# ---- receive_flat ----
Figure 1. Placement by cell class (receive_flat).
The bar under the picture is 20 um long.
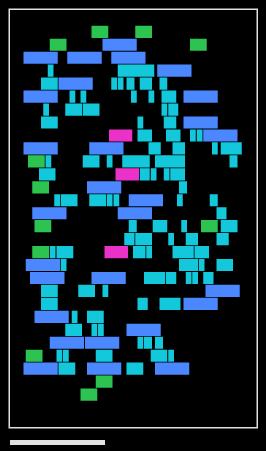

===== src/rtl/receive_if.sv =====
// -----------------------------------------------------------------------------
// receive_if : serial-in / byte-out bundle for the UART receiver.
//
//   in     serial line, idles high (driven by the line source)
//   sgn    one-cycle strobe, data holds a newly received byte
//   error  one-cycle strobe, framing error (stop bit sampled low)
//   data   last correctly received byte
//
// master : the line source / byte consumer side
// slave  : the receiver
// -----------------------------------------------------------------------------
interface receive_if;
    logic       in;
    logic       sgn;
    logic       error;
    logic [7:0] data;

    modport master (output in, input sgn, input error, input data);
    modport slave  (input in, output sgn, output error, output data);
endinterface


===== src/rtl/receive.sv =====
// -----------------------------------------------------------------------------
// receive : UART 8N1 receiver, mid-bit sampling from a clk-oversampled line.
//
// Parameters
//   CLKS_PER_BIT  clock cycles per bit period (even, 4..65534), default 16
//
// Ports
//   clk   system clock, rising edge
//   rst   synchronous active-low reset
//   bus   receive_if.slave : in (serial line), sgn / error strobes, data byte
//
// Build option
//   RECEIVE_SYNC_EN  when defined, in passes through a two-flop synchronizer
//                    (reset to idle-high) before use; all timing moves by +2
//                    cycles relative to in. When undefined, in must already be
//                    synchronous to clk.
// -----------------------------------------------------------------------------
module receive #(
    parameter int CLKS_PER_BIT = 16
) (
    input  logic       clk,
    input  logic       rst,
    receive_if.slave   bus
);

    // The counter only ever reaches CLKS_PER_BIT-1 before being cleared.
    localparam int CW = (CLKS_PER_BIT > 2) ? $clog2(CLKS_PER_BIT) : 1;
    localparam logic [CW-1:0] FULL_M1 = CW'(CLKS_PER_BIT - 1);
    localparam logic [CW-1:0] HALF_M1 = CW'(CLKS_PER_BIT / 2 - 1);
    localparam logic [CW-1:0] CNT_ZERO = {CW{1'b0}};
    localparam logic [CW-1:0] CNT_ONE  = CW'(1);

    typedef enum logic [2:0] {
        IDLE  = 3'd0,
        START = 3'd1,
        DATA  = 3'd2,
        STOP  = 3'd3,
        BREAK = 3'd4
    } state_t;

    state_t          state_r, state_s;
    logic [CW-1:0]   cnt_r,   cnt_s;
    logic [2:0]      bit_r,   bit_s;
    logic [7:0]      shift_r, shift_s;
    logic [7:0]      data_r,  data_s;
    logic            sgn_r,   sgn_s;
    logic            error_r, error_s;
    logic            rx_s;

`ifdef RECEIVE_SYNC_EN
    logic [1:0] sync_r;

    // Two-flop synchronizer; resets to the idle (high) line level.
    always_ff @(posedge clk) begin
        if (!rst) begin
            sync_r <= 2'b11;
        end else begin
            sync_r <= {sync_r[0], bus.in};
        end
    end

    assign rx_s = sync_r[1];
`else
    assign rx_s = bus.in;
`endif

    // Next-state, sampling and strobe logic.
    always_comb begin
        state_s = state_r;
        cnt_s   = cnt_r + CNT_ONE;
        bit_s   = bit_r;
        shift_s = shift_r;
        data_s  = data_r;
        sgn_s   = 1'b0;
        error_s = 1'b0;

        case (state_r)
            IDLE: begin
                cnt_s = CNT_ZERO;
                if (!rx_s) begin
                    state_s = START;
                end else begin
                    state_s = IDLE;
                end
            end

            START: begin
                // Re-check the line at the middle of the start bit to reject glitches.
                if (cnt_r == HALF_M1) begin
                    cnt_s = CNT_ZERO;
                    bit_s = 3'd0;
                    if (rx_s) begin
                        state_s = IDLE;
                    end else begin
                        state_s = DATA;
                    end
                end else begin
                    state_s = START;
                end
            end

            DATA: begin
                if (cnt_r == FULL_M1) begin
                    cnt_s = CNT_ZERO;
                    // Shift right so the first (LSB) bit ends up in bit 0.
                    shift_s = {rx_s, shift_r[7:1]};
                    if (bit_r == 3'd7) begin
                        state_s = STOP;
                        bit_s   = 3'd0;
                    end else begin
                        state_s = DATA;
                        bit_s   = bit_r + 3'd1;
                    end
                end else begin
                    state_s = DATA;
                end
            end

            STOP: begin
                if (cnt_r == FULL_M1) begin
                    cnt_s = CNT_ZERO;
                    if (rx_s) begin
                        data_s  = shift_r;
                        sgn_s   = 1'b1;
                        state_s = IDLE;
                    end else begin
                        error_s = 1'b1;
                        state_s = BREAK;
                    end
                end else begin
                    state_s = STOP;
                end
            end

            BREAK: begin
                // A held-low line reports one error only; wait for it to return high.
                cnt_s = CNT_ZERO;
                if (rx_s) begin
                    state_s = IDLE;
                end else begin
                    state_s = BREAK;
                end
            end

            default: begin
                cnt_s   = CNT_ZERO;
                state_s = IDLE;
            end
        endcase
    end

    // State, counters, shift register and registered outputs.
    always_ff @(posedge clk) begin
        if (!rst) begin
            state_r <= IDLE;
            cnt_r   <= CNT_ZERO;
            bit_r   <= 3'd0;
            shift_r <= 8'h00;
            data_r  <= 8'h00;
            sgn_r   <= 1'b0;
            error_r <= 1'b0;
        end else begin
            state_r <= state_s;
            cnt_r   <= cnt_s;
            bit_r   <= bit_s;
            shift_r <= shift_s;
            data_r  <= data_s;
            sgn_r   <= sgn_s;
            error_r <= error_s;
        end
    end

    assign bus.sgn   = sgn_r;
    assign bus.error = error_r;
    assign bus.data  = data_r;

endmodule


===== src/flat_wrapper.sv =====
// flat-port wrapper written by rule: the top's interface ports become plain ports
module receive_flat 
#(
    parameter int CLKS_PER_BIT = 16
)
  (clk, rst, bus_in, bus_sgn, bus_error, bus_data);
  receive_if bus_i ();
  input  logic clk;
  input  logic rst;
  input wire logic [$bits(bus_i.in)-1:0] bus_in;
  output wire logic [$bits(bus_i.sgn)-1:0] bus_sgn;
  output wire logic [$bits(bus_i.error)-1:0] bus_error;
  output wire logic [$bits(bus_i.data)-1:0] bus_data;
  assign bus_i.in = bus_in;
  assign bus_sgn = bus_i.sgn;
  assign bus_error = bus_i.error;
  assign bus_data = bus_i.data;
  receive #(.CLKS_PER_BIT(CLKS_PER_BIT)) u_core (.clk(clk), .rst(rst), .bus(bus_i));
endmodule

===== config.mk =====
export PLATFORM = sky130hd
export DESIGN_NAME = receive_flat
export DESIGN_NICKNAME = d
export VERILOG_FILES = /design/src/rtl/receive_if.sv /design/src/rtl/receive.sv /design/src/flat_wrapper.sv
export SDC_FILE = /design/constraint.sdc
export NUM_CORES = 1
export LEC_CHECK = 0
export CAP_MARGIN = 20
export CORE_ASPECT_RATIO = 1.75
export CORE_MARGIN = 2
export CORE_UTILIZATION = 32
export DETAILED_ROUTE_END_ITERATION = 10
export MAX_ROUTING_LAYER = met4
export PLACE_DENSITY_LB_ADDON = 0.05
export SLEW_MARGIN = 25
export SYNTH_ARGS = -nofsm -noshare
export SYNTH_HDL_FRONTEND = slang
export SYNTH_SLANG_ARGS = --single-unit

===== constraint.sdc =====
create_clock -name clk -period 5.4 [get_ports clk]
set_clock_uncertainty 0.15 [all_clocks]
set_input_delay 1.62 -clock clk [delete_from_list [all_inputs] [get_ports clk]]
set_output_delay 1.62 -clock clk [all_outputs]
set_load 0.02 [all_outputs]

# ---- fb_score_sched ----
===== src/rtl/fb_pkg.sv =====
// rtl/fb_pkg.sv - shared types and constants for the Flappy Bird score path
package fb_pkg;

  typedef enum logic [1:0] {S_IDLE, S_CLEAR, S_PLAY, S_OVER} fb_state_t;

  localparam logic [3:0] BCD_MAX   = 4'd9;
  // Score 99 packed as {tens, ones}
  localparam logic [7:0] SCORE_SAT = {BCD_MAX, BCD_MAX};

endpackage


===== src/rtl/fb_bcd_step.sv =====
// rtl/fb_bcd_step.sv - one-step saturating two-digit BCD incrementer with digit strobes
module fb_bcd_step
  import fb_pkg::*;
(
  input  logic       en,
  input  logic [3:0] ones,
  input  logic [3:0] tens,
  output logic [3:0] ones_next,
  output logic [3:0] tens_next,
  output logic       ones_inc,
  output logic       tens_inc,
  output logic       sat_next
);

  // Advance by one when enabled; 99 holds and emits no strobes.
  // On a ones wrap, both digit strobes fire together so the tens counter
  // takes its carry in the same cycle.
  always_comb begin
    ones_next = ones;
    tens_next = tens;
    ones_inc  = 1'b0;
    tens_inc  = 1'b0;
    if (en && ({tens, ones} != SCORE_SAT)) begin
      if (ones < BCD_MAX) begin
        ones_next = ones + 4'd1;
        ones_inc  = 1'b1;
      end else if (tens < BCD_MAX) begin
        ones_next = 4'd0;
        tens_next = tens + 4'd1;
        ones_inc  = 1'b1;
        tens_inc  = 1'b1;
      end
    end
  end

  assign sat_next = ({tens_next, ones_next} == SCORE_SAT);

endmodule


===== src/rtl/fb_score_sched.sv =====
// rtl/fb_score_sched.sv - round sequencer and score strobe scheduler
module fb_score_sched
  import fb_pkg::*;
#(
  parameter int HOLD_TICKS = 8,
  parameter int MAX_LEVEL  = 7,
  parameter int CNT_W      = 4
) (
  input  logic       clk,
  input  logic       RST,
  input  logic       start,
  input  logic       pipe_pass,
  input  logic       collide,
  input  logic       tick,
  output logic       ctr_clr,
  output logic       ones_inc,
  output logic       tens_inc,
  output logic [3:0] ones_bcd,
  output logic [3:0] tens_bcd,
  output logic [2:0] speed,
  output logic       playing,
  output logic       game_over,
  output logic       sat
);

  fb_state_t        state;
  fb_state_t        state_nxt;
  logic             start_q;
  logic             start_rise;
  logic [CNT_W-1:0] hold_cnt;
  logic             hold_done;
  logic             score_en;
  logic [3:0]       ones_nxt;
  logic [3:0]       tens_nxt;
  logic             ones_inc_nxt;
  logic             tens_inc_nxt;
  logic             sat_nxt;

  assign start_rise = start & ~start_q;
  assign hold_done  = (hold_cnt == CNT_W'(HOLD_TICKS));
  // A collision wins over a simultaneous pipe pass; 99 is terminal.
  assign score_en   = (state == S_PLAY) & pipe_pass & ~collide & ~sat;

  fb_bcd_step u_step (
    .en        (score_en),
    .ones      (ones_bcd),
    .tens      (tens_bcd),
    .ones_next (ones_nxt),
    .tens_next (tens_nxt),
    .ones_inc  (ones_inc_nxt),
    .tens_inc  (tens_inc_nxt),
    .sat_next  (sat_nxt)
  );

  // Round state register.
  always_ff @(posedge clk or negedge RST) begin
    if (!RST) state <= S_IDLE;
    else      state <= state_nxt;
  end

  // Round sequencing; early restart edges in OVER are simply dropped.
  always_comb begin
    state_nxt = state;
    case (state)
      S_IDLE:  if (start_rise) state_nxt = S_CLEAR;
      S_CLEAR: state_nxt = S_PLAY;
      S_PLAY:  if (collide) state_nxt = S_OVER;
      S_OVER:  if (start_rise && hold_done) state_nxt = S_CLEAR;
      default: state_nxt = S_IDLE;
    endcase
  end

  // Start key history for rising-edge detection.
  always_ff @(posedge clk or negedge RST) begin
    if (!RST) start_q <= 1'b0;
    else      start_q <= start;
  end

  // Hold-off counter: zeroed on the way into OVER, so a tick on the
  // collision cycle never counts, then saturates at HOLD_TICKS.
  always_ff @(posedge clk or negedge RST) begin
    if (!RST) begin
      hold_cnt <= '0;
    end else if (state == S_PLAY && collide) begin
      hold_cnt <= '0;
    end else if (state == S_OVER && tick && !hold_done) begin
      hold_cnt <= hold_cnt + CNT_W'(1);
    end
  end

  // Registered strobes and BCD shadow; strobes land one cycle after pipe_pass.
  always_ff @(posedge clk or negedge RST) begin
    if (!RST) begin
      ones_inc <= 1'b0;
      tens_inc <= 1'b0;
      ones_bcd <= 4'd0;
      tens_bcd <= 4'd0;
      sat      <= 1'b0;
    end else begin
      ones_inc <= ones_inc_nxt;
      tens_inc <= tens_inc_nxt;
      if (state == S_CLEAR) begin
        ones_bcd <= 4'd0;
        tens_bcd <= 4'd0;
        sat      <= 1'b0;
      end else if (score_en) begin
        ones_bcd <= ones_nxt;
        tens_bcd <= tens_nxt;
        sat      <= sat_nxt;
      end
    end
  end

  // Counters are held clear for the whole reset as well as the CLEAR cycle.
  assign ctr_clr   = ~RST | (state == S_CLEAR);
  assign playing   = (state == S_PLAY);
  assign game_over = (state == S_OVER);
  assign speed     = (tens_bcd > 4'(MAX_LEVEL)) ? 3'(MAX_LEVEL) : tens_bcd[2:0];

endmodule


===== config.mk =====
export PLATFORM = sky130hd
export DESIGN_NAME = fb_score_sched
export DESIGN_NICKNAME = d
export VERILOG_FILES = /design/src/rtl/fb_pkg.sv /design/src/rtl/fb_bcd_step.sv /design/src/rtl/fb_score_sched.sv
export SDC_FILE = /design/constraint.sdc
export NUM_CORES = 1
export LEC_CHECK = 0
export CORE_AREA = 3 3 52 54
export CTS_CLUSTER_DIAMETER = 60
export CTS_CLUSTER_SIZE = 14
export DETAILED_ROUTE_END_ITERATION = 10
export DIE_AREA = 0 0 55 57
export PLACE_DENSITY = 0.85
export SKIP_CTS_REPAIR_TIMING = 1
export SYNTH_ARGS = -nofsm -noshare
export SYNTH_HDL_FRONTEND = slang
export SYNTH_SLANG_ARGS = --single-unit

===== constraint.sdc =====
create_clock -name clk -period 2.9 [get_ports clk]
set_input_delay 0.58 -clock clk [delete_from_list [all_inputs] [get_ports clk]]
set_output_delay 0.58 -clock clk [all_outputs]
set_load 0.01 [all_outputs]

# ---- between_to_fifo_crc ----
===== config.mk =====
export PLATFORM = sky130hd
export DESIGN_NAME = between_to_fifo_crc
export DESIGN_NICKNAME = d
export VERILOG_FILES = /design/src/rtl/between_to_fifo_crc.sv
export SDC_FILE = /design/constraint.sdc
export NUM_CORES = 1
export LEC_CHECK = 0
export ABC_AREA = 1
export CORE_MARGIN = 2
export CORE_UTILIZATION = 36
export CTS_CLUSTER_DIAMETER = 200
export DETAILED_ROUTE_END_ITERATION = 16
export PLACE_DENSITY = 0.66
export SETUP_SLACK_MARGIN = 0.2
export SYNTH_ARGS = -nofsm -noshare
export SYNTH_HDL_FRONTEND = slang
export SYNTH_SLANG_ARGS = --single-unit

===== constraint.sdc =====
create_clock -name clk -period 1.94 [get_ports clk]
set_input_delay 0.485 -clock clk [delete_from_list [all_inputs] [get_ports clk]]
set_output_delay 0.485 -clock clk [all_outputs]
set_load 0.1 [all_outputs]

===== src/rtl/between_to_fifo_crc.sv =====
// Between-stage to TX FIFO bridge: four-phase word intake, serial CRC (BPC bits/cycle),
// FIFO write per word and an appended CRC word at end of packet.
module between_to_fifo_crc #(
    parameter int              DATA_W   = 8,
    parameter int              BPC      = 1,
    parameter int              CRC_W    = 8,
    parameter logic [CRC_W-1:0] POLY     = 8'h07,
    parameter logic [CRC_W-1:0] CRC_INIT = 8'h00,
    parameter int              MAX_LEN  = 16
) (
    input  logic              clk,
    input  logic              reset,
    input  logic              enable,
    input  logic [DATA_W-1:0] t_data,
    input  logic              t_last,
    input  logic              tsent,
    output logic              trecieve,
    input  logic              fifo_busy,
    output logic              fifo_we,
    output logic [DATA_W-1:0] fifo_data,
    output logic [CRC_W-1:0]  CRC,
    output logic              isFinish,
    output logic [3:0]        error
);
    localparam int STEPS = DATA_W / BPC;
    localparam int SC_W  = $clog2(STEPS + 1);
    localparam int CNT_W = $clog2(MAX_LEN + 1);

    typedef enum logic [2:0] {S_IDLE, S_WAIT, S_CRC, S_WR, S_ACK, S_CRCW} state_t;

    state_t             state_reg, state_next;
    logic [CRC_W-1:0]   crc_reg;
    logic [DATA_W-1:0]  shift_reg;
    logic [DATA_W-1:0]  fifo_data_reg;
    logic [SC_W-1:0]    step_reg;
    logic [CNT_W-1:0]   count_reg;
    logic [7:0]         wait_reg;
    logic [3:0]         error_reg;
    logic               last_reg;
    logic               ack_first_reg;
    logic               pkt_end;
    logic               busy_wait;

    // BPC single-bit CRC steps chained, consuming the shift register MSB first
    logic [CRC_W-1:0] crc_chain [0:BPC];
    assign crc_chain[0] = crc_reg;

    genvar gi;
    for (gi = 0; gi < BPC; gi++) begin : g_crc_step
        logic fb;
        assign fb = crc_chain[gi][CRC_W-1] ^ shift_reg[DATA_W-1-gi];
        assign crc_chain[gi+1] = {crc_chain[gi][CRC_W-2:0], 1'b0} ^ (fb ? POLY : '0);
    end

    assign pkt_end   = last_reg || (count_reg == CNT_W'(MAX_LEN));
    assign busy_wait = ((state_reg == S_WR) || (state_reg == S_CRCW)) && fifo_busy;

    always_ff @(posedge clk or negedge reset) begin
        if (!reset) begin
            state_reg <= S_IDLE;
        end else begin
            state_reg <= state_next;
        end
    end

    always_comb begin
        state_next = state_reg;
        if (enable) begin
            case (state_reg)
                S_IDLE:  state_next = S_WAIT;
                S_WAIT:  if (tsent) state_next = S_CRC;
                S_CRC:   if (step_reg == '0) state_next = S_WR;
                S_WR:    if (!fifo_busy) state_next = S_ACK;
                S_ACK:   if (!tsent) state_next = pkt_end ? S_CRCW : S_WAIT;
                S_CRCW:  if (!fifo_busy) state_next = S_WAIT;
                default: state_next = S_IDLE;
            endcase
        end
    end

    // The ack is forced high on the first S_ACK cycle so an early-dropped request still sees a pulse
    always_comb begin
        isFinish = (state_reg == S_WAIT);
        trecieve = (state_reg == S_ACK) && (tsent || ack_first_reg);
        fifo_we  = enable && !fifo_busy && ((state_reg == S_WR) || (state_reg == S_CRCW));
    end

    always_ff @(posedge clk or negedge reset) begin
        if (!reset) begin
            crc_reg       <= CRC_INIT;
            shift_reg     <= '0;
            fifo_data_reg <= '0;
            step_reg      <= '0;
            count_reg     <= '0;
            wait_reg      <= '0;
            error_reg     <= '0;
            last_reg      <= 1'b0;
            ack_first_reg <= 1'b0;
        end else if (enable) begin
            ack_first_reg <= 1'b0;
            if (busy_wait) begin
                if (wait_reg == 8'hFF) error_reg[2] <= 1'b1;
                else                   wait_reg <= wait_reg + 8'd1;
            end else begin
                wait_reg <= '0;
            end
            case (state_reg)
                S_IDLE: begin
                    if (tsent) error_reg[3] <= 1'b1;
                end
                S_WAIT: begin
                    if (tsent) begin
                        fifo_data_reg <= t_data;
                        shift_reg     <= t_data;
                        last_reg      <= t_last;
                        step_reg      <= SC_W'(STEPS - 1);
                    end
                end
                S_CRC: begin
                    crc_reg   <= crc_chain[BPC];
                    shift_reg <= shift_reg << BPC;
                    step_reg  <= step_reg - 1'b1;
                    if (!tsent) error_reg[1] <= 1'b1;
                end
                S_WR: begin
                    if (!tsent) error_reg[1] <= 1'b1;
                    if (!fifo_busy) begin
                        count_reg     <= count_reg + 1'b1;
                        ack_first_reg <= 1'b1;
                    end
                end
                S_ACK: begin
                    if (!tsent && pkt_end) begin
                        fifo_data_reg <= DATA_W'(crc_reg);
                        if (!last_reg) error_reg[0] <= 1'b1;
                    end
                end
                S_CRCW: begin
                    if (!fifo_busy) begin
                        crc_reg   <= CRC_INIT;
                        count_reg <= '0;
                    end
                end
                default: ;
            endcase
        end
    end

    assign fifo_data = fifo_data_reg;
    assign CRC       = crc_reg;
    assign error     = error_reg;

endmodule


# ---- lane_serializer ----
**config.mk**
```make
export PLATFORM = sky130hd
export DESIGN_NAME = lane_serializer
export DESIGN_NICKNAME = d
export VERILOG_FILES = /design/src/rtl/lane_pkg.sv /design/src/rtl/lane_serializer.sv
export SDC_FILE = /design/constraint.sdc
export NUM_CORES = 1
export LEC_CHECK = 0
export CORE_MARGIN = 4
export CORE_UTILIZATION = 35
export CTS_BUF_LIST = sky130_fd_sc_hd__clkbuf_2 sky130_fd_sc_hd__clkbuf_4 sky130_fd_sc_hd__clkbuf_8
export CTS_CLUSTER_SIZE = 12
export DETAILED_ROUTE_END_ITERATION = 8
export HOLD_SLACK_MARGIN = 0.08
export SYNTH_ARGS = -nofsm -noshare
export SYNTH_HDL_FRONTEND = slang
export SYNTH_SLANG_ARGS = --single-unit
export TNS_END_PERCENT = 50
```
**constraint.sdc**
```tcl
create_clock -name clk -period 2.18 [get_ports clk]
set_input_delay 0.436 -clock clk [delete_from_list [all_inputs] [get_ports clk]]
set_output_delay 0.436 -clock clk [all_outputs]
set_load 0.01 [all_outputs]
```
**src/rtl/lane_pkg.sv**
```systemverilog
// Shared constants, FSM state type and lane-count helper for the lane shifter
// and its downstream stages.
package lane_pkg;

  localparam int LANES     = 10;
  localparam int LANE_W    = 5;
  localparam int SHIFT_W   = 3;
  localparam int MAX_SHIFT = 4;
  localparam int IDX_W     = 4;

  typedef enum logic {
    IDLE = 1'b0,
    SEND = 1'b1
  } ser_state_t;

  // Meaningful lanes left after shifting right by `s` lanes.
  function automatic logic [IDX_W-1:0] lane_count(input logic [SHIFT_W-1:0] s);
    return IDX_W'(LANES) - IDX_W'(s);
  endfunction

endpackage

```
**src/rtl/lane_serializer.sv**
```systemverilog
// Serializes a shifted multi-lane word into one lane per beat on a valid/ready
// stream, skipping the fill lanes and discarding words flagged illegal.
module lane_serializer
  import lane_pkg::*;
#(
  parameter int LANES     = lane_pkg::LANES,
  parameter int LANE_W    = lane_pkg::LANE_W,
  parameter int SHIFT_W   = lane_pkg::SHIFT_W,
  parameter int MAX_SHIFT = lane_pkg::MAX_SHIFT
) (
  input  logic                    clk,
  input  logic                    rst,
  input  logic [LANES*LANE_W-1:0] in_word,
  input  logic [SHIFT_W-1:0]      in_shift,
  input  logic                    in_legal,
  input  logic                    in_valid,
  output logic                    in_ready,
  output logic [LANE_W-1:0]       lane_data,
  output logic [3:0]              lane_idx,
  output logic                    lane_last,
  output logic                    lane_valid,
  input  logic                    lane_ready,
  output logic                    drop,
  output logic                    busy
);

  ser_state_t              r_state, w_state_nxt;
  logic [LANES*LANE_W-1:0] r_word,  w_word_nxt;
  logic [3:0]              r_idx,   w_idx_nxt;
  logic [3:0]              r_cnt,   w_cnt_nxt;
  logic                    r_drop;

  logic w_send, w_last, w_accept, w_legal, w_load, w_beat;

  assign w_send = (r_state == SEND);
  assign w_last = w_send && (r_idx == (r_cnt - 4'd1));
  assign w_beat = w_send && lane_ready;

  // lane_ready -> in_ready is the only combinational path through the block.
  assign in_ready = !rst && (!w_send || (w_last && lane_ready));
  assign w_accept = in_valid && in_ready;
  // A shift beyond MAX_SHIFT claiming to be legal is an upstream fault; drop it
  // so the lane count never underflows its legal range.
  assign w_legal  = in_legal && (in_shift <= SHIFT_W'(MAX_SHIFT));
  assign w_load   = w_accept && w_legal;

  always_comb begin
    w_state_nxt = r_state;
    w_word_nxt  = r_word;
    w_idx_nxt   = r_idx;
    w_cnt_nxt   = r_cnt;
    case (r_state)
      IDLE: begin
        if (w_load) begin
          w_state_nxt = SEND;
          w_word_nxt  = in_word;
          w_cnt_nxt   = lane_count(in_shift);
          w_idx_nxt   = '0;
        end
      end
      SEND: begin
        if (w_beat) begin
          if (!w_last) begin
            w_idx_nxt = r_idx + 4'd1;
          end else if (w_load) begin
            w_word_nxt = in_word;
            w_cnt_nxt  = lane_count(in_shift);
            w_idx_nxt  = '0;
          end else begin
            w_state_nxt = IDLE;
            w_idx_nxt   = '0;
          end
        end
      end
      default: w_state_nxt = IDLE;
    endcase
  end

  always_ff @(posedge clk) begin
    if (rst) begin
      r_state <= IDLE;
      r_word  <= '0;
      r_idx   <= '0;
      r_cnt   <= '0;
      r_drop  <= 1'b0;
    end else begin
      r_state <= w_state_nxt;
      r_word  <= w_word_nxt;
      r_idx   <= w_idx_nxt;
      r_cnt   <= w_cnt_nxt;
      r_drop  <= w_accept && !w_legal;
    end
  end

  assign lane_valid = w_send;
  assign lane_last  = w_last;
  assign lane_idx   = w_send ? r_idx : 4'd0;
  assign lane_data  = w_send ? r_word[LANE_W*r_idx +: LANE_W] : '0;
  assign drop       = r_drop;
  assign busy       = w_send;

endmodule

```
# ---- ddr_rd_burst_sched ----
File: src/rtl/ddr_rd_burst_sched.sv
// rtl/ddr_rd_burst_sched.sv - AXI read-burst scheduler for a DDR sample ring region
// Issues one INCR read burst per committed write burst, bounded by outstanding-read budget.
module ddr_rd_burst_sched #(
    parameter int                              C_M_AXI_ADDR_WIDTH = 32,
    parameter logic [C_M_AXI_ADDR_WIDTH-1:0]   BASE_ADDR          = '0,
    parameter int                              REGION_BURSTS      = 1024,
    parameter int                              BURST_LEN          = 16,
    parameter int                              BEAT_BYTES         = 16,
    parameter int                              MAX_OUTSTANDING    = 4
) (
    input  logic                                     clk,
    input  logic                                     rst_n,
    input  logic                                     DDR_rd_en,
    input  logic                                     wr_burst_done,
    input  logic                                     flush,
    input  logic                                     fifo_full,
    output logic [C_M_AXI_ADDR_WIDTH-1:0]            m_axi_araddr,
    output logic [7:0]                               m_axi_arlen,
    output logic [2:0]                               m_axi_arsize,
    output logic [1:0]                               m_axi_arburst,
    output logic                                     m_axi_arvalid,
    input  logic                                     m_axi_arready,
    input  logic                                     m_axi_rvalid,
    input  logic                                     m_axi_rlast,
    output logic                                     m_axi_rready,
    output logic [$clog2(REGION_BURSTS):0]           avail_bursts,
    output logic [3:0]                               outstanding,
    output logic                                     busy,
    output logic                                     overrun
);

    localparam int AW      = C_M_AXI_ADDR_WIDTH;
    localparam int IDX_W   = $clog2(REGION_BURSTS);
    localparam int AVAIL_W = IDX_W + 1;

    localparam logic [AW-1:0]      BURST_BYTES = AW'(BURST_LEN * BEAT_BYTES);
    localparam logic [AVAIL_W-1:0] AVAIL_MAX   = AVAIL_W'(REGION_BURSTS);
    localparam logic [3:0]         OUT_MAX     = 4'(MAX_OUTSTANDING);

    typedef enum logic [1:0] {
        IDLE  = 2'd0,
        ADDR  = 2'd1,
        DRAIN = 2'd2
    } state_t;

    state_t               state_q, state_d;
    logic                 flush_pend_q, flush_pend_d;
    logic [IDX_W-1:0]     idx_q, idx_d;
    logic [AVAIL_W-1:0]   avail_q, avail_d;
    logic [3:0]           out_q, out_d;
    logic                 overrun_q, overrun_d;

    logic ar_hs;
    logic r_done;
    logic wr_ok;

    assign ar_hs  = (state_q == ADDR) && m_axi_arready;
    assign r_done = m_axi_rvalid && m_axi_rready && m_axi_rlast;
    // Write commits are meaningless while the region is being discarded.
    assign wr_ok  = wr_burst_done && (state_q != DRAIN);

    always_comb begin
        state_d      = state_q;
        flush_pend_d = flush_pend_q;
        idx_d        = idx_q;
        avail_d      = avail_q;
        out_d        = out_q;
        overrun_d    = overrun_q;

        // Late rlast beats after a reset must not wrap the counter below zero.
        if (ar_hs && !r_done) begin
            out_d = out_q + 4'd1;
        end else if (!ar_hs && r_done && (out_q != 4'd0)) begin
            out_d = out_q - 4'd1;
        end

        if (ar_hs && !wr_ok) begin
            avail_d = avail_q - AVAIL_W'(1);
        end else if (wr_ok && !ar_hs) begin
            if (avail_q == AVAIL_MAX) begin
                overrun_d = 1'b1;
            end else begin
                avail_d = avail_q + AVAIL_W'(1);
            end
        end

        if (ar_hs) begin
            idx_d = idx_q + IDX_W'(1);
        end

        case (state_q)
            IDLE: begin
                if (flush) begin
                    state_d = DRAIN;
                end else if (DDR_rd_en && (avail_q != '0) && (out_q < OUT_MAX)) begin
                    state_d = ADDR;
                end
            end
            ADDR: begin
                if (flush) begin
                    flush_pend_d = 1'b1;
                end
                if (m_axi_arready) begin
                    state_d      = (flush_pend_q || flush) ? DRAIN : IDLE;
                    flush_pend_d = 1'b0;
                end
            end
            DRAIN: begin
                if (out_q == 4'd0) begin
                    state_d   = IDLE;
                    idx_d     = '0;
                    avail_d   = '0;
                    overrun_d = 1'b0;
                end
            end
            default: state_d = IDLE;
        endcase
    end

    always_ff @(posedge clk or negedge rst_n) begin
        if (!rst_n) begin
            state_q      <= IDLE;
            flush_pend_q <= 1'b0;
            idx_q        <= '0;
            avail_q      <= '0;
            out_q        <= 4'd0;
            overrun_q    <= 1'b0;
        end else begin
            state_q      <= state_d;
            flush_pend_q <= flush_pend_d;
            idx_q        <= idx_d;
            avail_q      <= avail_d;
            out_q        <= out_d;
            overrun_q    <= overrun_d;
        end
    end

    // Address derives from the registered index, so it is stable for the whole AR wait.
    assign m_axi_araddr  = BASE_ADDR + (AW'(idx_q) * BURST_BYTES);
    assign m_axi_arlen   = 8'(BURST_LEN - 1);
    assign m_axi_arsize  = 3'($clog2(BEAT_BYTES));
    assign m_axi_arburst = 2'b01;
    assign m_axi_arvalid = (state_q == ADDR);
    assign m_axi_rready  = ~fifo_full;

    assign avail_bursts = avail_q;
    assign outstanding  = out_q;
    assign busy         = (state_q != IDLE);
    assign overrun      = overrun_q;

endmodule

File: config.mk
export PLATFORM = sky130hd
export DESIGN_NAME = ddr_rd_burst_sched
export DESIGN_NICKNAME = d
export VERILOG_FILES = /design/src/rtl/ddr_rd_burst_sched.sv
export SDC_FILE = /design/constraint.sdc
export NUM_CORES = 1
export LEC_CHECK = 0
export CAP_MARGIN = 20
export CELL_PAD_IN_SITES_DETAIL_PLACEMENT = 0
export CELL_PAD_IN_SITES_GLOBAL_PLACEMENT = 1
export CORE_ASPECT_RATIO = 0.9
export CORE_MARGIN = 2
export CORE_UTILIZATION = 30
export DETAILED_ROUTE_END_ITERATION = 10
export GPL_TIMING_DRIVEN = 0
export PLACE_DENSITY_LB_ADDON = 0.1
export SKIP_CTS_REPAIR_TIMING = 1
export SLEW_MARGIN = 10
export SYNTH_ARGS = -nofsm -noshare
export SYNTH_HDL_FRONTEND = slang
export SYNTH_SLANG_ARGS = --single-unit
File: constraint.sdc
create_clock -name clk -period 5.6 [get_ports clk]
set_input_delay 0.56 -clock clk [delete_from_list [all_inputs] [get_ports clk]]
set_output_delay 0.56 -clock clk [all_outputs]
set_load 0.005 [all_outputs]
Figure 2. Gate-type map (fb_score_sched).
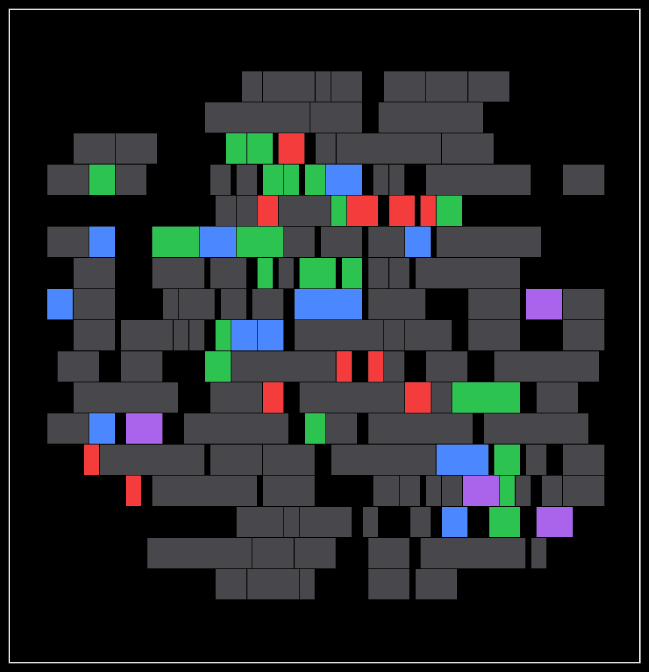
purple -> XOR/XNOR gates  # cells 4
green -> NAND gates  # cells 20
red -> NOR gates  # cells 11
blue -> AND and OR gates  # cells 11
logic share of the area: 46.8%
non-filler cells, final: 176
most common logic cell in the routed design: clkdlybuf4s50_1

Figure 3. Register map, names as in the netlist (fb_score_sched).
The bar under the picture is 20 um long. Other sequential cells in the stronger gray, the rest of the logic in the fainter gray.
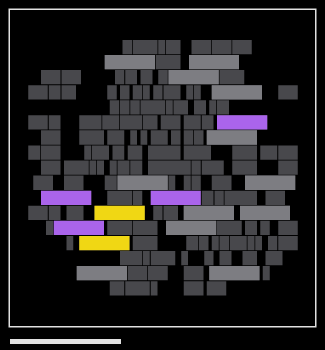
yellow -> state  # flops 2
purple -> tens_bcd  # flops 4

==> out/qor.txt, fb_score_sched <==
Max_slew headroom - 74.0%
Worst slew pin tran - 0.380 ns
Clock latency (worst-skew pair) - 0.32 ns
DR WL/cell - 15.9 um
Detail Route Antenna Nets - 0
Status - completed
Global-route wire length before repair - 4790 um
Input/output buffers - 22
Leading area contributor after synthesis - dfrtp_1
Uppermost routed layer - met4
Sw frac - 39.8%
Met1 WL - 1180 um
WL met2 - 1310 um
Met2 Resource Use GR - 31.4%
Registers - 18
Largest net degree at the start of global routing - 19
DR pass1 iterations - 4
Setup crit start kind - register
Top FF cell, synth - dfrtp_1
Die H - 57 um
CTS tree - done
Min-Delay Path Class - reg -> reg
Die area - 0.00314 mm^2
DP Wirelength - 2090 um
Unique cell types - 43
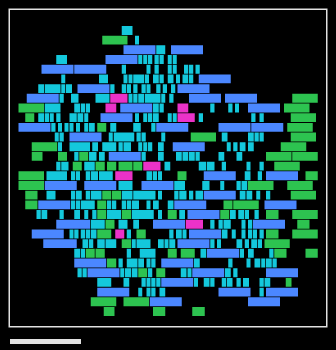
Figure 4: between_to_fifo_crc, placement by cell class.
The bar under the picture is 20 um long.
blue -> flip-flops  # cells 50, share of their area 35%
cyan -> all other logic  # cells 279, share of their area 39%
green -> other buffers and delay cells  # cells 66, share of their area 23%
magenta -> clock drivers and dummy loads  # cells 8, share of their area 2.6%
Core ar.: 0.00687 mm^2
Seq area share: 33.9%
Final Core Density: 53.8%
Design Area, Final: 0.00369 mm^2

Figure 5. Routing congestion map (between_to_fifo_crc).
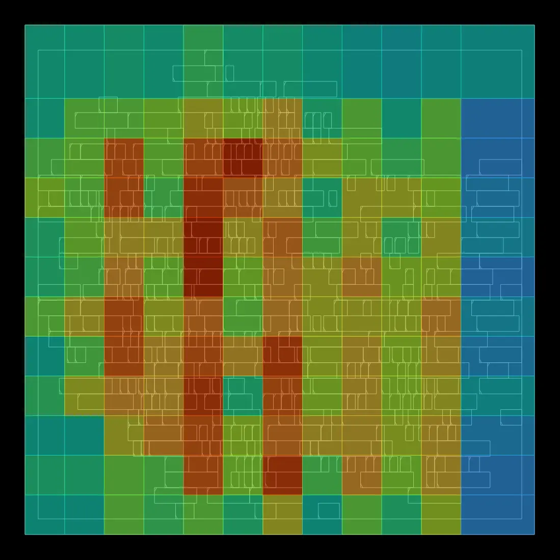
Global Route Usage Sum: 17.3%
GR peak layer: met2
M3 GR Usage: 3.64%
M1 GR Usage: 22.3%

==> out/qor.txt, between_to_fifo_crc <==
Crit path max-delay family - flip-flops
Critical path class - reg -> out
Pleak - 1.80 nW
Met1 WL - 2990 um
Clock group share of total power - 10.1%
Number of global-route vias before repair - 2372
Logic share of the area - 33.2%
Clk root buf - clkbuf_8
Critical path depth - 5
CTS H-tree depth - 2
Clk power - 0.639 mW
DRT Wirelength - 6410 um
Bufs on Longest Clock Path - 2
Leading area contributor after synthesis - dfrtp_1
Floorplan Utilization - 37.6%
Most common logic cell in the routed design - nand2_1
DR pass1 iterations - 4
Worst slew pin tran - 0.511 ns
Maximum vdd drop - 0.000829 V
EDFF count, synth - 0
Yosys adder share - 1.94%
Max_slew headroom - 65.9%
Critical Path AT - 1.41 ns
Largest net degree at the start of global routing - 31
Tapcells - 96
Crit-path cells - buf_6, nor2_4, nand2_4, a21oi_4, buf_12
Max-cap violations - 0
Pwr top - combinational cells
R2R Setup Slk - 0.27 ns
Status - completed
Top-area cell share - 48.4%
Synth mux share - 0%
Figure 6. Routing congestion map (lane_serializer).
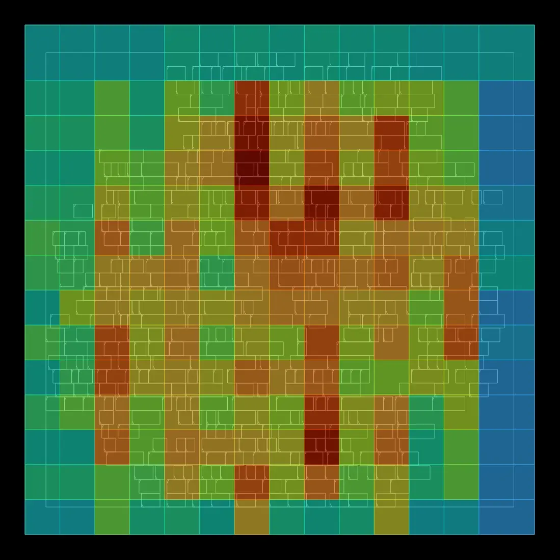
met2 Resource Use GR: 27.8%
Global Route Usage Sum: 16.8%
M3 GR Usage: 3.88%
DR WL/cell: 17.6 um
GR peak layer: met2

==> out/qor.txt, lane_serializer <==
Top reg by flops - r_word
Max_slew headroom - 48.8%
Status - finished with violations
Final-report hold violation count - 0
Dpl ws - -0.354 ns
Input/output buffers - 71
Critical path depth - 7
Postcts setup bufs - 6
Critical Path Start - r_idx[0]$_SDFFE_PP0P_
Top FF cell, synth - dfxtp_1
Worst r2r dst - r_cnt[1]$_SDFFE_PP0P_
Final TNS setup - -2.35 ns
Pleak - 1.60 nW
Slowest CP cell - mux4_2
Number of global-route vias before repair - 2778
Final setup fails - 47
Xor/xnor share - 2.54%
# fillers - 693
Clk power - 0.913 mW
Io pins - 72
Beginning of the worst hold path - r_word[39]$_SDFFE_PP0P_
Final Core Density - 57.3%
Initial DRC count - 184
Detail Route Antenna Nets - 0
Synthesized Nets - 408
PnR worst setup slack - -0.275 ns
Synth Warn # - 0
P&R area growth vs syn - 58.1%
Failing checks - negative setup slack
WL met2 - 4900 um
Clk pin slew, worst setup/hold paths - 0.06 ns
Count of non-CTS buffers in the layout - 121
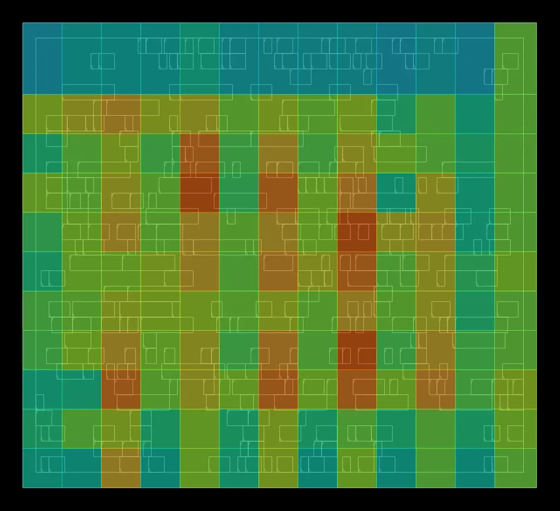
Figure 7: ddr_rd_burst_sched, routing congestion map.
Final Core Density: 41.6%
met2 Resource Use GR: 20.6%

==> out/qor.txt, ddr_rd_burst_sched <==
Status - completed
Largest family of logic cells by area - simple AND/OR/NAND/NOR gates
M1 GR Usage - 17.0%
Sw frac - 37.0%
Maximum vdd drop - 0.000159 V
Die area - 0.00735 mm^2
Pleak - 1.28 nW
Clock group share of total power - 22.1%
Top cell category - logic gates
Unique cell types - 45
DRT Wirelength - 4520 um
Max_slew headroom - 55.9%
Gate Count Post-Synth - 224
Mapped Area - 0.00200 mm^2
Core ar. - 0.00652 mm^2
Registers - 29
Reg area - 726 um^2
Slew Limit Fails - 0
Seq group - 0.324 mW
Largest net degree at the start of global routing - 30
Bufs on Longest Clock Path - 2
EDFF count, synth - 0
Setup crit start kind - input port
Max-cap violations - 0
Top FF cell, synth - dfrtp_1
Clock latency (worst-skew pair) - 0.28 ns
Residual DRC - 0
Number of global-route vias before repair - 1528
Simple-gate share of the synthesized area - 24.2%
R2R depth - 10
Min-Delay Path Class - in -> async
Input/output buffers - 37
Figure 8. Register map, names as in the netlist (receive_flat).
The bar under the picture is 20 um long. Other sequential cells in the stronger gray, the rest of the logic in the fainter gray.
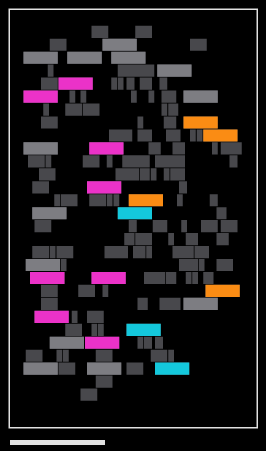
orange -> u_core.cnt_r  # flops 4
cyan -> u_core.bit_r  # flops 3
magenta -> u_core.shift_r  # flops 8
Seq area share: 39.0%
Reg area: 561 um^2

Notes on Figure 1 above:
green -> other buffers and delay cells  # cells 12, share of their area 8.7%
cyan -> all other logic  # cells 94, share of their area 48%
blue -> flip-flops  # cells 28, share of their area 41%
magenta -> cells driving clock nets  # cells 3, share of their area 3.0%
Design Area, Final: 0.00144 mm^2
Core ar.: 0.00387 mm^2
row cnt: 30
Final Core Density: 37.2%

==> out/qor.txt, receive_flat <==
Hold_buf cts - 0
Non-Clock Inverter Count - 5
Worst R2R Start - u_core.cnt_r[0]$_SDFF_PN0_
CTS tree - done
Comb. pwr - 0.0104 mW
CTS H-tree depth - 1
PnR worst setup slack - 2.01 ns
Top-area cell share - 43.9%
Simple-gate share of the synthesized area - 24.1%
Most common library cells after synthesis - dfxtp_1 (28), nand2_1 (26), mux2i_1 (21)
Largest net degree at the start of global routing - 27
Net Sw Power - 0.0701 mW
Count leader, synth - dfxtp_1
Initial antenna violation count - 0
M3 GR Usage - 2.22%
Met1 WL - 1080 um
Max_slew headroom - 41.8%
Clk power - 0.112 mW
Min Tclk post-route - 3.39 ns
End of the critical path - u_core.bit_r[0]$_SDFFE_PN0P_
Global-route wire length before repair - 4240 um
Final non-clock buffer share - 8.36%
Dpl ws - 1.71 ns
Crit-path cells - clkdlybuf4s50_1, nand2b_1, or4_1, mux2i_1
Critical path class - in -> reg
Critical Path AT - 3.44 ns
Synthesized Nets - 137
Status - completed
Final-report hold violation count - 0
Die area - 0.00453 mm^2
Non-filler cells, final - 185
Xor/xnor share - 0.686%
Yosys adder share - 2.94%
Post-Synth AOI/OAI Area - 5.59%
Fmax achieved - 295 MHz
Leading area contributor after synthesis - dfxtp_1
GR peak layer - met2
Clk pin slew, worst setup/hold paths - 0.09 ns

# ---- scs8hd_o311ai_vector_seq ----
<file path="config.mk">
export PLATFORM = sky130hd
export DESIGN_NAME = scs8hd_o311ai_vector_seq
export DESIGN_NICKNAME = d
export VERILOG_FILES = /design/src/rtl/scs8hd_cut_pkg.sv /design/src/rtl/scs8hd_o311ai_golden.sv /design/src/rtl/scs8hd_o311ai_vector_seq.sv
export SDC_FILE = /design/constraint.sdc
export NUM_CORES = 1
export LEC_CHECK = 0
export CAP_MARGIN = 20
export CORE_ASPECT_RATIO = 1.1
export CORE_MARGIN = 2
export CORE_UTILIZATION = 54
export CTS_BUF_LIST = sky130_fd_sc_hd__clkbuf_16
export DETAILED_ROUTE_END_ITERATION = 6
export PLACE_DENSITY = 0.79
export SYNTH_ARGS = -nofsm -noshare
export SYNTH_HDL_FRONTEND = slang
export SYNTH_SLANG_ARGS = --single-unit
</file>
<file path="constraint.sdc">
create_clock -name clk -period 1.9 [get_ports clk]
set_input_delay 0.57 -clock clk [delete_from_list [all_inputs] [get_ports clk]]
set_output_delay 0.57 -clock clk [all_outputs]
set_load 0.005 [all_outputs]
</file>
<file path="src/rtl/scs8hd_cut_pkg.sv">
// Shared types and sizes for the o311ai exhaustive vector sequencer.
package scs8hd_cut_pkg;

  localparam int unsigned VEC_W   = 5;
  localparam int unsigned NUM_VEC = 32;
  localparam int unsigned ERR_W   = 6;
  localparam int unsigned CNT_W   = 4;

  localparam logic [VEC_W-1:0] LAST_VEC = VEC_W'(NUM_VEC - 1);
  localparam logic [ERR_W-1:0] ERR_MAX  = ERR_W'(NUM_VEC);

  typedef enum logic [2:0] {
    IDLE   = 3'd0,
    DRIVE  = 3'd1,
    SETTLE = 3'd2,
    SAMPLE = 3'd3,
    DONE   = 3'd4
  } state_t;

endpackage

</file>
<file path="src/rtl/scs8hd_o311ai_golden.sv">
// Reference model of the o311ai cell: y = !((a1|a2|a3) & b1 & c1).
module scs8hd_o311ai_golden (
  input  logic a1,
  input  logic a2,
  input  logic a3,
  input  logic b1,
  input  logic c1,
  output logic y_c
);

  assign y_c = ~((a1 | a2 | a3) & b1 & c1);

endmodule

</file>
<file path="src/rtl/scs8hd_o311ai_vector_seq.sv">
// Walks all 32 input vectors through an external o311ai cell and counts
// mismatches against the golden model.
module scs8hd_o311ai_vector_seq
  import scs8hd_cut_pkg::*;
#(
  parameter int unsigned SETTLE_CYCLES = 2
) (
  input  logic             clk,
  input  logic             rst_n,
  input  logic             start,
  input  logic             abort,
  output logic             a1,
  output logic             a2,
  output logic             a3,
  output logic             b1,
  output logic             c1,
  input  logic             y_cut,
  output logic             busy,
  output logic             done,
  output logic             pass,
  output logic [ERR_W-1:0] err_cnt,
  output logic [VEC_W-1:0] first_fail
);

  localparam logic [CNT_W-1:0] SETTLE_LAST = CNT_W'(SETTLE_CYCLES - 1);

  state_t             state_q, state_d;
  logic [VEC_W-1:0]   vec_q, vec_d;
  logic [VEC_W-1:0]   stim_q, stim_d;
  logic [CNT_W-1:0]   cnt_q, cnt_d;
  logic               busy_d, done_d, pass_d;
  logic [ERR_W-1:0]   err_d;
  logic [VEC_W-1:0]   ff_d;
  logic               y_exp;

  assign a1 = stim_q[0];
  assign a2 = stim_q[1];
  assign a3 = stim_q[2];
  assign b1 = stim_q[3];
  assign c1 = stim_q[4];

  scs8hd_o311ai_golden u_golden (
    .a1  (stim_q[0]),
    .a2  (stim_q[1]),
    .a3  (stim_q[2]),
    .b1  (stim_q[3]),
    .c1  (stim_q[4]),
    .y_c (y_exp)
  );

  // State and datapath registers; reset outranks abort and start.
  always_ff @(posedge clk) begin
    if (!rst_n) begin
      state_q    <= IDLE;
      vec_q      <= '0;
      stim_q     <= '0;
      cnt_q      <= '0;
      busy       <= 1'b0;
      done       <= 1'b0;
      pass       <= 1'b0;
      err_cnt    <= '0;
      first_fail <= '0;
    end else begin
      state_q    <= state_d;
      vec_q      <= vec_d;
      stim_q     <= stim_d;
      cnt_q      <= cnt_d;
      busy       <= busy_d;
      done       <= done_d;
      pass       <= pass_d;
      err_cnt    <= err_d;
      first_fail <= ff_d;
    end
  end

  // Next-state and next-output logic; abort wins over every run transition.
  always_comb begin
    state_d = state_q;
    vec_d   = vec_q;
    stim_d  = stim_q;
    cnt_d   = cnt_q;
    busy_d  = busy;
    done_d  = 1'b0;
    pass_d  = pass;
    err_d   = err_cnt;
    ff_d    = first_fail;

    if (state_q != IDLE && abort) begin
      state_d = IDLE;
      busy_d  = 1'b0;
      pass_d  = 1'b0;
    end else begin
      unique case (state_q)
        IDLE: begin
          if (start) begin
            state_d = DRIVE;
            vec_d   = '0;
            err_d   = '0;
            ff_d    = '0;
            pass_d  = 1'b0;
            busy_d  = 1'b1;
          end
        end
        DRIVE: begin
          stim_d  = vec_q;
          cnt_d   = '0;
          state_d = SETTLE;
        end
        SETTLE: begin
          if (cnt_q == SETTLE_LAST) begin
            state_d = SAMPLE;
          end else begin
            cnt_d = cnt_q + CNT_W'(1);
          end
        end
        SAMPLE: begin
          if (y_cut != y_exp) begin
            if (err_cnt != ERR_MAX) err_d = err_cnt + ERR_W'(1);
            if (err_cnt == '0) ff_d = vec_q;
          end
          if (vec_q == LAST_VEC) begin
            state_d = DONE;
          end else begin
            vec_d   = vec_q + VEC_W'(1);
            state_d = DRIVE;
          end
        end
        DONE: begin
          done_d  = 1'b1;
          pass_d  = (err_cnt == '0);
          busy_d  = 1'b0;
          state_d = IDLE;
        end
        default: state_d = IDLE;
      endcase
    end
  end

endmodule

</file>
# ---- rv_multicycle ----
**src/rtl/rv_multicycle.sv**
```systemverilog
// ---------------------------------------------------------------------------
// rv_multicycle
//   Multi-cycle RV32I subset core (ADD, ADDI, BEQ, BNE, LW, SW) with a single
//   shared instruction/data memory port and a simple req/ready handshake.
//   Any unsupported encoding, or a register index >= NREGS, parks the core
//   in HALT until reset.
//
// Parameters
//   WIDTH    : datapath/register/address width (32 or wider; IR is 32 bits)
//   NREGS    : architectural register count, 16 or 32
//   RESET_PC : first fetch address after reset
//
// Ports
//   clk        : clock, all state changes on the rising edge
//   rst        : asynchronous active-high reset
//   mem_req    : memory transaction request
//   mem_we     : 1 = write, 0 = read (meaningful only while mem_req = 1)
//   mem_addr   : byte address, driven unmodified (no alignment check)
//   mem_wdata  : store data
//   mem_rdata  : read data, sampled in the cycle mem_ready is high
//   mem_ready  : completes the transaction when high together with mem_req
//   a0         : continuous copy of x10
//   halted     : high while in HALT
//   instret    : 64-bit retired-instruction counter (only with RETIRE_CNT_EN)
//
// Configuration
//   `define RETIRE_CNT_EN to add the instret output and its counter.
//
// States
//   FETCH  | request instruction at PC, latch into IR on ready
//   DECODE | latch operands and immediate, trap illegal encodings
//   EXEC   | ALU / address add, resolve branches
//   MEM    | LW/SW data transaction
//   WB     | register write-back, PC += 4
//   HALT   | absorbing until reset, no memory traffic
// ---------------------------------------------------------------------------
module rv_multicycle #(
    parameter int               WIDTH    = 32,
    parameter int               NREGS    = 32,
    parameter logic [WIDTH-1:0] RESET_PC = '0
) (
    input  logic             clk,
    input  logic             rst,
    output logic             mem_req,
    output logic             mem_we,
    output logic [WIDTH-1:0] mem_addr,
    output logic [WIDTH-1:0] mem_wdata,
    input  logic [WIDTH-1:0] mem_rdata,
    input  logic             mem_ready,
    output logic [WIDTH-1:0] a0,
    output logic             halted
`ifdef RETIRE_CNT_EN
    ,
    output logic [63:0]      instret
`endif
);

    localparam int RIW = $clog2(NREGS);

    typedef enum logic [2:0] {
        FETCH,
        DECODE,
        EXEC,
        MEM,
        WB,
        HALT
    } state_t;

    state_t state, state_nxt;

    logic [31:0]      ir;
    logic [WIDTH-1:0] pc;
    logic [WIDTH-1:0] op_a;
    logic [WIDTH-1:0] op_b;
    logic [WIDTH-1:0] imm;
    logic [WIDTH-1:0] result;
    logic [WIDTH-1:0] regs [NREGS];

    // -----------------------------------------------------------------------
    // Instruction decode (IR is stable from DECODE until the next FETCH)
    // -----------------------------------------------------------------------
    logic [6:0] opcode;
    logic [2:0] funct3;
    logic [6:0] funct7;
    logic [4:0] rd_f, rs1_f, rs2_f;

    assign opcode = ir[6:0];
    assign rd_f   = ir[11:7];
    assign funct3 = ir[14:12];
    assign rs1_f  = ir[19:15];
    assign rs2_f  = ir[24:20];
    assign funct7 = ir[31:25];

    logic is_add, is_addi, is_beq, is_bne, is_lw, is_sw;
    logic is_branch, uses_rd, uses_rs2;
    logic rd_ok, rs1_ok, rs2_ok, legal;

    assign is_add  = (opcode == 7'b0110011) && (funct3 == 3'b000) && (funct7 == 7'b0000000);
    assign is_addi = (opcode == 7'b0010011) && (funct3 == 3'b000);
    assign is_beq  = (opcode == 7'b1100011) && (funct3 == 3'b000);
    assign is_bne  = (opcode == 7'b1100011) && (funct3 == 3'b001);
    assign is_lw   = (opcode == 7'b0000011) && (funct3 == 3'b010);
    assign is_sw   = (opcode == 7'b0100011) && (funct3 == 3'b010);

    assign is_branch = is_beq | is_bne;
    assign uses_rd   = is_add | is_addi | is_lw;
    assign uses_rs2  = is_add | is_branch | is_sw;

    // With 16 registers, index bit 4 set means an out-of-range register.
    // Only the fields the instruction actually uses are checked.
    assign rs1_ok = (NREGS == 32) || !rs1_f[4];
    assign rs2_ok = (NREGS == 32) || !uses_rs2 || !rs2_f[4];
    assign rd_ok  = (NREGS == 32) || !uses_rd  || !rd_f[4];

    assign legal = (is_add | is_addi | is_branch | is_lw | is_sw) && rs1_ok && rs2_ok && rd_ok;

    logic [RIW-1:0] rd_i, rs1_i, rs2_i;

    assign rd_i  = rd_f[RIW-1:0];
    assign rs1_i = rs1_f[RIW-1:0];
    assign rs2_i = rs2_f[RIW-1:0];

    logic [WIDTH-1:0] imm_i, imm_s, imm_b, imm_sel;

    assign imm_i = {{(WIDTH-12){ir[31]}}, ir[31:20]};
    assign imm_s = {{(WIDTH-12){ir[31]}}, ir[31:25], ir[11:7]};
    assign imm_b = {{(WIDTH-13){ir[31]}}, ir[31], ir[7], ir[30:25], ir[11:8], 1'b0};

    always_comb begin
        imm_sel = imm_i;
        if (is_sw) begin
            imm_sel = imm_s;
        end else if (is_branch) begin
            imm_sel = imm_b;
        end
    end

    logic [WIDTH-1:0] rs1_val, rs2_val;

    assign rs1_val = (rs1_i == '0) ? '0 : regs[rs1_i];
    assign rs2_val = (rs2_i == '0) ? '0 : regs[rs2_i];

    logic taken;

    assign taken = is_beq ? (op_a == op_b) : (op_a != op_b);

    // -----------------------------------------------------------------------
    // FSM state register
    // -----------------------------------------------------------------------
    always_ff @(posedge clk or posedge rst) begin
        if (rst) begin
            state <= FETCH;
        end else begin
            state <= state_nxt;
        end
    end

    // -----------------------------------------------------------------------
    // FSM next state and memory port
    //   The port is driven purely from state and registers that do not
    //   change while a transaction waits, so it holds stable until ready.
    //   rst gates mem_req/mem_we directly so an in-flight transaction is
    //   dropped the moment reset rises, not at the next edge.
    // -----------------------------------------------------------------------
    always_comb begin
        state_nxt = state;
        mem_req   = 1'b0;
        mem_we    = 1'b0;
        mem_addr  = pc;
        mem_wdata = op_b;

        case (state)
            FETCH: begin
                mem_req = 1'b1;
                if (mem_ready) begin
                    state_nxt = DECODE;
                end
            end
            DECODE: begin
                state_nxt = legal ? EXEC : HALT;
            end
            EXEC: begin
                if (is_branch) begin
                    state_nxt = FETCH;
                end else if (is_add || is_addi) begin
                    state_nxt = WB;
                end else begin
                    state_nxt = MEM;
                end
            end
            MEM: begin
                mem_req  = 1'b1;
                mem_we   = is_sw;
                mem_addr = result;
                if (mem_ready) begin
                    state_nxt = is_sw ? FETCH : WB;
                end
            end
            WB: begin
                state_nxt = FETCH;
            end
            HALT: begin
                state_nxt = HALT;
            end
            default: begin
                state_nxt = FETCH;
            end
        endcase

        if (rst) begin
            mem_req = 1'b0;
            mem_we  = 1'b0;
        end
    end

    // -----------------------------------------------------------------------
    // Datapath registers
    // -----------------------------------------------------------------------
    always_ff @(posedge clk or posedge rst) begin
        if (rst) begin
            pc     <= RESET_PC;
            ir     <= '0;
            op_a   <= '0;
            op_b   <= '0;
            imm    <= '0;
            result <= '0;
            for (int i = 0; i < NREGS; i++) begin
                regs[i] <= '0;
            end
        end else begin
            case (state)
                FETCH: begin
                    if (mem_ready) begin
                        ir <= mem_rdata[31:0];
                    end
                end
                DECODE: begin
                    op_a <= rs1_val;
                    op_b <= rs2_val;
                    imm  <= imm_sel;
                end
                EXEC: begin
                    if (is_branch) begin
                        pc <= taken ? (pc + imm) : (pc + WIDTH'(4));
                    end else if (is_add) begin
                        result <= op_a + op_b;
                    end else begin
                        result <= op_a + imm;
                    end
                end
                MEM: begin
                    if (mem_ready) begin
                        if (is_sw) begin
                            pc <= pc + WIDTH'(4);
                        end else begin
                            result <= mem_rdata;
                        end
                    end
                end
                WB: begin
                    if (rd_i != '0) begin
                        regs[rd_i] <= result;
                    end
                    pc <= pc + WIDTH'(4);
                end
                default: begin
                end
            endcase
        end
    end

    assign a0     = regs[RIW'(10)];
    assign halted = (state == HALT);

`ifdef RETIRE_CNT_EN
    // An instruction retires when its final state is left.
    logic retire;

    assign retire = ((state == EXEC) && is_branch)
                 || ((state == MEM) && mem_ready && is_sw)
                 ||  (state == WB);

    always_ff @(posedge clk or posedge rst) begin
        if (rst) begin
            instret <= '0;
        end else if (retire) begin
            instret <= instret + 64'd1;
        end
    end
`endif

endmodule
```
**config.mk**
```make
export PLATFORM = sky130hd
export DESIGN_NAME = rv_multicycle
export DESIGN_NICKNAME = d
export VERILOG_FILES = /design/src/rtl/rv_multicycle.sv
export SDC_FILE = /design/constraint.sdc
export NUM_CORES = 2
export LEC_CHECK = 0
export CAP_MARGIN = 20
export CORE_AREA = 4 4 342 344
export CTS_BUF_LIST = sky130_fd_sc_hd__clkbuf_4
export DETAILED_ROUTE_END_ITERATION = 8
export DIE_AREA = 0 0 346 348
export GPL_ROUTABILITY_DRIVEN = 0
export PLACE_DENSITY = 0.79
export REMOVE_ABC_BUFFERS = 1
export SETUP_SLACK_MARGIN = 0.05
export SYNTH_ARGS = -nofsm -noshare
export SYNTH_HDL_FRONTEND = slang
export SYNTH_SLANG_ARGS = --single-unit
```
**constraint.sdc**
```tcl
create_clock -name clk -period 46.3 [get_ports clk]
set_input_delay 11.575 -clock clk [delete_from_list [all_inputs] [get_ports clk]]
set_output_delay 11.575 -clock clk [all_outputs]
set_load 0.02 [all_outputs]
```
Figure 9. Routed clock nets over the placement (scs8hd_o311ai_vector_seq).
The bar under the picture is 20 um long.
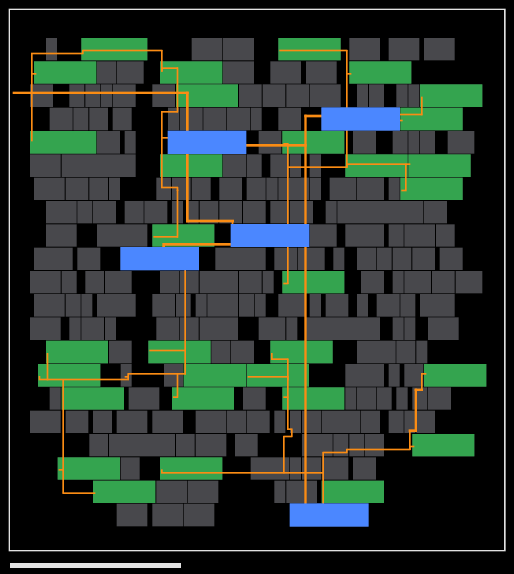
green -> flip-flops  # count 31
blue -> cells driving clock nets  # count 5
orange -> clock wires  # length 398 um
flops lie = all over the die
routed clock nets = 6

==> out/qor.txt, scs8hd_o311ai_vector_seq <==
Bufs on Longest Clock Path - 2
DR pass1 iterations - 4
Leading area contributor after synthesis - dfxtp_1
P&R area growth vs syn - 32.7%
DR WL/cell - 15.8 um
Uppermost routed layer - met4
Count of non-CTS buffers in the layout - 44
PwrDens - 759 mW/mm^2
Status - completed
Postcts setup bufs - 0
CP Capture Type - register
Simple-gate share of the synthesized area - 31.1%
Worst slew pin tran - 0.445 ns
Met2 Resource Use GR - 42.5%
Setup crit start kind - register
Figure 10. Register map, names as in the netlist (rv_multicycle).
The bar under the picture is 100 um long. Other sequential cells in the stronger gray, the rest of the logic in the fainter gray.
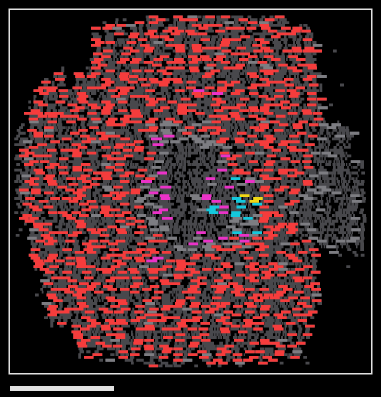
red -> regs  # flops 992, where all over the die
cyan -> imm  # flops 13
magenta -> ir  # flops 32, where center
yellow -> state  # flops 3
not colored = 160

==> out/qor.txt, rv_multicycle <==
RSZ-0062 raised after global routing - no
Ant diodes - 9
CP Max Fanout - 3
Tapcells - 1512
ClkCell Share - 5.53%
Net Sw Power - 1.65 mW
Mapped Area - 0.0667 mm^2
Buf/Inv on CP - 2
Fmax achieved - 40.6 MHz
Bufs on Longest Clock Path - 4
CP Data Required Time - 34.72 ns
Worst R2R Start - ir[13]$_DFFE_PP0P_
Seq area share - 41.1%
Reg area - 0.0301 mm^2
DR WL/cell - 29.7 um
Yosys cell count - 5557
Io pins - 134
Number of global-route vias before repair - 51500
Largest family of logic cells by area - multiplexers
Core ar. - 0.114 mm^2
Internal - 2.17 mW
Floorplan Utilization - 58.6%
Setup crit start kind - input port
DP Cell Count - 6737
Die area - 0.120 mm^2
Grt total ovfl - 0
Global-route wire length before repair - 322000 um
Row cnt - 124
Fin crit share - 53.3%
Slew Limit Fails - 0
M1 GR Usage - 45.1%
Critical path depth - 3
M3 GR Usage - 13.6%
Status - completed
Beginning of the worst hold path - regs[1018]$_DFFE_PP0P_
Setup Skew - 0.103 ns
Mean Syn Cell Area - 12.0 um^2
PnR Total Power - 3.82 mW

# ---- systolic_feeder ----
Figure 11. Routing congestion map (systolic_feeder).
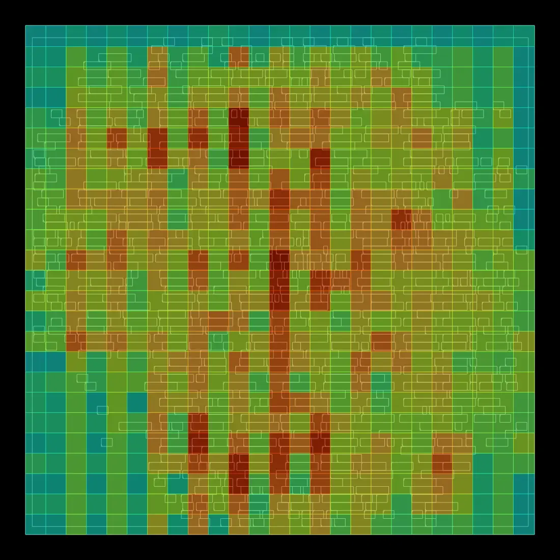

===== config.mk =====
export PLATFORM = sky130hd
export DESIGN_NAME = systolic_feeder
export DESIGN_NICKNAME = d
export VERILOG_FILES = /design/src/rtl/systolic_feeder.sv
export SDC_FILE = /design/constraint.sdc
export NUM_CORES = 1
export LEC_CHECK = 0
export ABC_CLOCK_PERIOD_IN_PS = 3390
export CELL_PAD_IN_SITES_DETAIL_PLACEMENT = 1
export CELL_PAD_IN_SITES_GLOBAL_PLACEMENT = 2
export CORE_MARGIN = 2
export CORE_UTILIZATION = 41
export DETAILED_ROUTE_END_ITERATION = 16
export PLACE_DENSITY = 0.81
export SLEW_MARGIN = 15
export SYNTH_ARGS = -nofsm -noshare
export SYNTH_HDL_FRONTEND = slang
export SYNTH_SLANG_ARGS = --single-unit

===== constraint.sdc =====
create_clock -name clk -period 3.39 [get_ports clk]
set_clock_uncertainty 0.05 [all_clocks]
set_input_delay 0.5085 -clock clk [delete_from_list [all_inputs] [get_ports clk]]
set_output_delay 0.5085 -clock clk [all_outputs]
set_load 0.005 [all_outputs]

===== src/rtl/systolic_feeder.sv =====
// systolic_feeder: captures one K-deep operand tile, then streams it to the
// left (A) and top (B) edges of an N x N systolic array with the diagonal
// skew the array needs (lane i delayed by i cycles). Lanes outside their
// valid window carry zeros so the PEs see no-ops.
module systolic_feeder #(
  parameter int N      = 4,
  parameter int K      = 4,
  parameter int DATA_W = 8
) (
  input  logic                  clk,
  input  logic                  rst,
  input  logic                  in_valid,
  output logic                  in_ready,
  input  logic [N*DATA_W-1:0]   in_a,
  input  logic [N*DATA_W-1:0]   in_b,
  output logic [N*DATA_W-1:0]   a_out,
  output logic [N*DATA_W-1:0]   b_out,
  output logic                  pe_en,
  output logic                  busy,
  output logic                  done
);

  // S covers the K beats plus the N-1 skew cycles plus N-1 flush cycles.
  localparam int S   = K + 2 * N - 2;
  localparam int LCW = (K > 1) ? $clog2(K) : 1;
  localparam int SCW = $clog2(S + 1);

  typedef enum logic {
    LOAD,
    STREAM
  } state_t;

  state_t            state;
  logic [LCW-1:0]    load_cnt;
  logic [SCW-1:0]    st_cnt;
  logic [DATA_W-1:0] abuf [K][N];
  logic [DATA_W-1:0] bbuf [K][N];
  logic [N*DATA_W-1:0] a_next;
  logic [N*DATA_W-1:0] b_next;
  logic              accept;

  assign in_ready = (state == LOAD);
  assign busy     = (state == STREAM);
  assign accept   = in_valid && in_ready;

  // Tile buffers: written one beat per accept, never cleared (a discarded
  // partial tile is simply overwritten by the next load).
  always_ff @(posedge clk) begin
    if (accept) begin
      for (int i = 0; i < N; i++) begin
        abuf[load_cnt][i] <= in_a[i*DATA_W +: DATA_W];
        bbuf[load_cnt][i] <= in_b[i*DATA_W +: DATA_W];
      end
    end
  end

  // Skew select: lane i shows beat (t - i) when that beat exists, else zero;
  // the difference is taken as a signed int so t < i cannot wrap into range.
  always_comb begin
    a_next = '0;
    b_next = '0;
    for (int i = 0; i < N; i++) begin
      int d;
      d = int'(st_cnt) - i;
      if (d >= 0 && d < K) begin
        a_next[i*DATA_W +: DATA_W] = abuf[d[LCW-1:0]][i];
        b_next[i*DATA_W +: DATA_W] = bbuf[d[LCW-1:0]][i];
      end
    end
  end

  // Control FSM with registered lanes, enable and completion pulse; outputs
  // default to zero every cycle so nothing lingers after the stream ends.
  always_ff @(posedge clk) begin
    if (rst) begin
      state    <= LOAD;
      load_cnt <= '0;
      st_cnt   <= '0;
      a_out    <= '0;
      b_out    <= '0;
      pe_en    <= 1'b0;
      done     <= 1'b0;
    end else begin
      a_out <= '0;
      b_out <= '0;
      pe_en <= 1'b0;
      done  <= 1'b0;
      case (state)
        LOAD: begin
          if (accept) begin
            if (load_cnt == LCW'(K - 1)) begin
              state    <= STREAM;
              load_cnt <= '0;
              st_cnt   <= '0;
            end else begin
              load_cnt <= load_cnt + 1'b1;
            end
          end
        end
        STREAM: begin
          a_out <= a_next;
          b_out <= b_next;
          pe_en <= 1'b1;
          if (st_cnt == SCW'(S - 1)) begin
            done   <= 1'b1;
            state  <= LOAD;
            st_cnt <= '0;
          end else begin
            st_cnt <= st_cnt + 1'b1;
          end
        end
        default: state <= LOAD;
      endcase
    end
  end

endmodule


# ---- adc_averager_scaler ----
File: config.mk
export PLATFORM = sky130hd
export DESIGN_NAME = adc_averager_scaler
export DESIGN_NICKNAME = d
export VERILOG_FILES = /design/src/rtl/adc_pkg.sv /design/src/rtl/sample_ring_buffer.sv /design/src/rtl/adc_averager_scaler.sv
export SDC_FILE = /design/constraint.sdc
export NUM_CORES = 2
export LEC_CHECK = 0
export CELL_PAD_IN_SITES_DETAIL_PLACEMENT = 1
export CELL_PAD_IN_SITES_GLOBAL_PLACEMENT = 2
export CORE_MARGIN = 1
export CORE_UTILIZATION = 46
export CTS_CLUSTER_DIAMETER = 40
export CTS_CLUSTER_SIZE = 28
export DETAILED_ROUTE_END_ITERATION = 12
export GPL_TIMING_DRIVEN = 0
export PLACE_DENSITY_LB_ADDON = 0.1
export SLEW_MARGIN = 20
export SYNTH_ARGS = -nofsm -noshare
export SYNTH_HDL_FRONTEND = slang
export SYNTH_SLANG_ARGS = --single-unit
File: constraint.sdc
create_clock -name clk -period 4.05 [get_ports clk]
set_input_delay 0.405 -clock clk [delete_from_list [all_inputs] [get_ports clk]]
set_output_delay 0.405 -clock clk [all_outputs]
set_load 0.05 [all_outputs]
File: src/rtl/adc_pkg.sv
// Shared ADC channel constants and types used by the averaging/scaling front end.
package adc_pkg;

    localparam int ADC_DATA_W    = 12;
    localparam int MV_FULL_SCALE = 1000;

    typedef enum logic [1:0] {
        IDLE = 2'd0,
        FILL = 2'd1,
        RUN  = 2'd2
    } avg_state_t;

    typedef logic [15:0] disp_word_t;

endpackage

File: src/rtl/sample_ring_buffer.sv
// Purpose: single-port read-first sample RAM holding the averaging window.
// Latency: 1 cycle registered read; the old word at addr is returned while the new one is written.
// Backpressure: none; one access per cycle whenever en is high.
module sample_ring_buffer #(
    parameter int DEPTH_LOG2 = 8,
    parameter int WIDTH      = 12
) (
    input  logic                  clk,
    input  logic                  en,
    input  logic [DEPTH_LOG2-1:0] addr,
    input  logic [WIDTH-1:0]      wr_dat,
    output logic [WIDTH-1:0]      rd_dat
);

    logic [WIDTH-1:0] mem [0:(1<<DEPTH_LOG2)-1];

    // No reset: contents are treated as stale until the window has been refilled.
    always_ff @(posedge clk) begin
        if (en) begin
            rd_dat    <= mem[addr];
            mem[addr] <= wr_dat;
        end
    end

endmodule

File: src/rtl/adc_averager_scaler.sv
// Purpose: per-channel ADC conditioning -> held raw code, moving average over 2^LOG2_N samples, average in mV.
// Latency: raw_out 1 cycle after accept, ave_out/scaled_out/out_valid 3 cycles after accept.
// Backpressure: none; accepts a sample every cycle, enable low flushes the pipeline.
module adc_averager_scaler
    import adc_pkg::*;
#(
    parameter int DATA_W      = ADC_DATA_W,
    parameter int LOG2_N      = 8,
    parameter int SCALE_NUM   = MV_FULL_SCALE,
    parameter int SCALE_SHIFT = 12
) (
    input  logic              clk,
    input  logic              reset,
    input  logic              enable,
    input  logic              sample_valid,
    input  logic [DATA_W-1:0] sample_in,
    output disp_word_t        raw_out,
    output disp_word_t        ave_out,
    output disp_word_t        scaled_out,
    output logic              out_valid,
    output logic              window_full
);

    localparam int SUM_W  = DATA_W + LOG2_N;
    localparam int PROD_W = DATA_W + 16;

    avg_state_t        state;
    logic [LOG2_N-1:0] wr_ptr;
    logic              accept;
    logic              last_fill;
    logic [DATA_W-1:0] rd_dat;

    logic              s1_acc, s1_fill, s1_out;
    logic [DATA_W-1:0] s1_new;
    logic              s2_acc, s2_out;
    logic [DATA_W-1:0] s2_new, s2_old;
    logic              s3_out;
    logic [SUM_W-1:0]  sum;

    logic [DATA_W-1:0] ave;
    logic [PROD_W-1:0] prod;
    logic [PROD_W-1:0] prod_shr;
    disp_word_t        scaled;

    assign accept = enable && sample_valid;
    // Until the window is full the write pointer doubles as the fill count.
    assign last_fill = (state != RUN) && (&wr_ptr);

    sample_ring_buffer #(
        .DEPTH_LOG2 (LOG2_N),
        .WIDTH      (DATA_W)
    ) u_ring (
        .clk    (clk),
        .en     (accept),
        .addr   (wr_ptr),
        .wr_dat (sample_in),
        .rd_dat (rd_dat)
    );

    always_ff @(posedge clk or posedge reset) begin
        if (reset) begin
            state  <= IDLE;
            wr_ptr <= '0;
        end else if (!enable) begin
            state  <= IDLE;
            wr_ptr <= '0;
        end else begin
            if (accept) begin
                wr_ptr <= wr_ptr + 1'b1;
            end
            if (accept && last_fill) begin
                state <= RUN;
            end else if (state == IDLE) begin
                state <= FILL;
            end
        end
    end

    assign ave      = sum[SUM_W-1:LOG2_N];
    assign prod     = PROD_W'(ave) * PROD_W'(SCALE_NUM);
    assign prod_shr = prod >> SCALE_SHIFT;
    assign scaled   = (|prod_shr[PROD_W-1:16]) ? 16'hFFFF : prod_shr[15:0];

    always_ff @(posedge clk or posedge reset) begin
        if (reset) begin
            s1_acc      <= 1'b0;
            s1_fill     <= 1'b0;
            s1_out      <= 1'b0;
            s1_new      <= '0;
            s2_acc      <= 1'b0;
            s2_out      <= 1'b0;
            s2_new      <= '0;
            s2_old      <= '0;
            s3_out      <= 1'b0;
            sum         <= '0;
            raw_out     <= '0;
            ave_out     <= '0;
            scaled_out  <= '0;
            out_valid   <= 1'b0;
            window_full <= 1'b0;
        end else if (!enable) begin
            // In-flight samples are dropped; display words keep their last values.
            s1_acc      <= 1'b0;
            s1_out      <= 1'b0;
            s2_acc      <= 1'b0;
            s2_out      <= 1'b0;
            s3_out      <= 1'b0;
            sum         <= '0;
            out_valid   <= 1'b0;
            window_full <= 1'b0;
        end else begin
            s1_acc  <= accept;
            s1_new  <= sample_in;
            s1_fill <= (state != RUN);
            s1_out  <= (state == RUN) || last_fill;

            if (s1_acc) begin
                raw_out <= 16'(s1_new);
            end
            s2_acc <= s1_acc;
            s2_out <= s1_acc && s1_out;
            s2_new <= s1_new;
            // RAM words are stale while filling, so nothing is retired from the sum.
            s2_old <= s1_fill ? '0 : rd_dat;

            if (s2_acc) begin
                sum <= sum + SUM_W'(s2_new) - SUM_W'(s2_old);
            end
            s3_out <= s2_out;

            out_valid <= s3_out;
            if (s3_out) begin
                ave_out     <= 16'(ave);
                scaled_out  <= scaled;
                window_full <= 1'b1;
            end
        end
    end

endmodule

Figure 12. Routed clock nets over the placement (systolic_feeder).
The bar under the picture is 50 um long.
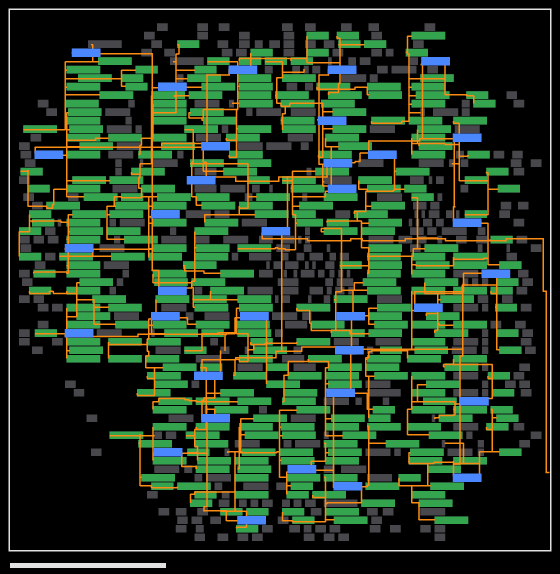
blue -> cells driving clock nets  # count 34
green -> flip-flops  # count 329
orange -> clock wires  # length 3700 um
flops lie = all over the die
clock latency (worst-skew pair): 0.51 ns
Clk power: 3.72 mW
clock group share of total power: 43.3%

About Figure 11:
Global Route Usage Sum: 16.7%
met2 Resource Use GR: 28.1%
M1 GR Usage: 21.8%
DR WL/cell: 22.0 um

==> out/qor.txt, systolic_feeder <==
Synth mux share - 12.5%
Die width - 173 um
Net Sw Power - 1.69 mW
PnR worst setup slack - 0.953 ns
Input/output buffers - 134
Detail Route Antenna Nets - 0
Max_slew headroom - 29.8%
Min-Delay Path Class - reg -> reg
CTS Buf Count - 34
Slew Limit Fails - 0
Placed cell areas - 0.0135 mm^2
Clkbuf count - 44
Post-Synth AOI/OAI Area - 1.03%
Critical path depth - 5
Comb. pwr - 0.333 mW
Setup crit start kind - register
Internal - 6.91 mW
Leading area contributor after synthesis - edfxtp_1
EDFF count, synth - 256
Crit-path cells - inv_1, ha_1, buf_4, mux4_2, nor3b_1
Grt total ovfl - 0
Simple-gate share of the synthesized area - 4.81%
Maximum vdd drop - 0.000378 V
Non-filler cells, final - 1104
Final setup fails - 0
Postcts setup bufs - 0
CP Capture Type - register
DRT Wirelength - 24200 um
Initial DRC count - 448
Clk root buf - clkbuf_16
Critical Path AT - 2.74 ns
R2R depth - 5
Count leader, synth - edfxtp_1
Status - completed
M3 GR Usage - 3.50%
Ant diodes - 0
Figure 13. Routing congestion map (adc_averager_scaler).
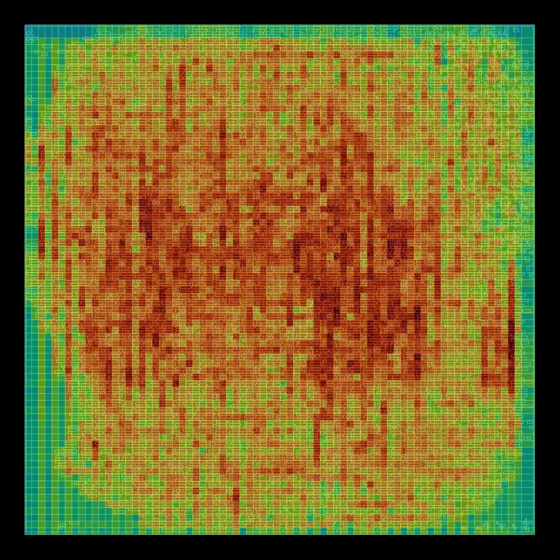
M3 GR Usage: 8.75%
met2 Resource Use GR: 50.1%
Global Route Usage Sum: 33.5%

Figure 14. Routed clock nets over the placement (adc_averager_scaler).
The bar under the picture is 200 um long.
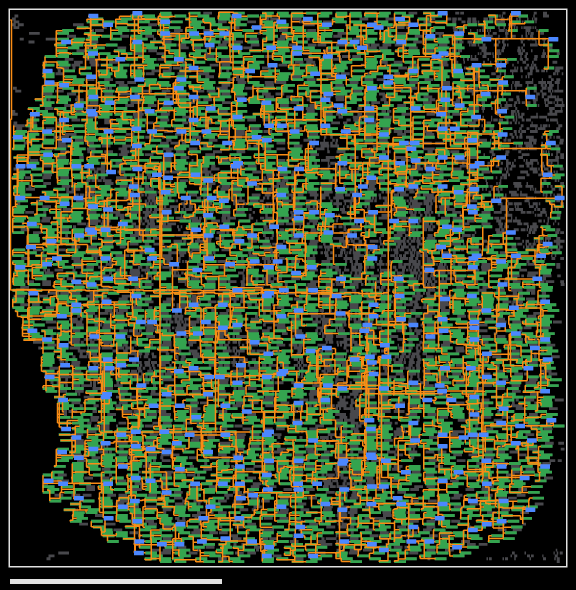
orange -> clock wires  # length 42.1 mm
blue -> cells driving clock nets  # count 467
green -> flip-flops  # count 3192
routed clock nets = 468
flops lie = all over the die

==> out/qor.txt, adc_averager_scaler <==
Seq area share - 59.8%
PnR worst setup slack - -0.465 ns
Clk root buf - clkbuf_16
Failing checks - negative setup slack
Routability cong. - 0.920
Largest stage delay, worst path - 0.62 ns
Most common library cells after synthesis - edfxtp_1 (3084), mux4_2 (981), nor2_1 (297)
Synth mux share - 18.1%
Count of non-CTS buffers in the layout - 951
Min Tclk post-route - 4.51 ns
Slowest CP cell - mux4_2
Detail Route Antenna Nets - 0
Reg area - 0.0953 mm^2
Status - finished with violations
Crit-path cells - buf_12, buf_12, buf_16, buf_16, buf_16, mux4_2, mux4_2, mux4_2, a22oi_2, nand4_1
Row cnt - 191
Regs by FF count - u_ring.mem x3072, sum x20
Final setup fails - 157
Post-synth ARST share - 3.38%
CP Data Required Time - 4.57 ns

==> gallery <==
Register map, names as in the netlist.
shot_01.png
The bar under the picture is 200 um long. Other sequential cells in the stronger gray, the rest of the logic in the fainter gray.
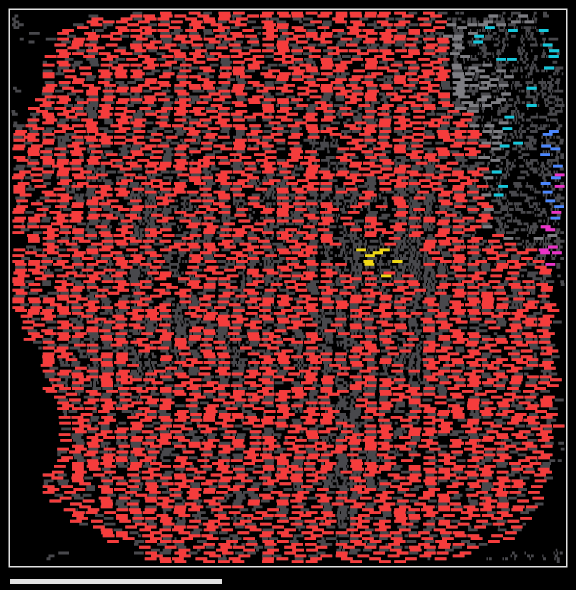
shot_02.png
The bar under the picture is 50 um long. Other sequential cells in the stronger gray, the rest of the logic in the fainter gray.
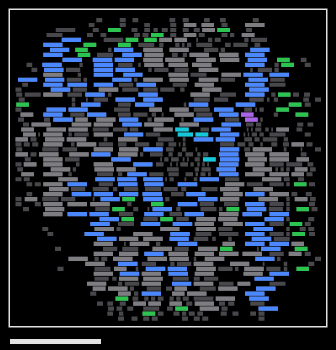
| from | picture |
|---|---|
| adc_averager_scaler | shot_01.png |
| systolic_feeder | shot_02.png |

Key to shot_02.png:
cyan -> st_cnt  # flops 4, where center
green -> b_out  # flops 32, where all over the die
blue -> bbuf  # flops 128
purple -> load_cnt  # flops 2
not colored = 163


# ---- l1_miss_arbiter_flat ----
Figure 15. Routed clock nets over the placement (l1_miss_arbiter_flat).
The bar under the picture is 20 um long.
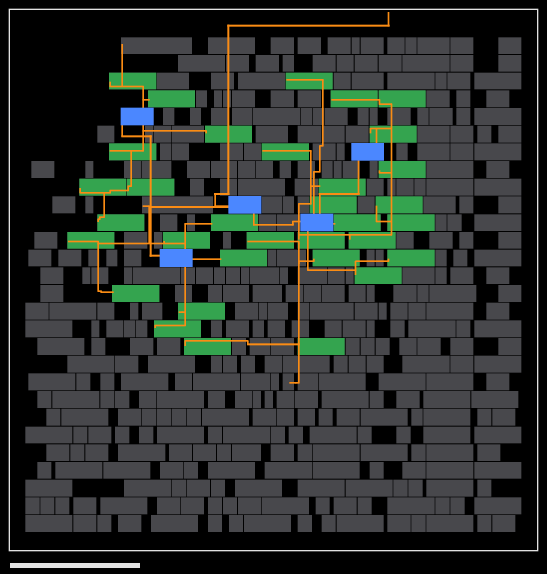

<file path="config.mk">
export PLATFORM = sky130hd
export DESIGN_NAME = l1_miss_arbiter_flat
export DESIGN_NICKNAME = d
export VERILOG_FILES = /design/src/rtl/l1_cache_pkg.sv /design/src/rtl/l1_miss_arbiter_if.sv /design/src/rtl/l1_rr_arbiter.sv /design/src/rtl/l1_miss_arbiter.sv /design/src/flat_wrapper.sv
export SDC_FILE = /design/constraint.sdc
export NUM_CORES = 1
export LEC_CHECK = 0
export CORE_AREA = 2 2 79 81
export DETAILED_ROUTE_END_ITERATION = 12
export DIE_AREA = 0 0 81 83
export PLACE_DENSITY = 0.87
export SLEW_MARGIN = 20
export SYNTH_ARGS = -nofsm -noshare
export SYNTH_HDL_FRONTEND = slang
export SYNTH_SLANG_ARGS = --single-unit
</file>
<file path="constraint.sdc">
create_clock -name clk -period 3.4 [get_ports clk]
set_input_delay 0.85 -clock clk [delete_from_list [all_inputs] [get_ports clk]]
set_output_delay 0.85 -clock clk [all_outputs]
set_load 0.1 [all_outputs]
</file>
<file path="src/rtl/l1_cache_pkg.sv">
// Shared sizing constants and FSM encoding for the L1 refill/writeback arbiter.
package l1_cache_pkg;

    localparam int ADDR_W    = 16;
    localparam int DATA_W    = 16;
    localparam int BLK_WORDS = 8;
    localparam int IDX_W     = $clog2(BLK_WORDS);
    localparam int BLK_W     = ADDR_W - IDX_W;

    typedef enum logic [1:0] {
        ST_IDLE = 2'd0,
        ST_WB   = 2'd1,
        ST_FILL = 2'd2,
        ST_DONE = 2'd3
    } arb_state_e;

endpackage

</file>
<file path="src/rtl/l1_miss_arbiter_if.sv">
// Bundle of the I-cache, D-cache and next-level memory signals seen by the
// miss arbiter. master = arbiter side, slave = caches + memory side.
interface l1_miss_arbiter_if #(
    parameter int ADDR_W    = l1_cache_pkg::ADDR_W,
    parameter int DATA_W    = l1_cache_pkg::DATA_W,
    parameter int BLK_WORDS = l1_cache_pkg::BLK_WORDS
);
    localparam int IDX_W = $clog2(BLK_WORDS);
    localparam int BLK_W = ADDR_W - IDX_W;

    // I-cache
    logic              i_miss;
    logic [BLK_W-1:0]  i_addr;
    logic              i_fill_valid;
    logic [IDX_W-1:0]  i_fill_idx;
    logic [DATA_W-1:0] i_fill_data;
    logic              i_done;

    // D-cache
    logic              d_miss;
    logic [BLK_W-1:0]  d_addr;
    logic [BLK_W-1:0]  d_victim_addr;
    logic              d_dirty;
    logic [IDX_W-1:0]  d_wb_idx;
    logic [DATA_W-1:0] d_wb_data;
    logic              d_fill_valid;
    logic [IDX_W-1:0]  d_fill_idx;
    logic [DATA_W-1:0] d_fill_data;
    logic              d_done;

    // Next-level memory port
    logic              mem_req;
    logic              mem_we;
    logic [ADDR_W-1:0] mem_addr;
    logic [DATA_W-1:0] mem_wdata;
    logic              mem_ack;
    logic [DATA_W-1:0] mem_rdata;

    // Status
    logic              busy;
    logic              owner_d;

    modport master (
        input  i_miss, i_addr,
        input  d_miss, d_addr, d_victim_addr, d_dirty, d_wb_data,
        input  mem_ack, mem_rdata,
        output i_fill_valid, i_fill_idx, i_fill_data, i_done,
        output d_wb_idx, d_fill_valid, d_fill_idx, d_fill_data, d_done,
        output mem_req, mem_we, mem_addr, mem_wdata,
        output busy, owner_d
    );

    modport slave (
        output i_miss, i_addr,
        output d_miss, d_addr, d_victim_addr, d_dirty, d_wb_data,
        output mem_ack, mem_rdata,
        input  i_fill_valid, i_fill_idx, i_fill_data, i_done,
        input  d_wb_idx, d_fill_valid, d_fill_idx, d_fill_data, d_done,
        input  mem_req, mem_we, mem_addr, mem_wdata,
        input  busy, owner_d
    );

endinterface

</file>
<file path="src/rtl/l1_rr_arbiter.sv">
// Two-way round-robin grant between the I and D refill requesters.
// Remembers who was served last; a tie goes to the other one.
module l1_rr_arbiter (
    input  logic clk,
    input  logic rst_n,
    input  logic req_i,
    input  logic req_d,
    input  logic update,     // a transaction is retiring this cycle
    input  logic served_d,   // owner of the retiring transaction
    output logic grant_d     // 1 = D wins, 0 = I wins (when any request)
);

    logic last_d_q;

    // Last-served tracker, starts as "I served last" so D wins the first tie.
    always_ff @(posedge clk) begin
        if (!rst_n) begin
            last_d_q <= 1'b0;
        end else if (update) begin
            last_d_q <= served_d;
        end
    end

    // D wins when I is not asking, or when I was the one served last.
    assign grant_d = req_d & (~req_i | ~last_d_q);

endmodule

</file>
<file path="src/rtl/l1_miss_arbiter.sv">
// Serialises I-cache and D-cache block refills (plus dirty-victim writeback)
// onto a single word-wide next-level memory port.
module l1_miss_arbiter #(
    parameter int ADDR_W    = l1_cache_pkg::ADDR_W,
    parameter int DATA_W    = l1_cache_pkg::DATA_W,
    parameter int BLK_WORDS = l1_cache_pkg::BLK_WORDS
) (
    input  logic              clk,
    input  logic              rst_n,
    l1_miss_arbiter_if.master bus
);
    import l1_cache_pkg::*;

    localparam int IDX_W = $clog2(BLK_WORDS);
    localparam int BLK_W = ADDR_W - IDX_W;
    localparam logic [IDX_W-1:0] LAST_IDX = IDX_W'(BLK_WORDS - 1);

    arb_state_e        state_q, state_d;
    logic [IDX_W-1:0]  idx_q;
    logic              owner_q;       // 1 = D owns the current transaction
    logic [BLK_W-1:0]  fill_addr_q;
    logic [BLK_W-1:0]  victim_q;
    logic              grant_d;
    logic              any_miss;
    logic              last_word;
    logic [DATA_W-1:0] wb_word;

    assign any_miss  = bus.i_miss | bus.d_miss;
    assign last_word = (idx_q == LAST_IDX);
    assign wb_word   = bus.d_wb_data;

    l1_rr_arbiter u_rr (
        .clk      (clk),
        .rst_n    (rst_n),
        .req_i    (bus.i_miss),
        .req_d    (bus.d_miss),
        .update   (state_q == ST_DONE),
        .served_d (owner_q),
        .grant_d  (grant_d)
    );

    // State, word counter and the addresses latched at grant time.
    // The victim's dirty bit is consumed at grant by the IDLE->WB/FILL choice.
    always_ff @(posedge clk) begin
        if (!rst_n) begin
            state_q     <= ST_IDLE;
            idx_q       <= '0;
            owner_q     <= 1'b0;
            fill_addr_q <= '0;
            victim_q    <= '0;
        end else begin
            state_q <= state_d;
            case (state_q)
                ST_IDLE: begin
                    if (any_miss) begin
                        idx_q       <= '0;
                        owner_q     <= grant_d;
                        fill_addr_q <= grant_d ? bus.d_addr : bus.i_addr;
                        victim_q    <= bus.d_victim_addr;
                    end
                end
                ST_WB, ST_FILL: begin
                    // Counter wraps to 0 after the last word, ready for FILL.
                    if (bus.mem_ack) idx_q <= idx_q + 1'b1;
                end
                default: ;
            endcase
        end
    end

    // Next-state decode and all outputs; memory request is a pure function
    // of state so addr/we/wdata stay stable while waiting for mem_ack.
    always_comb begin
        state_d          = state_q;
        bus.mem_req      = 1'b0;
        bus.mem_we       = 1'b0;
        bus.mem_addr     = '0;
        bus.mem_wdata    = '0;
        bus.d_wb_idx     = '0;
        bus.i_fill_valid = 1'b0;
        bus.i_fill_idx   = '0;
        bus.i_fill_data  = '0;
        bus.i_done       = 1'b0;
        bus.d_fill_valid = 1'b0;
        bus.d_fill_idx   = '0;
        bus.d_fill_data  = '0;
        bus.d_done       = 1'b0;
        bus.busy         = (state_q != ST_IDLE);
        bus.owner_d      = (state_q != ST_IDLE) & owner_q;

        case (state_q)
            ST_IDLE: begin
                if (any_miss) state_d = (grant_d && bus.d_dirty) ? ST_WB : ST_FILL;
            end
            ST_WB: begin
                bus.mem_req   = 1'b1;
                bus.mem_we    = 1'b1;
                bus.mem_addr  = {victim_q, idx_q};
                bus.mem_wdata = wb_word;
                bus.d_wb_idx  = idx_q;
                if (bus.mem_ack && last_word) state_d = ST_FILL;
            end
            ST_FILL: begin
                bus.mem_req  = 1'b1;
                bus.mem_addr = {fill_addr_q, idx_q};
                if (bus.mem_ack) begin
                    if (owner_q) begin
                        bus.d_fill_valid = 1'b1;
                        bus.d_fill_idx   = idx_q;
                        bus.d_fill_data  = bus.mem_rdata;
                    end else begin
                        bus.i_fill_valid = 1'b1;
                        bus.i_fill_idx   = idx_q;
                        bus.i_fill_data  = bus.mem_rdata;
                    end
                    if (last_word) state_d = ST_DONE;
                end
            end
            ST_DONE: begin
                if (owner_q) bus.d_done = 1'b1;
                else         bus.i_done = 1'b1;
                state_d = ST_IDLE;
            end
            default: state_d = ST_IDLE;
        endcase
    end

endmodule
</file>
<file path="src/flat_wrapper.sv">
// flat-port wrapper written by rule: the top's interface ports become plain ports
module l1_miss_arbiter_flat import l1_cache_pkg::*;
#(
    parameter int ADDR_W    = l1_cache_pkg::ADDR_W,
    parameter int DATA_W    = l1_cache_pkg::DATA_W,
    parameter int BLK_WORDS = l1_cache_pkg::BLK_WORDS
)
  (clk, rst_n, bus_i_miss, bus_i_addr, bus_d_miss, bus_d_addr, bus_d_victim_addr, bus_d_dirty, bus_d_wb_data, bus_mem_ack, bus_mem_rdata, bus_i_fill_valid, bus_i_fill_idx, bus_i_fill_data, bus_i_done, bus_d_wb_idx, bus_d_fill_valid, bus_d_fill_idx, bus_d_fill_data, bus_d_done, bus_mem_req, bus_mem_we, bus_mem_addr, bus_mem_wdata, bus_busy, bus_owner_d);
  l1_miss_arbiter_if #(.ADDR_W(ADDR_W), .DATA_W(DATA_W), .BLK_WORDS(BLK_WORDS)) bus_i ();
  input  logic clk;
  input  logic rst_n;
  input wire logic [$bits(bus_i.i_miss)-1:0] bus_i_miss;
  input wire logic [$bits(bus_i.i_addr)-1:0] bus_i_addr;
  input wire logic [$bits(bus_i.d_miss)-1:0] bus_d_miss;
  input wire logic [$bits(bus_i.d_addr)-1:0] bus_d_addr;
  input wire logic [$bits(bus_i.d_victim_addr)-1:0] bus_d_victim_addr;
  input wire logic [$bits(bus_i.d_dirty)-1:0] bus_d_dirty;
  input wire logic [$bits(bus_i.d_wb_data)-1:0] bus_d_wb_data;
  input wire logic [$bits(bus_i.mem_ack)-1:0] bus_mem_ack;
  input wire logic [$bits(bus_i.mem_rdata)-1:0] bus_mem_rdata;
  output wire logic [$bits(bus_i.i_fill_valid)-1:0] bus_i_fill_valid;
  output wire logic [$bits(bus_i.i_fill_idx)-1:0] bus_i_fill_idx;
  output wire logic [$bits(bus_i.i_fill_data)-1:0] bus_i_fill_data;
  output wire logic [$bits(bus_i.i_done)-1:0] bus_i_done;
  output wire logic [$bits(bus_i.d_wb_idx)-1:0] bus_d_wb_idx;
  output wire logic [$bits(bus_i.d_fill_valid)-1:0] bus_d_fill_valid;
  output wire logic [$bits(bus_i.d_fill_idx)-1:0] bus_d_fill_idx;
  output wire logic [$bits(bus_i.d_fill_data)-1:0] bus_d_fill_data;
  output wire logic [$bits(bus_i.d_done)-1:0] bus_d_done;
  output wire logic [$bits(bus_i.mem_req)-1:0] bus_mem_req;
  output wire logic [$bits(bus_i.mem_we)-1:0] bus_mem_we;
  output wire logic [$bits(bus_i.mem_addr)-1:0] bus_mem_addr;
  output wire logic [$bits(bus_i.mem_wdata)-1:0] bus_mem_wdata;
  output wire logic [$bits(bus_i.busy)-1:0] bus_busy;
  output wire logic [$bits(bus_i.owner_d)-1:0] bus_owner_d;
  assign bus_i.i_miss = bus_i_miss;
  assign bus_i.i_addr = bus_i_addr;
  assign bus_i.d_miss = bus_d_miss;
  assign bus_i.d_addr = bus_d_addr;
  assign bus_i.d_victim_addr = bus_d_victim_addr;
  assign bus_i.d_dirty = bus_d_dirty;
  assign bus_i.d_wb_data = bus_d_wb_data;
  assign bus_i.mem_ack = bus_mem_ack;
  assign bus_i.mem_rdata = bus_mem_rdata;
  assign bus_i_fill_valid = bus_i.i_fill_valid;
  assign bus_i_fill_idx = bus_i.i_fill_idx;
  assign bus_i_fill_data = bus_i.i_fill_data;
  assign bus_i_done = bus_i.i_done;
  assign bus_d_wb_idx = bus_i.d_wb_idx;
  assign bus_d_fill_valid = bus_i.d_fill_valid;
  assign bus_d_fill_idx = bus_i.d_fill_idx;
  assign bus_d_fill_data = bus_i.d_fill_data;
  assign bus_d_done = bus_i.d_done;
  assign bus_mem_req = bus_i.mem_req;
  assign bus_mem_we = bus_i.mem_we;
  assign bus_mem_addr = bus_i.mem_addr;
  assign bus_mem_wdata = bus_i.mem_wdata;
  assign bus_busy = bus_i.busy;
  assign bus_owner_d = bus_i.owner_d;
  l1_miss_arbiter #(.ADDR_W(ADDR_W), .DATA_W(DATA_W), .BLK_WORDS(BLK_WORDS)) u_core (.clk(clk), .rst_n(rst_n), .bus(bus_i));
endmodule
</file>
# ---- construtor_caminho ----
`src/rtl/construtor_caminho.sv`:
```
// construtor_caminho
// Walks the predecessor memory backwards from the destination node until it
// reaches the source node. Each visited node is written into the path buffer,
// with index 0 holding the destination.
//
// Ports:
//   clk, rst_n            clock, asynchronous active-low reset
//   construir_caminho_in  level request; dropping it aborts the build
//   endereco_fonte_in     source node, sampled at start
//   endereco_destino_in   destination node, sampled at start
//   anterior_rd_out       one-cycle read strobe to the predecessor memory
//   anterior_addr_out     node whose predecessor is requested
//   anterior_data_in      predecessor returned by the memory
//   anterior_valid_in     anterior_data_in valid this cycle
//   caminho_wr_out        one-cycle write strobe to the path buffer
//   caminho_idx_out       write index (0 = destination)
//   caminho_data_out      node being written
//   tamanho_caminho_out   number of entries written
//   caminho_pronto_out    build finished (success or error)
//   erro_out              build failed
//
// Optional feature macro: CONSTRUTOR_CAMINHO_SENTINELA_EN
//   When defined, an all-ones predecessor means "no predecessor" and ends
//   the build in error without writing it.

module construtor_caminho #(
  parameter  int ADDR_WIDTH = 10,
  parameter  int MAX_PATH   = 256,
  localparam int CNT_WIDTH  = $clog2(MAX_PATH + 1)
) (
  input  logic                  clk,
  input  logic                  rst_n,
  input  logic                  construir_caminho_in,
  input  logic [ADDR_WIDTH-1:0] endereco_fonte_in,
  input  logic [ADDR_WIDTH-1:0] endereco_destino_in,
  output logic                  anterior_rd_out,
  output logic [ADDR_WIDTH-1:0] anterior_addr_out,
  input  logic [ADDR_WIDTH-1:0] anterior_data_in,
  input  logic                  anterior_valid_in,
  output logic                  caminho_wr_out,
  output logic [CNT_WIDTH-1:0]  caminho_idx_out,
  output logic [ADDR_WIDTH-1:0] caminho_data_out,
  output logic [CNT_WIDTH-1:0]  tamanho_caminho_out,
  output logic                  caminho_pronto_out,
  output logic                  erro_out
);

  typedef enum logic [2:0] {
    IDLE,
    ESCREVER,
    LER,
    ESPERAR,
    PRONTO,
    ERRO
  } state_t;

  state_t                state, state_next;
  logic [ADDR_WIDTH-1:0] atual, atual_next;
  logic [ADDR_WIDTH-1:0] fonte, fonte_next;
  logic [CNT_WIDTH-1:0]  contador, contador_next;
  logic [CNT_WIDTH-1:0]  contador_inc;

  logic                  wr_next, rd_next, pronto_next, erro_next;
  logic [CNT_WIDTH-1:0]  idx_next;
  logic [ADDR_WIDTH-1:0] data_next, addr_next;

  assign contador_inc        = contador + CNT_WIDTH'(1);
  assign tamanho_caminho_out = contador;

  // Every output is registered together with the state, so the value
  // computed here for the next state is what the outputs show while
  // the FSM sits in that state (e.g. the write strobe is high exactly
  // during ESCREVER).
  always_comb begin
    state_next    = state;
    atual_next    = atual;
    fonte_next    = fonte;
    contador_next = contador;
    wr_next       = 1'b0;
    rd_next       = 1'b0;
    idx_next      = caminho_idx_out;
    data_next     = caminho_data_out;
    addr_next     = anterior_addr_out;
    pronto_next   = caminho_pronto_out;
    erro_next     = erro_out;

    case (state)
      IDLE: begin
        pronto_next = 1'b0;
        if (construir_caminho_in) begin
          fonte_next    = endereco_fonte_in;
          atual_next    = endereco_destino_in;
          contador_next = '0;
          erro_next     = 1'b0;
          wr_next       = 1'b1;
          idx_next      = '0;
          data_next     = endereco_destino_in;
          state_next    = ESCREVER;
        end
      end

      // The write is already on the bus; it counts even if the request
      // is withdrawn in this same cycle.
      ESCREVER: begin
        contador_next = contador_inc;
        if (!construir_caminho_in) begin
          state_next = IDLE;
        end else if (atual == fonte) begin
          pronto_next = 1'b1;
          erro_next   = 1'b0;
          state_next  = PRONTO;
        end else if (contador_inc == CNT_WIDTH'(MAX_PATH)) begin
          pronto_next = 1'b1;
          erro_next   = 1'b1;
          state_next  = ERRO;
        end else begin
          rd_next    = 1'b1;
          addr_next  = atual;
          state_next = LER;
        end
      end

      LER: begin
        if (!construir_caminho_in) state_next = IDLE;
        else                       state_next = ESPERAR;
      end

      // The memory may take any number of cycles to answer.
      ESPERAR: begin
        if (!construir_caminho_in) begin
          state_next = IDLE;
        end else if (anterior_valid_in) begin
`ifdef CONSTRUTOR_CAMINHO_SENTINELA_EN
          if (anterior_data_in == {ADDR_WIDTH{1'b1}}) begin
            pronto_next = 1'b1;
            erro_next   = 1'b1;
            state_next  = ERRO;
          end else begin
            atual_next = anterior_data_in;
            wr_next    = 1'b1;
            idx_next   = contador;
            data_next  = anterior_data_in;
            state_next = ESCREVER;
          end
`else
          atual_next = anterior_data_in;
          wr_next    = 1'b1;
          idx_next   = contador;
          data_next  = anterior_data_in;
          state_next = ESCREVER;
`endif
        end
      end

      // erro_out is left untouched on exit so that a failed build stays
      // visible until the next start.
      PRONTO, ERRO: begin
        if (!construir_caminho_in) begin
          pronto_next = 1'b0;
          state_next  = IDLE;
        end
      end

      default: state_next = IDLE;
    endcase
  end

  always_ff @(posedge clk or negedge rst_n) begin
    if (!rst_n) begin
      state              <= IDLE;
      atual              <= '0;
      fonte              <= '0;
      contador           <= '0;
      caminho_wr_out     <= 1'b0;
      caminho_idx_out    <= '0;
      caminho_data_out   <= '0;
      anterior_rd_out    <= 1'b0;
      anterior_addr_out  <= '0;
      caminho_pronto_out <= 1'b0;
      erro_out           <= 1'b0;
    end else begin
      state              <= state_next;
      atual              <= atual_next;
      fonte              <= fonte_next;
      contador           <= contador_next;
      caminho_wr_out     <= wr_next;
      caminho_idx_out    <= idx_next;
      caminho_data_out   <= data_next;
      anterior_rd_out    <= rd_next;
      anterior_addr_out  <= addr_next;
      caminho_pronto_out <= pronto_next;
      erro_out           <= erro_next;
    end
  end

endmodule

```
`config.mk`:
```
export PLATFORM = sky130hd
export DESIGN_NAME = construtor_caminho
export DESIGN_NICKNAME = d
export VERILOG_FILES = /design/src/rtl/construtor_caminho.sv
export SDC_FILE = /design/constraint.sdc
export NUM_CORES = 1
export LEC_CHECK = 0
export ABC_CLOCK_PERIOD_IN_PS = 2200
export CORE_MARGIN = 4
export CORE_UTILIZATION = 42
export CTS_CLUSTER_DIAMETER = 30
export DETAILED_ROUTE_END_ITERATION = 7
export PLACE_DENSITY = 0.75
export SYNTH_ARGS = -nofsm -noshare
export SYNTH_HDL_FRONTEND = slang
export SYNTH_SLANG_ARGS = --single-unit
```
`constraint.sdc`:
```
create_clock -name clk -period 2.2 [get_ports clk]
set_input_delay 0.44 -clock clk [delete_from_list [all_inputs] [get_ports clk]]
set_output_delay 0.44 -clock clk [all_outputs]
set_load 0.01 [all_outputs]
```
# ---- apb_timer_slave ----
$ cat src/rtl/apb_timer_slave.sv
// APB completer for the 8-bit timer.
// Decodes TDR/TCR/TSR/TCNT, runs a prescaled up/down counter with sticky
// wrap flags, and inserts WAIT_CYCLES wait states before each completion.
module apb_timer_slave #(
  parameter int unsigned WAIT_CYCLES = 0
) (
  input  logic       pclk,
  input  logic       preset,
  input  logic       psel,
  input  logic       penable,
  input  logic       pwrite,
  input  logic [7:0] paddr,
  input  logic [7:0] pwdata,
  output logic [7:0] prdata,
  output logic       pready,
  output logic       pslverr,
  output logic       irq_ovf,
  output logic       irq_udf
);

  localparam logic [4:0] WAIT_LAST = 5'(WAIT_CYCLES);

  logic [7:0] tdr_q, tdr_d;
  logic [7:0] tcnt_q, tcnt_d;
  logic       en_q, en_d;
  logic       dn_q, dn_d;
  logic [1:0] cks_q, cks_d;
  logic       ovf_q, ovf_d;
  logic       udf_q, udf_d;
  logic [3:0] presc_q, presc_d;
  logic [3:0] wait_q, wait_d;
  logic       pready_q, pready_d;
  logic       pslverr_q, pslverr_d;
  logic [7:0] prdata_q, prdata_d;

  logic       access;
  logic       setup;
  logic       complete;
  logic       mapped;
  logic       wr_en;
  logic       wr_tdr;
  logic       wr_tcr;
  logic       wr_tsr;
  logic       load;
  logic [3:0] tick_mask;
  logic       tick;
  logic       ovf_set;
  logic       udf_set;
  logic [7:0] rd_val;

  // Bus decode: pready is registered, so it is predicted one cycle early
  // from the phase and the count of access cycles already spent waiting.
  always_comb begin
    access    = psel & penable;
    setup     = psel & ~penable;
    complete  = access & pready_q;
    mapped    = (paddr <= 8'h03);
    wr_en     = complete & pwrite & mapped;
    wr_tdr    = wr_en & (paddr == 8'h00);
    wr_tcr    = wr_en & (paddr == 8'h01);
    wr_tsr    = wr_en & (paddr == 8'h02);
    load      = wr_tcr & pwdata[7];
    wait_d    = wait_q;
    pready_d  = 1'b0;
    if (!psel || complete) begin
      wait_d = 4'd0;
    end else if (access) begin
      wait_d = wait_q + 4'd1;
    end
    if (setup) begin
      pready_d = (WAIT_LAST == 5'd0);
    end else if (access && !pready_q) begin
      pready_d = (({1'b0, wait_q} + 5'd1) == WAIT_LAST);
    end
    pslverr_d = pready_d & ~mapped;
  end

  // Prescaler and counter: a tick fires when the CKS-selected low prescaler
  // bits are all ones; a LOAD overrides any tick in the same cycle.
  always_comb begin
    tick_mask = {cks_q == 2'd3, cks_q[1], cks_q != 2'd0, 1'b1};
    tick      = en_q & ((presc_q & tick_mask) == tick_mask);
    presc_d   = 4'd0;
    tcnt_d    = tcnt_q;
    ovf_set   = 1'b0;
    udf_set   = 1'b0;
    if (!load && en_q) begin
      presc_d = presc_q + 4'd1;
    end
    if (load) begin
      tcnt_d = tdr_q;
    end else if (tick) begin
      if (dn_q) begin
        tcnt_d  = tcnt_q - 8'd1;
        udf_set = (tcnt_q == 8'h00);
      end else begin
        tcnt_d  = tcnt_q + 8'd1;
        ovf_set = (tcnt_q == 8'hFF);
      end
    end
  end

  // Register writes and sticky flags; a flag being set beats its own W1C.
  always_comb begin
    tdr_d = wr_tdr ? pwdata : tdr_q;
    en_d  = wr_tcr ? pwdata[4] : en_q;
    dn_d  = wr_tcr ? pwdata[5] : dn_q;
    cks_d = wr_tcr ? pwdata[1:0] : cks_q;
    ovf_d = ovf_set | (ovf_q & ~(wr_tsr & pwdata[0]));
    udf_d = udf_set | (udf_q & ~(wr_tsr & pwdata[1]));
  end

  // Read data is captured from next-state values so that prdata shows the
  // register contents as they stand during the pready cycle.
  always_comb begin
    rd_val = 8'h00;
    case (paddr)
      8'h00:   rd_val = tdr_d;
      8'h01:   rd_val = {2'b00, dn_d, en_d, 2'b00, cks_d};
      8'h02:   rd_val = {6'b000000, udf_d, ovf_d};
      8'h03:   rd_val = tcnt_d;
      default: rd_val = 8'h00;
    endcase
    prdata_d = (pready_d && !pwrite && mapped) ? rd_val : 8'h00;
  end

  // State registers, all cleared asynchronously by preset.
  always_ff @(posedge pclk or posedge preset) begin
    if (preset) begin
      tdr_q     <= 8'h00;
      tcnt_q    <= 8'h00;
      en_q      <= 1'b0;
      dn_q      <= 1'b0;
      cks_q     <= 2'b00;
      ovf_q     <= 1'b0;
      udf_q     <= 1'b0;
      presc_q   <= 4'd0;
      wait_q    <= 4'd0;
      pready_q  <= 1'b0;
      pslverr_q <= 1'b0;
      prdata_q  <= 8'h00;
    end else begin
      tdr_q     <= tdr_d;
      tcnt_q    <= tcnt_d;
      en_q      <= en_d;
      dn_q      <= dn_d;
      cks_q     <= cks_d;
      ovf_q     <= ovf_d;
      udf_q     <= udf_d;
      presc_q   <= presc_d;
      wait_q    <= wait_d;
      pready_q  <= pready_d;
      pslverr_q <= pslverr_d;
      prdata_q  <= prdata_d;
    end
  end

  assign prdata  = prdata_q;
  assign pready  = pready_q;
  assign pslverr = pslverr_q;
  assign irq_ovf = ovf_q;
  assign irq_udf = udf_q;

endmodule

$ cat config.mk
export PLATFORM = sky130hd
export DESIGN_NAME = apb_timer_slave
export DESIGN_NICKNAME = d
export VERILOG_FILES = /design/src/rtl/apb_timer_slave.sv
export SDC_FILE = /design/constraint.sdc
export NUM_CORES = 1
export LEC_CHECK = 0
export ABC_CLOCK_PERIOD_IN_PS = 2800
export CAP_MARGIN = 20
export CORE_UTILIZATION = 42
export CTS_CLUSTER_DIAMETER = 100
export CTS_CLUSTER_SIZE = 12
export DETAILED_ROUTE_END_ITERATION = 8
export GPL_TIMING_DRIVEN = 0
export RECOVER_POWER = 50
export SKIP_CTS_REPAIR_TIMING = 1
export SLEW_MARGIN = 25
export SYNTH_ARGS = -nofsm -noshare
export SYNTH_HDL_FRONTEND = slang
export SYNTH_SLANG_ARGS = --single-unit
$ cat constraint.sdc
create_clock -name pclk -period 2.8 [get_ports pclk]
set_input_delay 0.42 -clock pclk [delete_from_list [all_inputs] [get_ports pclk]]
set_output_delay 0.42 -clock pclk [all_outputs]
set_load 0.02 [all_outputs]

==> notes/layouts.md <==
Pictures saved along the way, in no particular order.

Placement by cell class.
The bar under the picture is 20 um long.
(a)
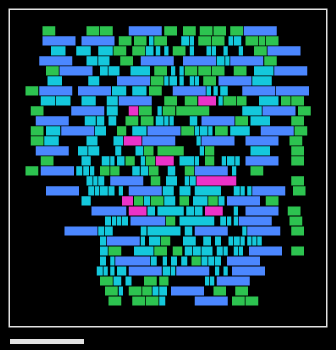
(b)
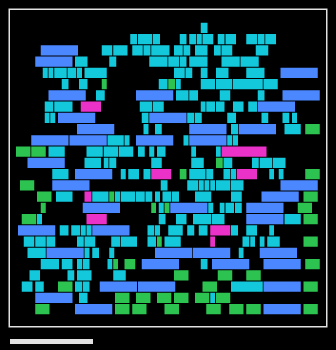
(c)
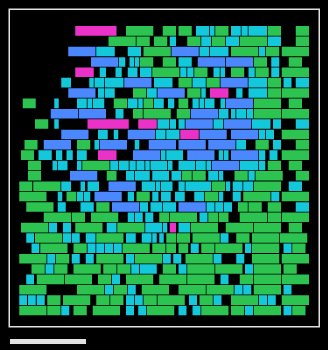
For l1_miss_arbiter_flat, see (c).
For apb_timer_slave, see (b).
For construtor_caminho, see (a).
Of these, smallest die: (b)
Of these, lowest utilization: (b)

Key to (a):
cyan -> all other logic  # cells 177, share of their area 32%
blue -> flip-flops  # cells 55, share of their area 38%
magenta -> clock drivers and dummy loads  # cells 8, share of their area 3.2%
green -> other buffers and delay cells  # cells 100, share of their area 27%

Figure 16. Gate-type map (l1_miss_arbiter_flat).
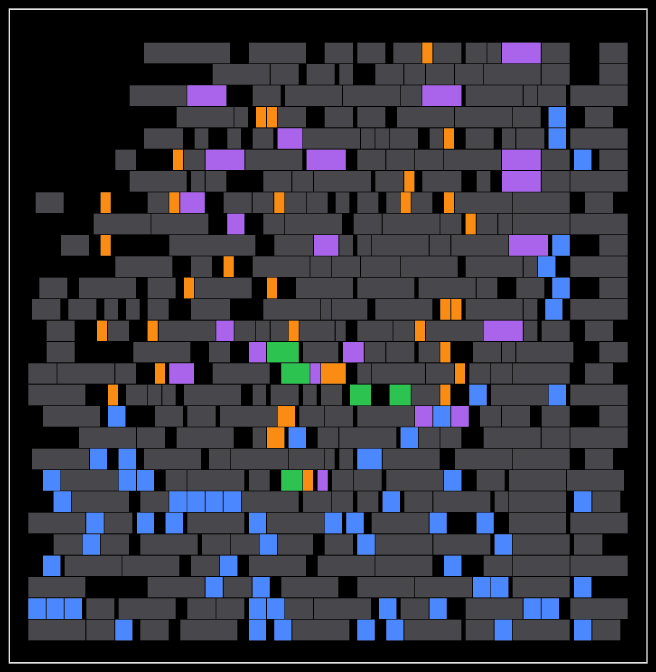
orange -> NAND gates  # cells 31
green -> AND-OR and OR-AND gates  # cells 5, where center
blue -> AND and OR gates  # cells 63
purple -> NOR gates  # cells 21

## Picture notes: Figure 15
green -> flip-flops  # count 33
orange -> clock wires  # length 450 um
blue -> cells driving clock nets  # count 5
routed clock nets = 6
clock latency (worst-skew pair): 0.29 ns
Clk power: 0.444 mW
clock group share of total power: 13.1%
Setup Skew: 0.0130 ns

==> out/qor.txt, l1_miss_arbiter_flat <==
Status - completed
EDFF count, synth - 0
Pleak - 1.88 nW
Xor/xnor share - 0%
Hold_buf cts - 0
Logic pwr share - 70.5%
Tapcells - 75
Worst R2R Start - u_core.state_q[0]$_SDFFE_PN0P_
Largest stage delay, worst path - 0.59 ns
CP Data Required Time - 2.55 ns
Slew Limit Fails - 0
Yosys cell count - 262
PwrDens - 725 mW/mm^2
Unique cell types - 27
Post-synth regs - 33
ClkCell Share - 2.87%
P&R area growth vs syn - 123%
Max-cap violations - 0
Critical path depth - 5
Final-report hold violation count - 0
Row cnt - 28
Top FF cell, synth - dfxtp_1
Logic share of the area - 30.1%
Input/output buffers - 157
CP Capture Type - output pin
Worst slew pin tran - 1.04 ns
CTS Buf Count - 5
DP Wirelength - 7040 um
Yosys adder share - 3.58%
Gate Count Post-Synth - 262
Beginning of the worst hold path - u_core.victim_q[2]$_SDFFE_PN0P_
# fillers - 350
Max_slew headroom - 30.3%
Figure 17. Routing congestion map (apb_timer_slave).
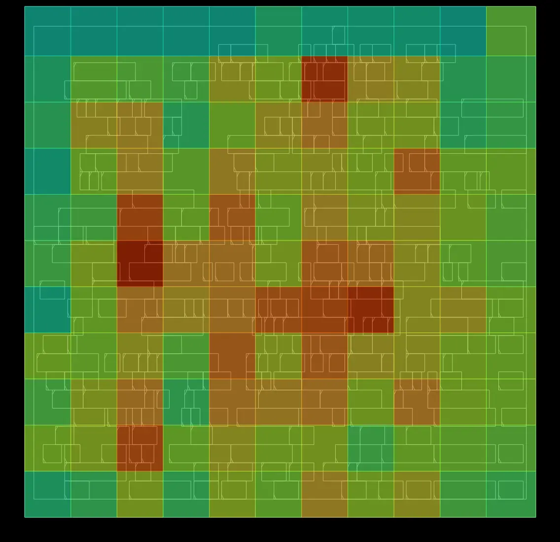
M1 GR Usage: 26.4%
Global Route Usage Sum: 19.3%
met2 Resource Use GR: 31.4%

Figure 18. Gate-type map (apb_timer_slave).
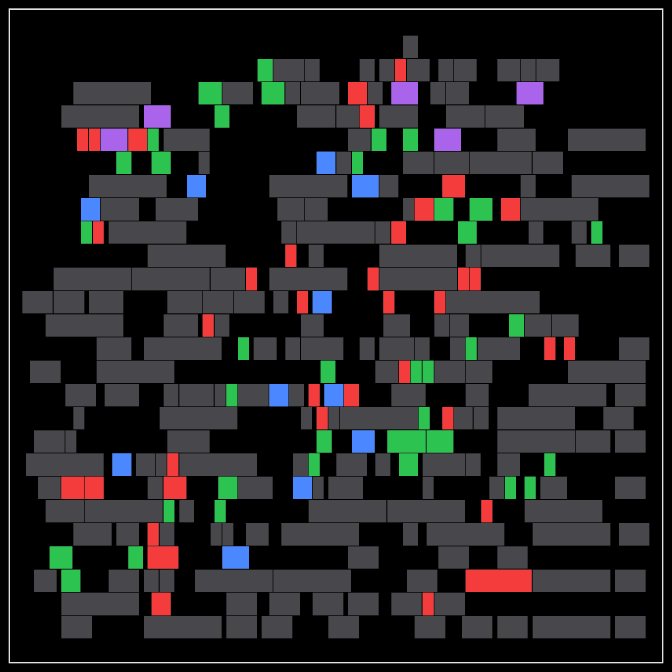
purple -> XOR/XNOR gates  # cells 5
green -> NAND gates  # cells 37
blue -> AND and OR gates  # cells 11
red -> NOR gates  # cells 37, where all over the die

==> out/qor.txt, apb_timer_slave <==
CP Max Fanout - 13
Logic share of the area - 44.4%
Gate Count Post-Synth - 237
Crit-path cells - ha_1, a211oi_1, o21ai_0, a21o_1, and4_1, o21ai_0, a21oi_1
CTS H-tree depth - 2
Critical path class - reg -> reg
Setup Skew - 0.00773 ns
Io pins - 33
Unique cell types - 49
Final TNS setup - 0 ns
EDFF count, synth - 0
Status - completed
Clk power - 0.462 mW
Mean Syn Cell Area - 9.81 um^2
Seq area share - 35.2%
Pleak - 1.25 nW
R2R Setup Slk - 0.45 ns
Routability cong. - 0.817
DRT Wirelength - 5310 um
DR WL/cell - 15.2 um
Die area - 0.00584 mm^2
Xor/xnor share - 1.88%
Worst R2R Start - dn_q$_DFF_PP0_
Bufs on Longest Clock Path - 2
Final Core Density - 54.6%
CTS sink cnt - 40
Count leader, synth - dfrtp_1
ClkCell Share - 3.78%
Fmax achieved - 425 MHz
Met1 WL - 2560 um
Fin crit share - 84.0%
Initial antenna violation count - 0
Dpl ws - 0.139 ns
Figure 19. Register map, names as in the netlist (construtor_caminho).
The bar under the picture is 20 um long. Other sequential cells in the stronger gray, the rest of the logic in the fainter gray.
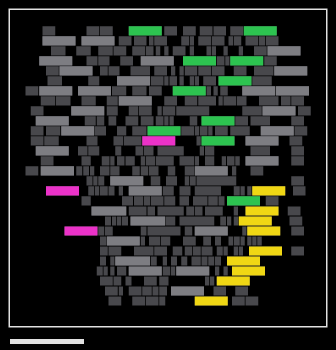
yellow -> caminho_idx_out  # flops 9, where lower right
green -> atual  # flops 10
magenta -> state  # flops 3
Reg area: 0.00138 mm^2
Seq area share: 37.0%

Figure 20. Gate-type map (construtor_caminho).
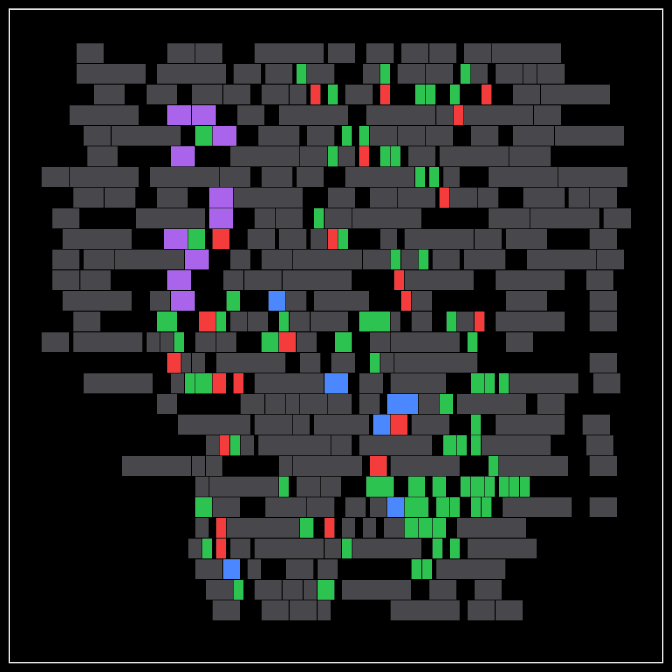
red -> NOR gates  # cells 22
green -> NAND gates  # cells 71
blue -> AND and OR gates  # cells 6
purple -> XOR/XNOR gates  # cells 10

==> out/qor.txt, construtor_caminho <==
Initial DRC count - 116
DRT Wirelength - 6670 um
Internal - 2.24 mW
Final setup fails - 1
P&R area growth vs syn - 46.1%
Grt total ovfl - 0
Top-area cell share - 53.9%
Dpl ws - 0.0235 ns
Synth mux share - 10.0%
Final non-clock buffer share - 25.9%
Final-report hold violation count - 0
Uppermost routed layer - met4
Status - finished with violations
Failing checks - negative setup slack
CP Max Fanout - 6
Top FF cell, synth - dfrtp_1
DP Cell Count - 402
Xor/xnor share - 3.43%
Via density - 5.21
Met1 WL - 3030 um
PnR worst setup slack - -0.00563 ns
PwrDens - 867 mW/mm^2


## Gallery

Gate-type map.
Plate I
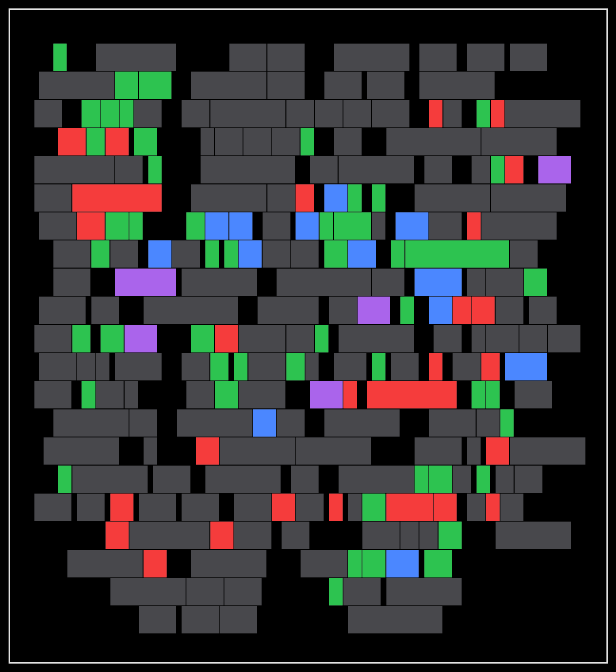
Plate II
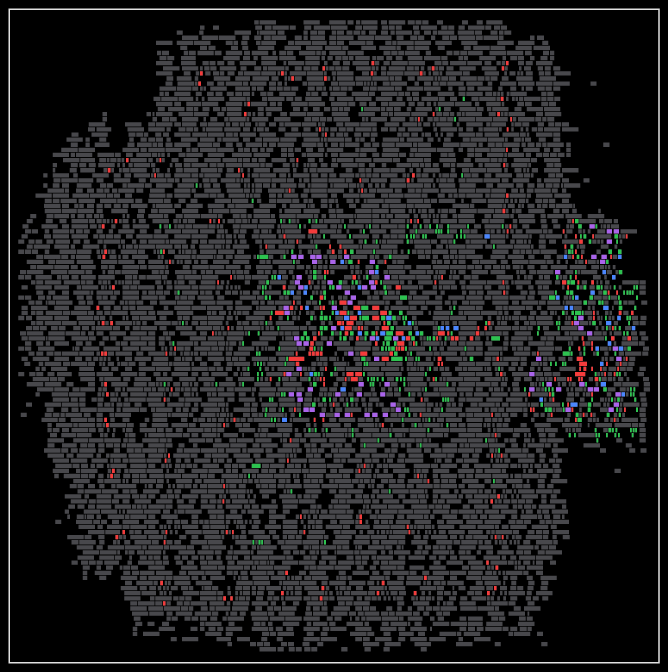
Plate III
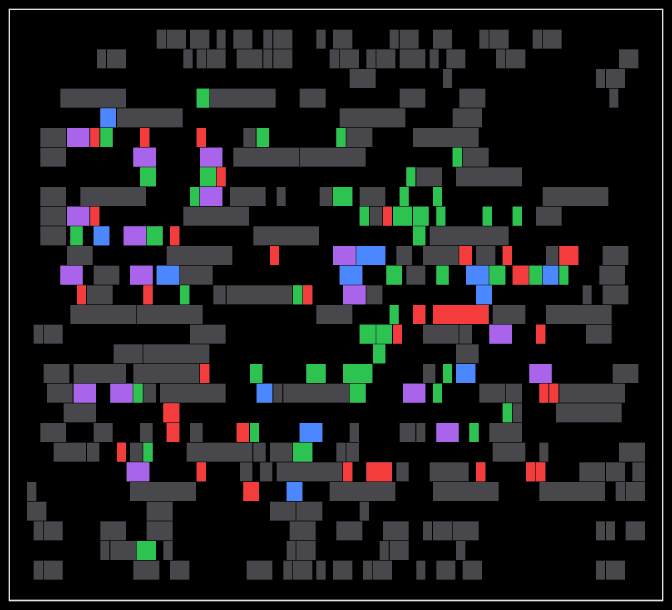
Plate IV
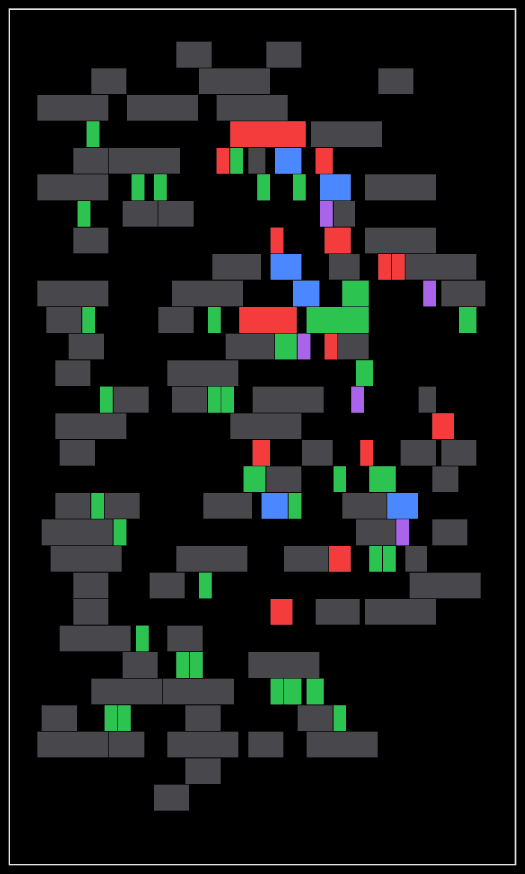
Plate V
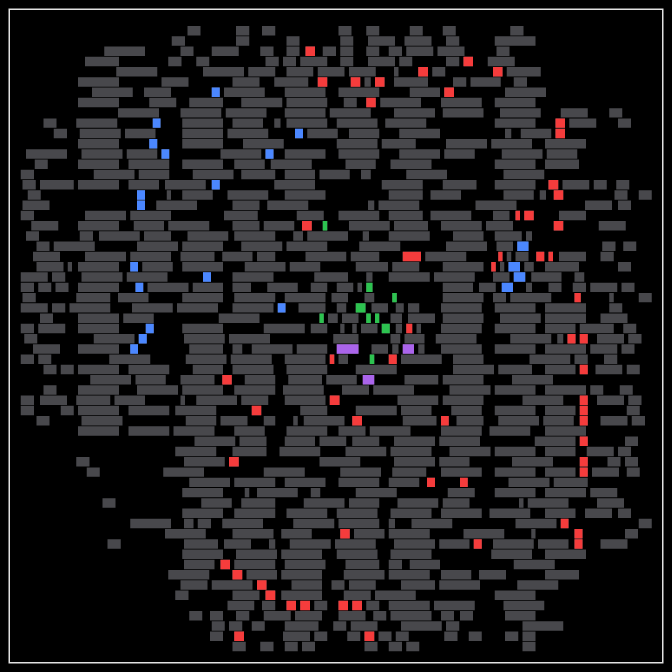
Plate VI
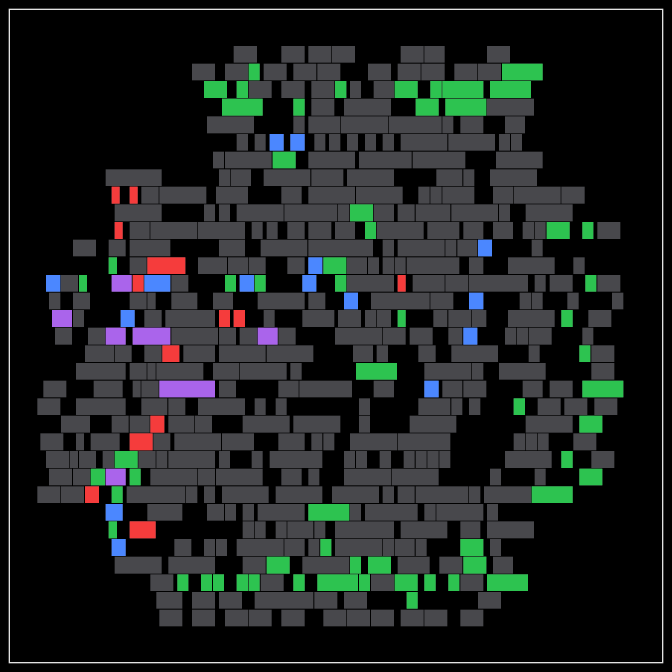
The one with the fewest cells is Plate IV.
The one with the most cells is Plate II.
Plate I -> scs8hd_o311ai_vector_seq
Plate V -> systolic_feeder
Plate VI -> lane_serializer
Plate II -> rv_multicycle
Plate IV -> receive_flat
Plate III -> ddr_rd_burst_sched


==> notes/layouts.md <==
Pictures saved along the way, in no particular order.

Routed clock nets over the placement.
panel A
The bar under the picture is 20 um long.
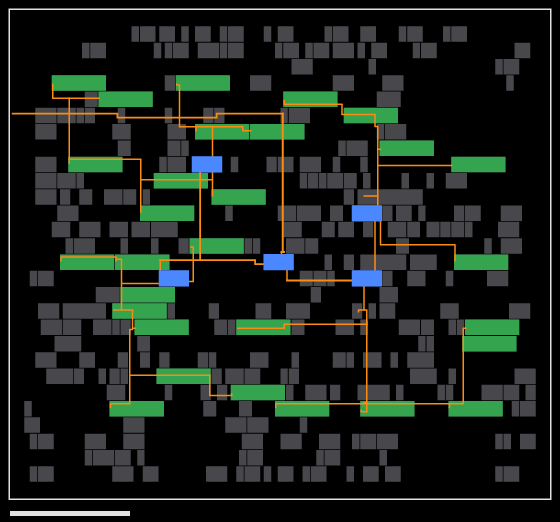
panel B
The bar under the picture is 100 um long.
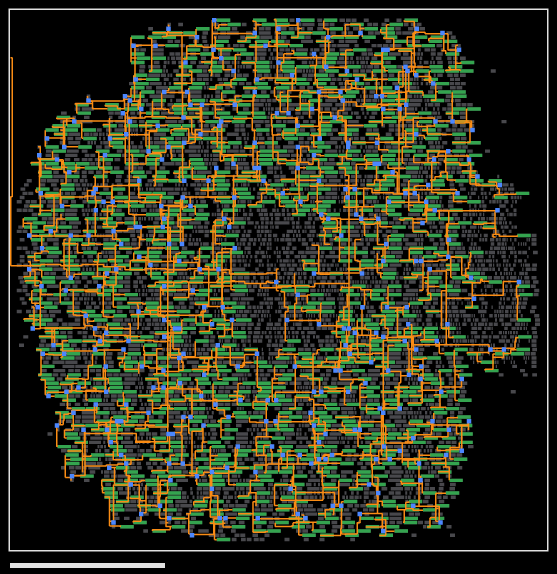
panel C
The bar under the picture is 20 um long.
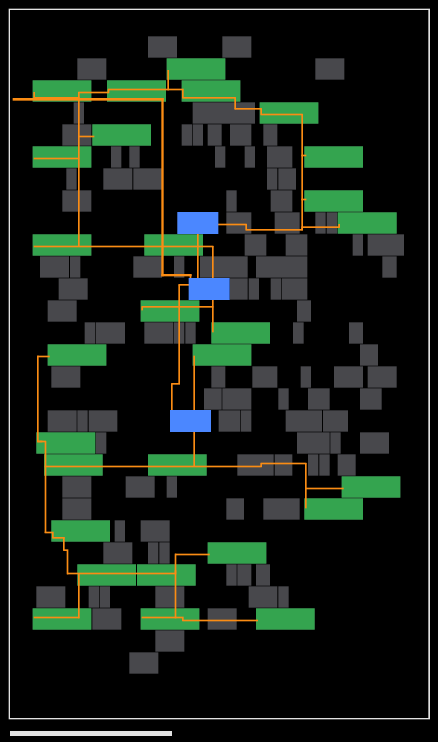
panel D
The bar under the picture is 20 um long.
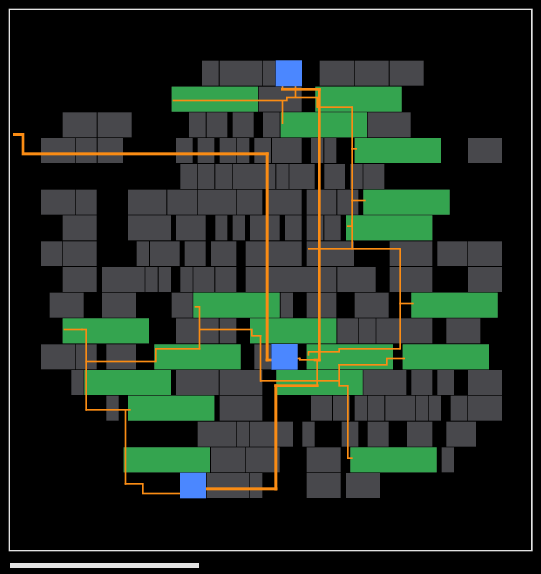
panel E
The bar under the picture is 20 um long.
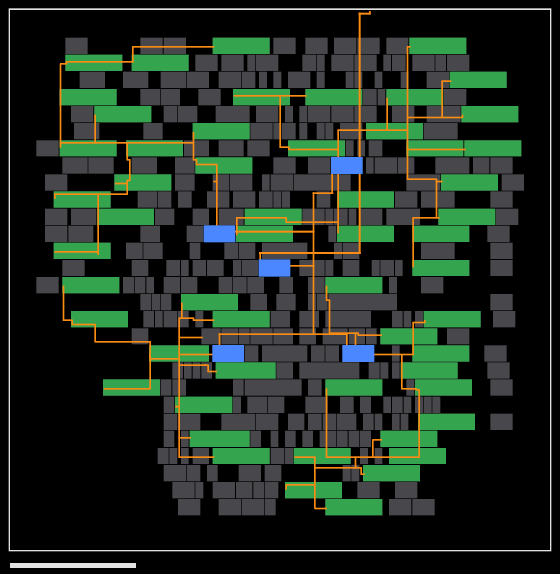
panel F
The bar under the picture is 20 um long.
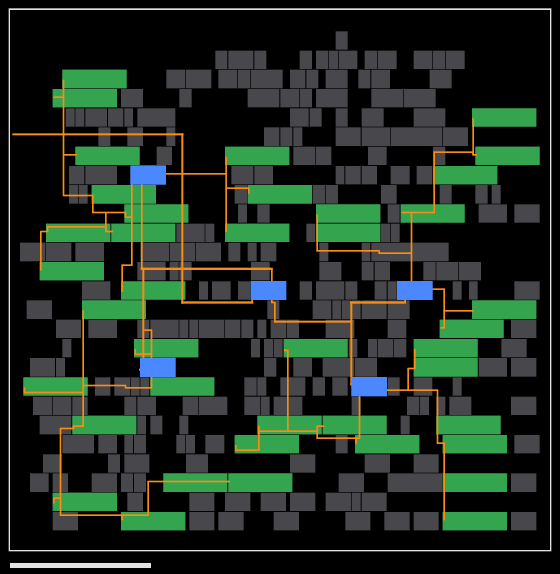
The one with the smallest die is panel D.
The one with the fewest sequential cells is panel D.
fb_score_sched: panel D
ddr_rd_burst_sched: panel A
apb_timer_slave: panel F
construtor_caminho: panel E
rv_multicycle: panel B
receive_flat: panel C

Key to panel A:
green -> flip-flops  # count 29
blue -> cells driving clock nets  # count 5
orange -> clock wires  # length 485 um
flops lie = all over the die
routed clock nets = 6

No activity file was given, so power comes from the tool's default toggle rates.
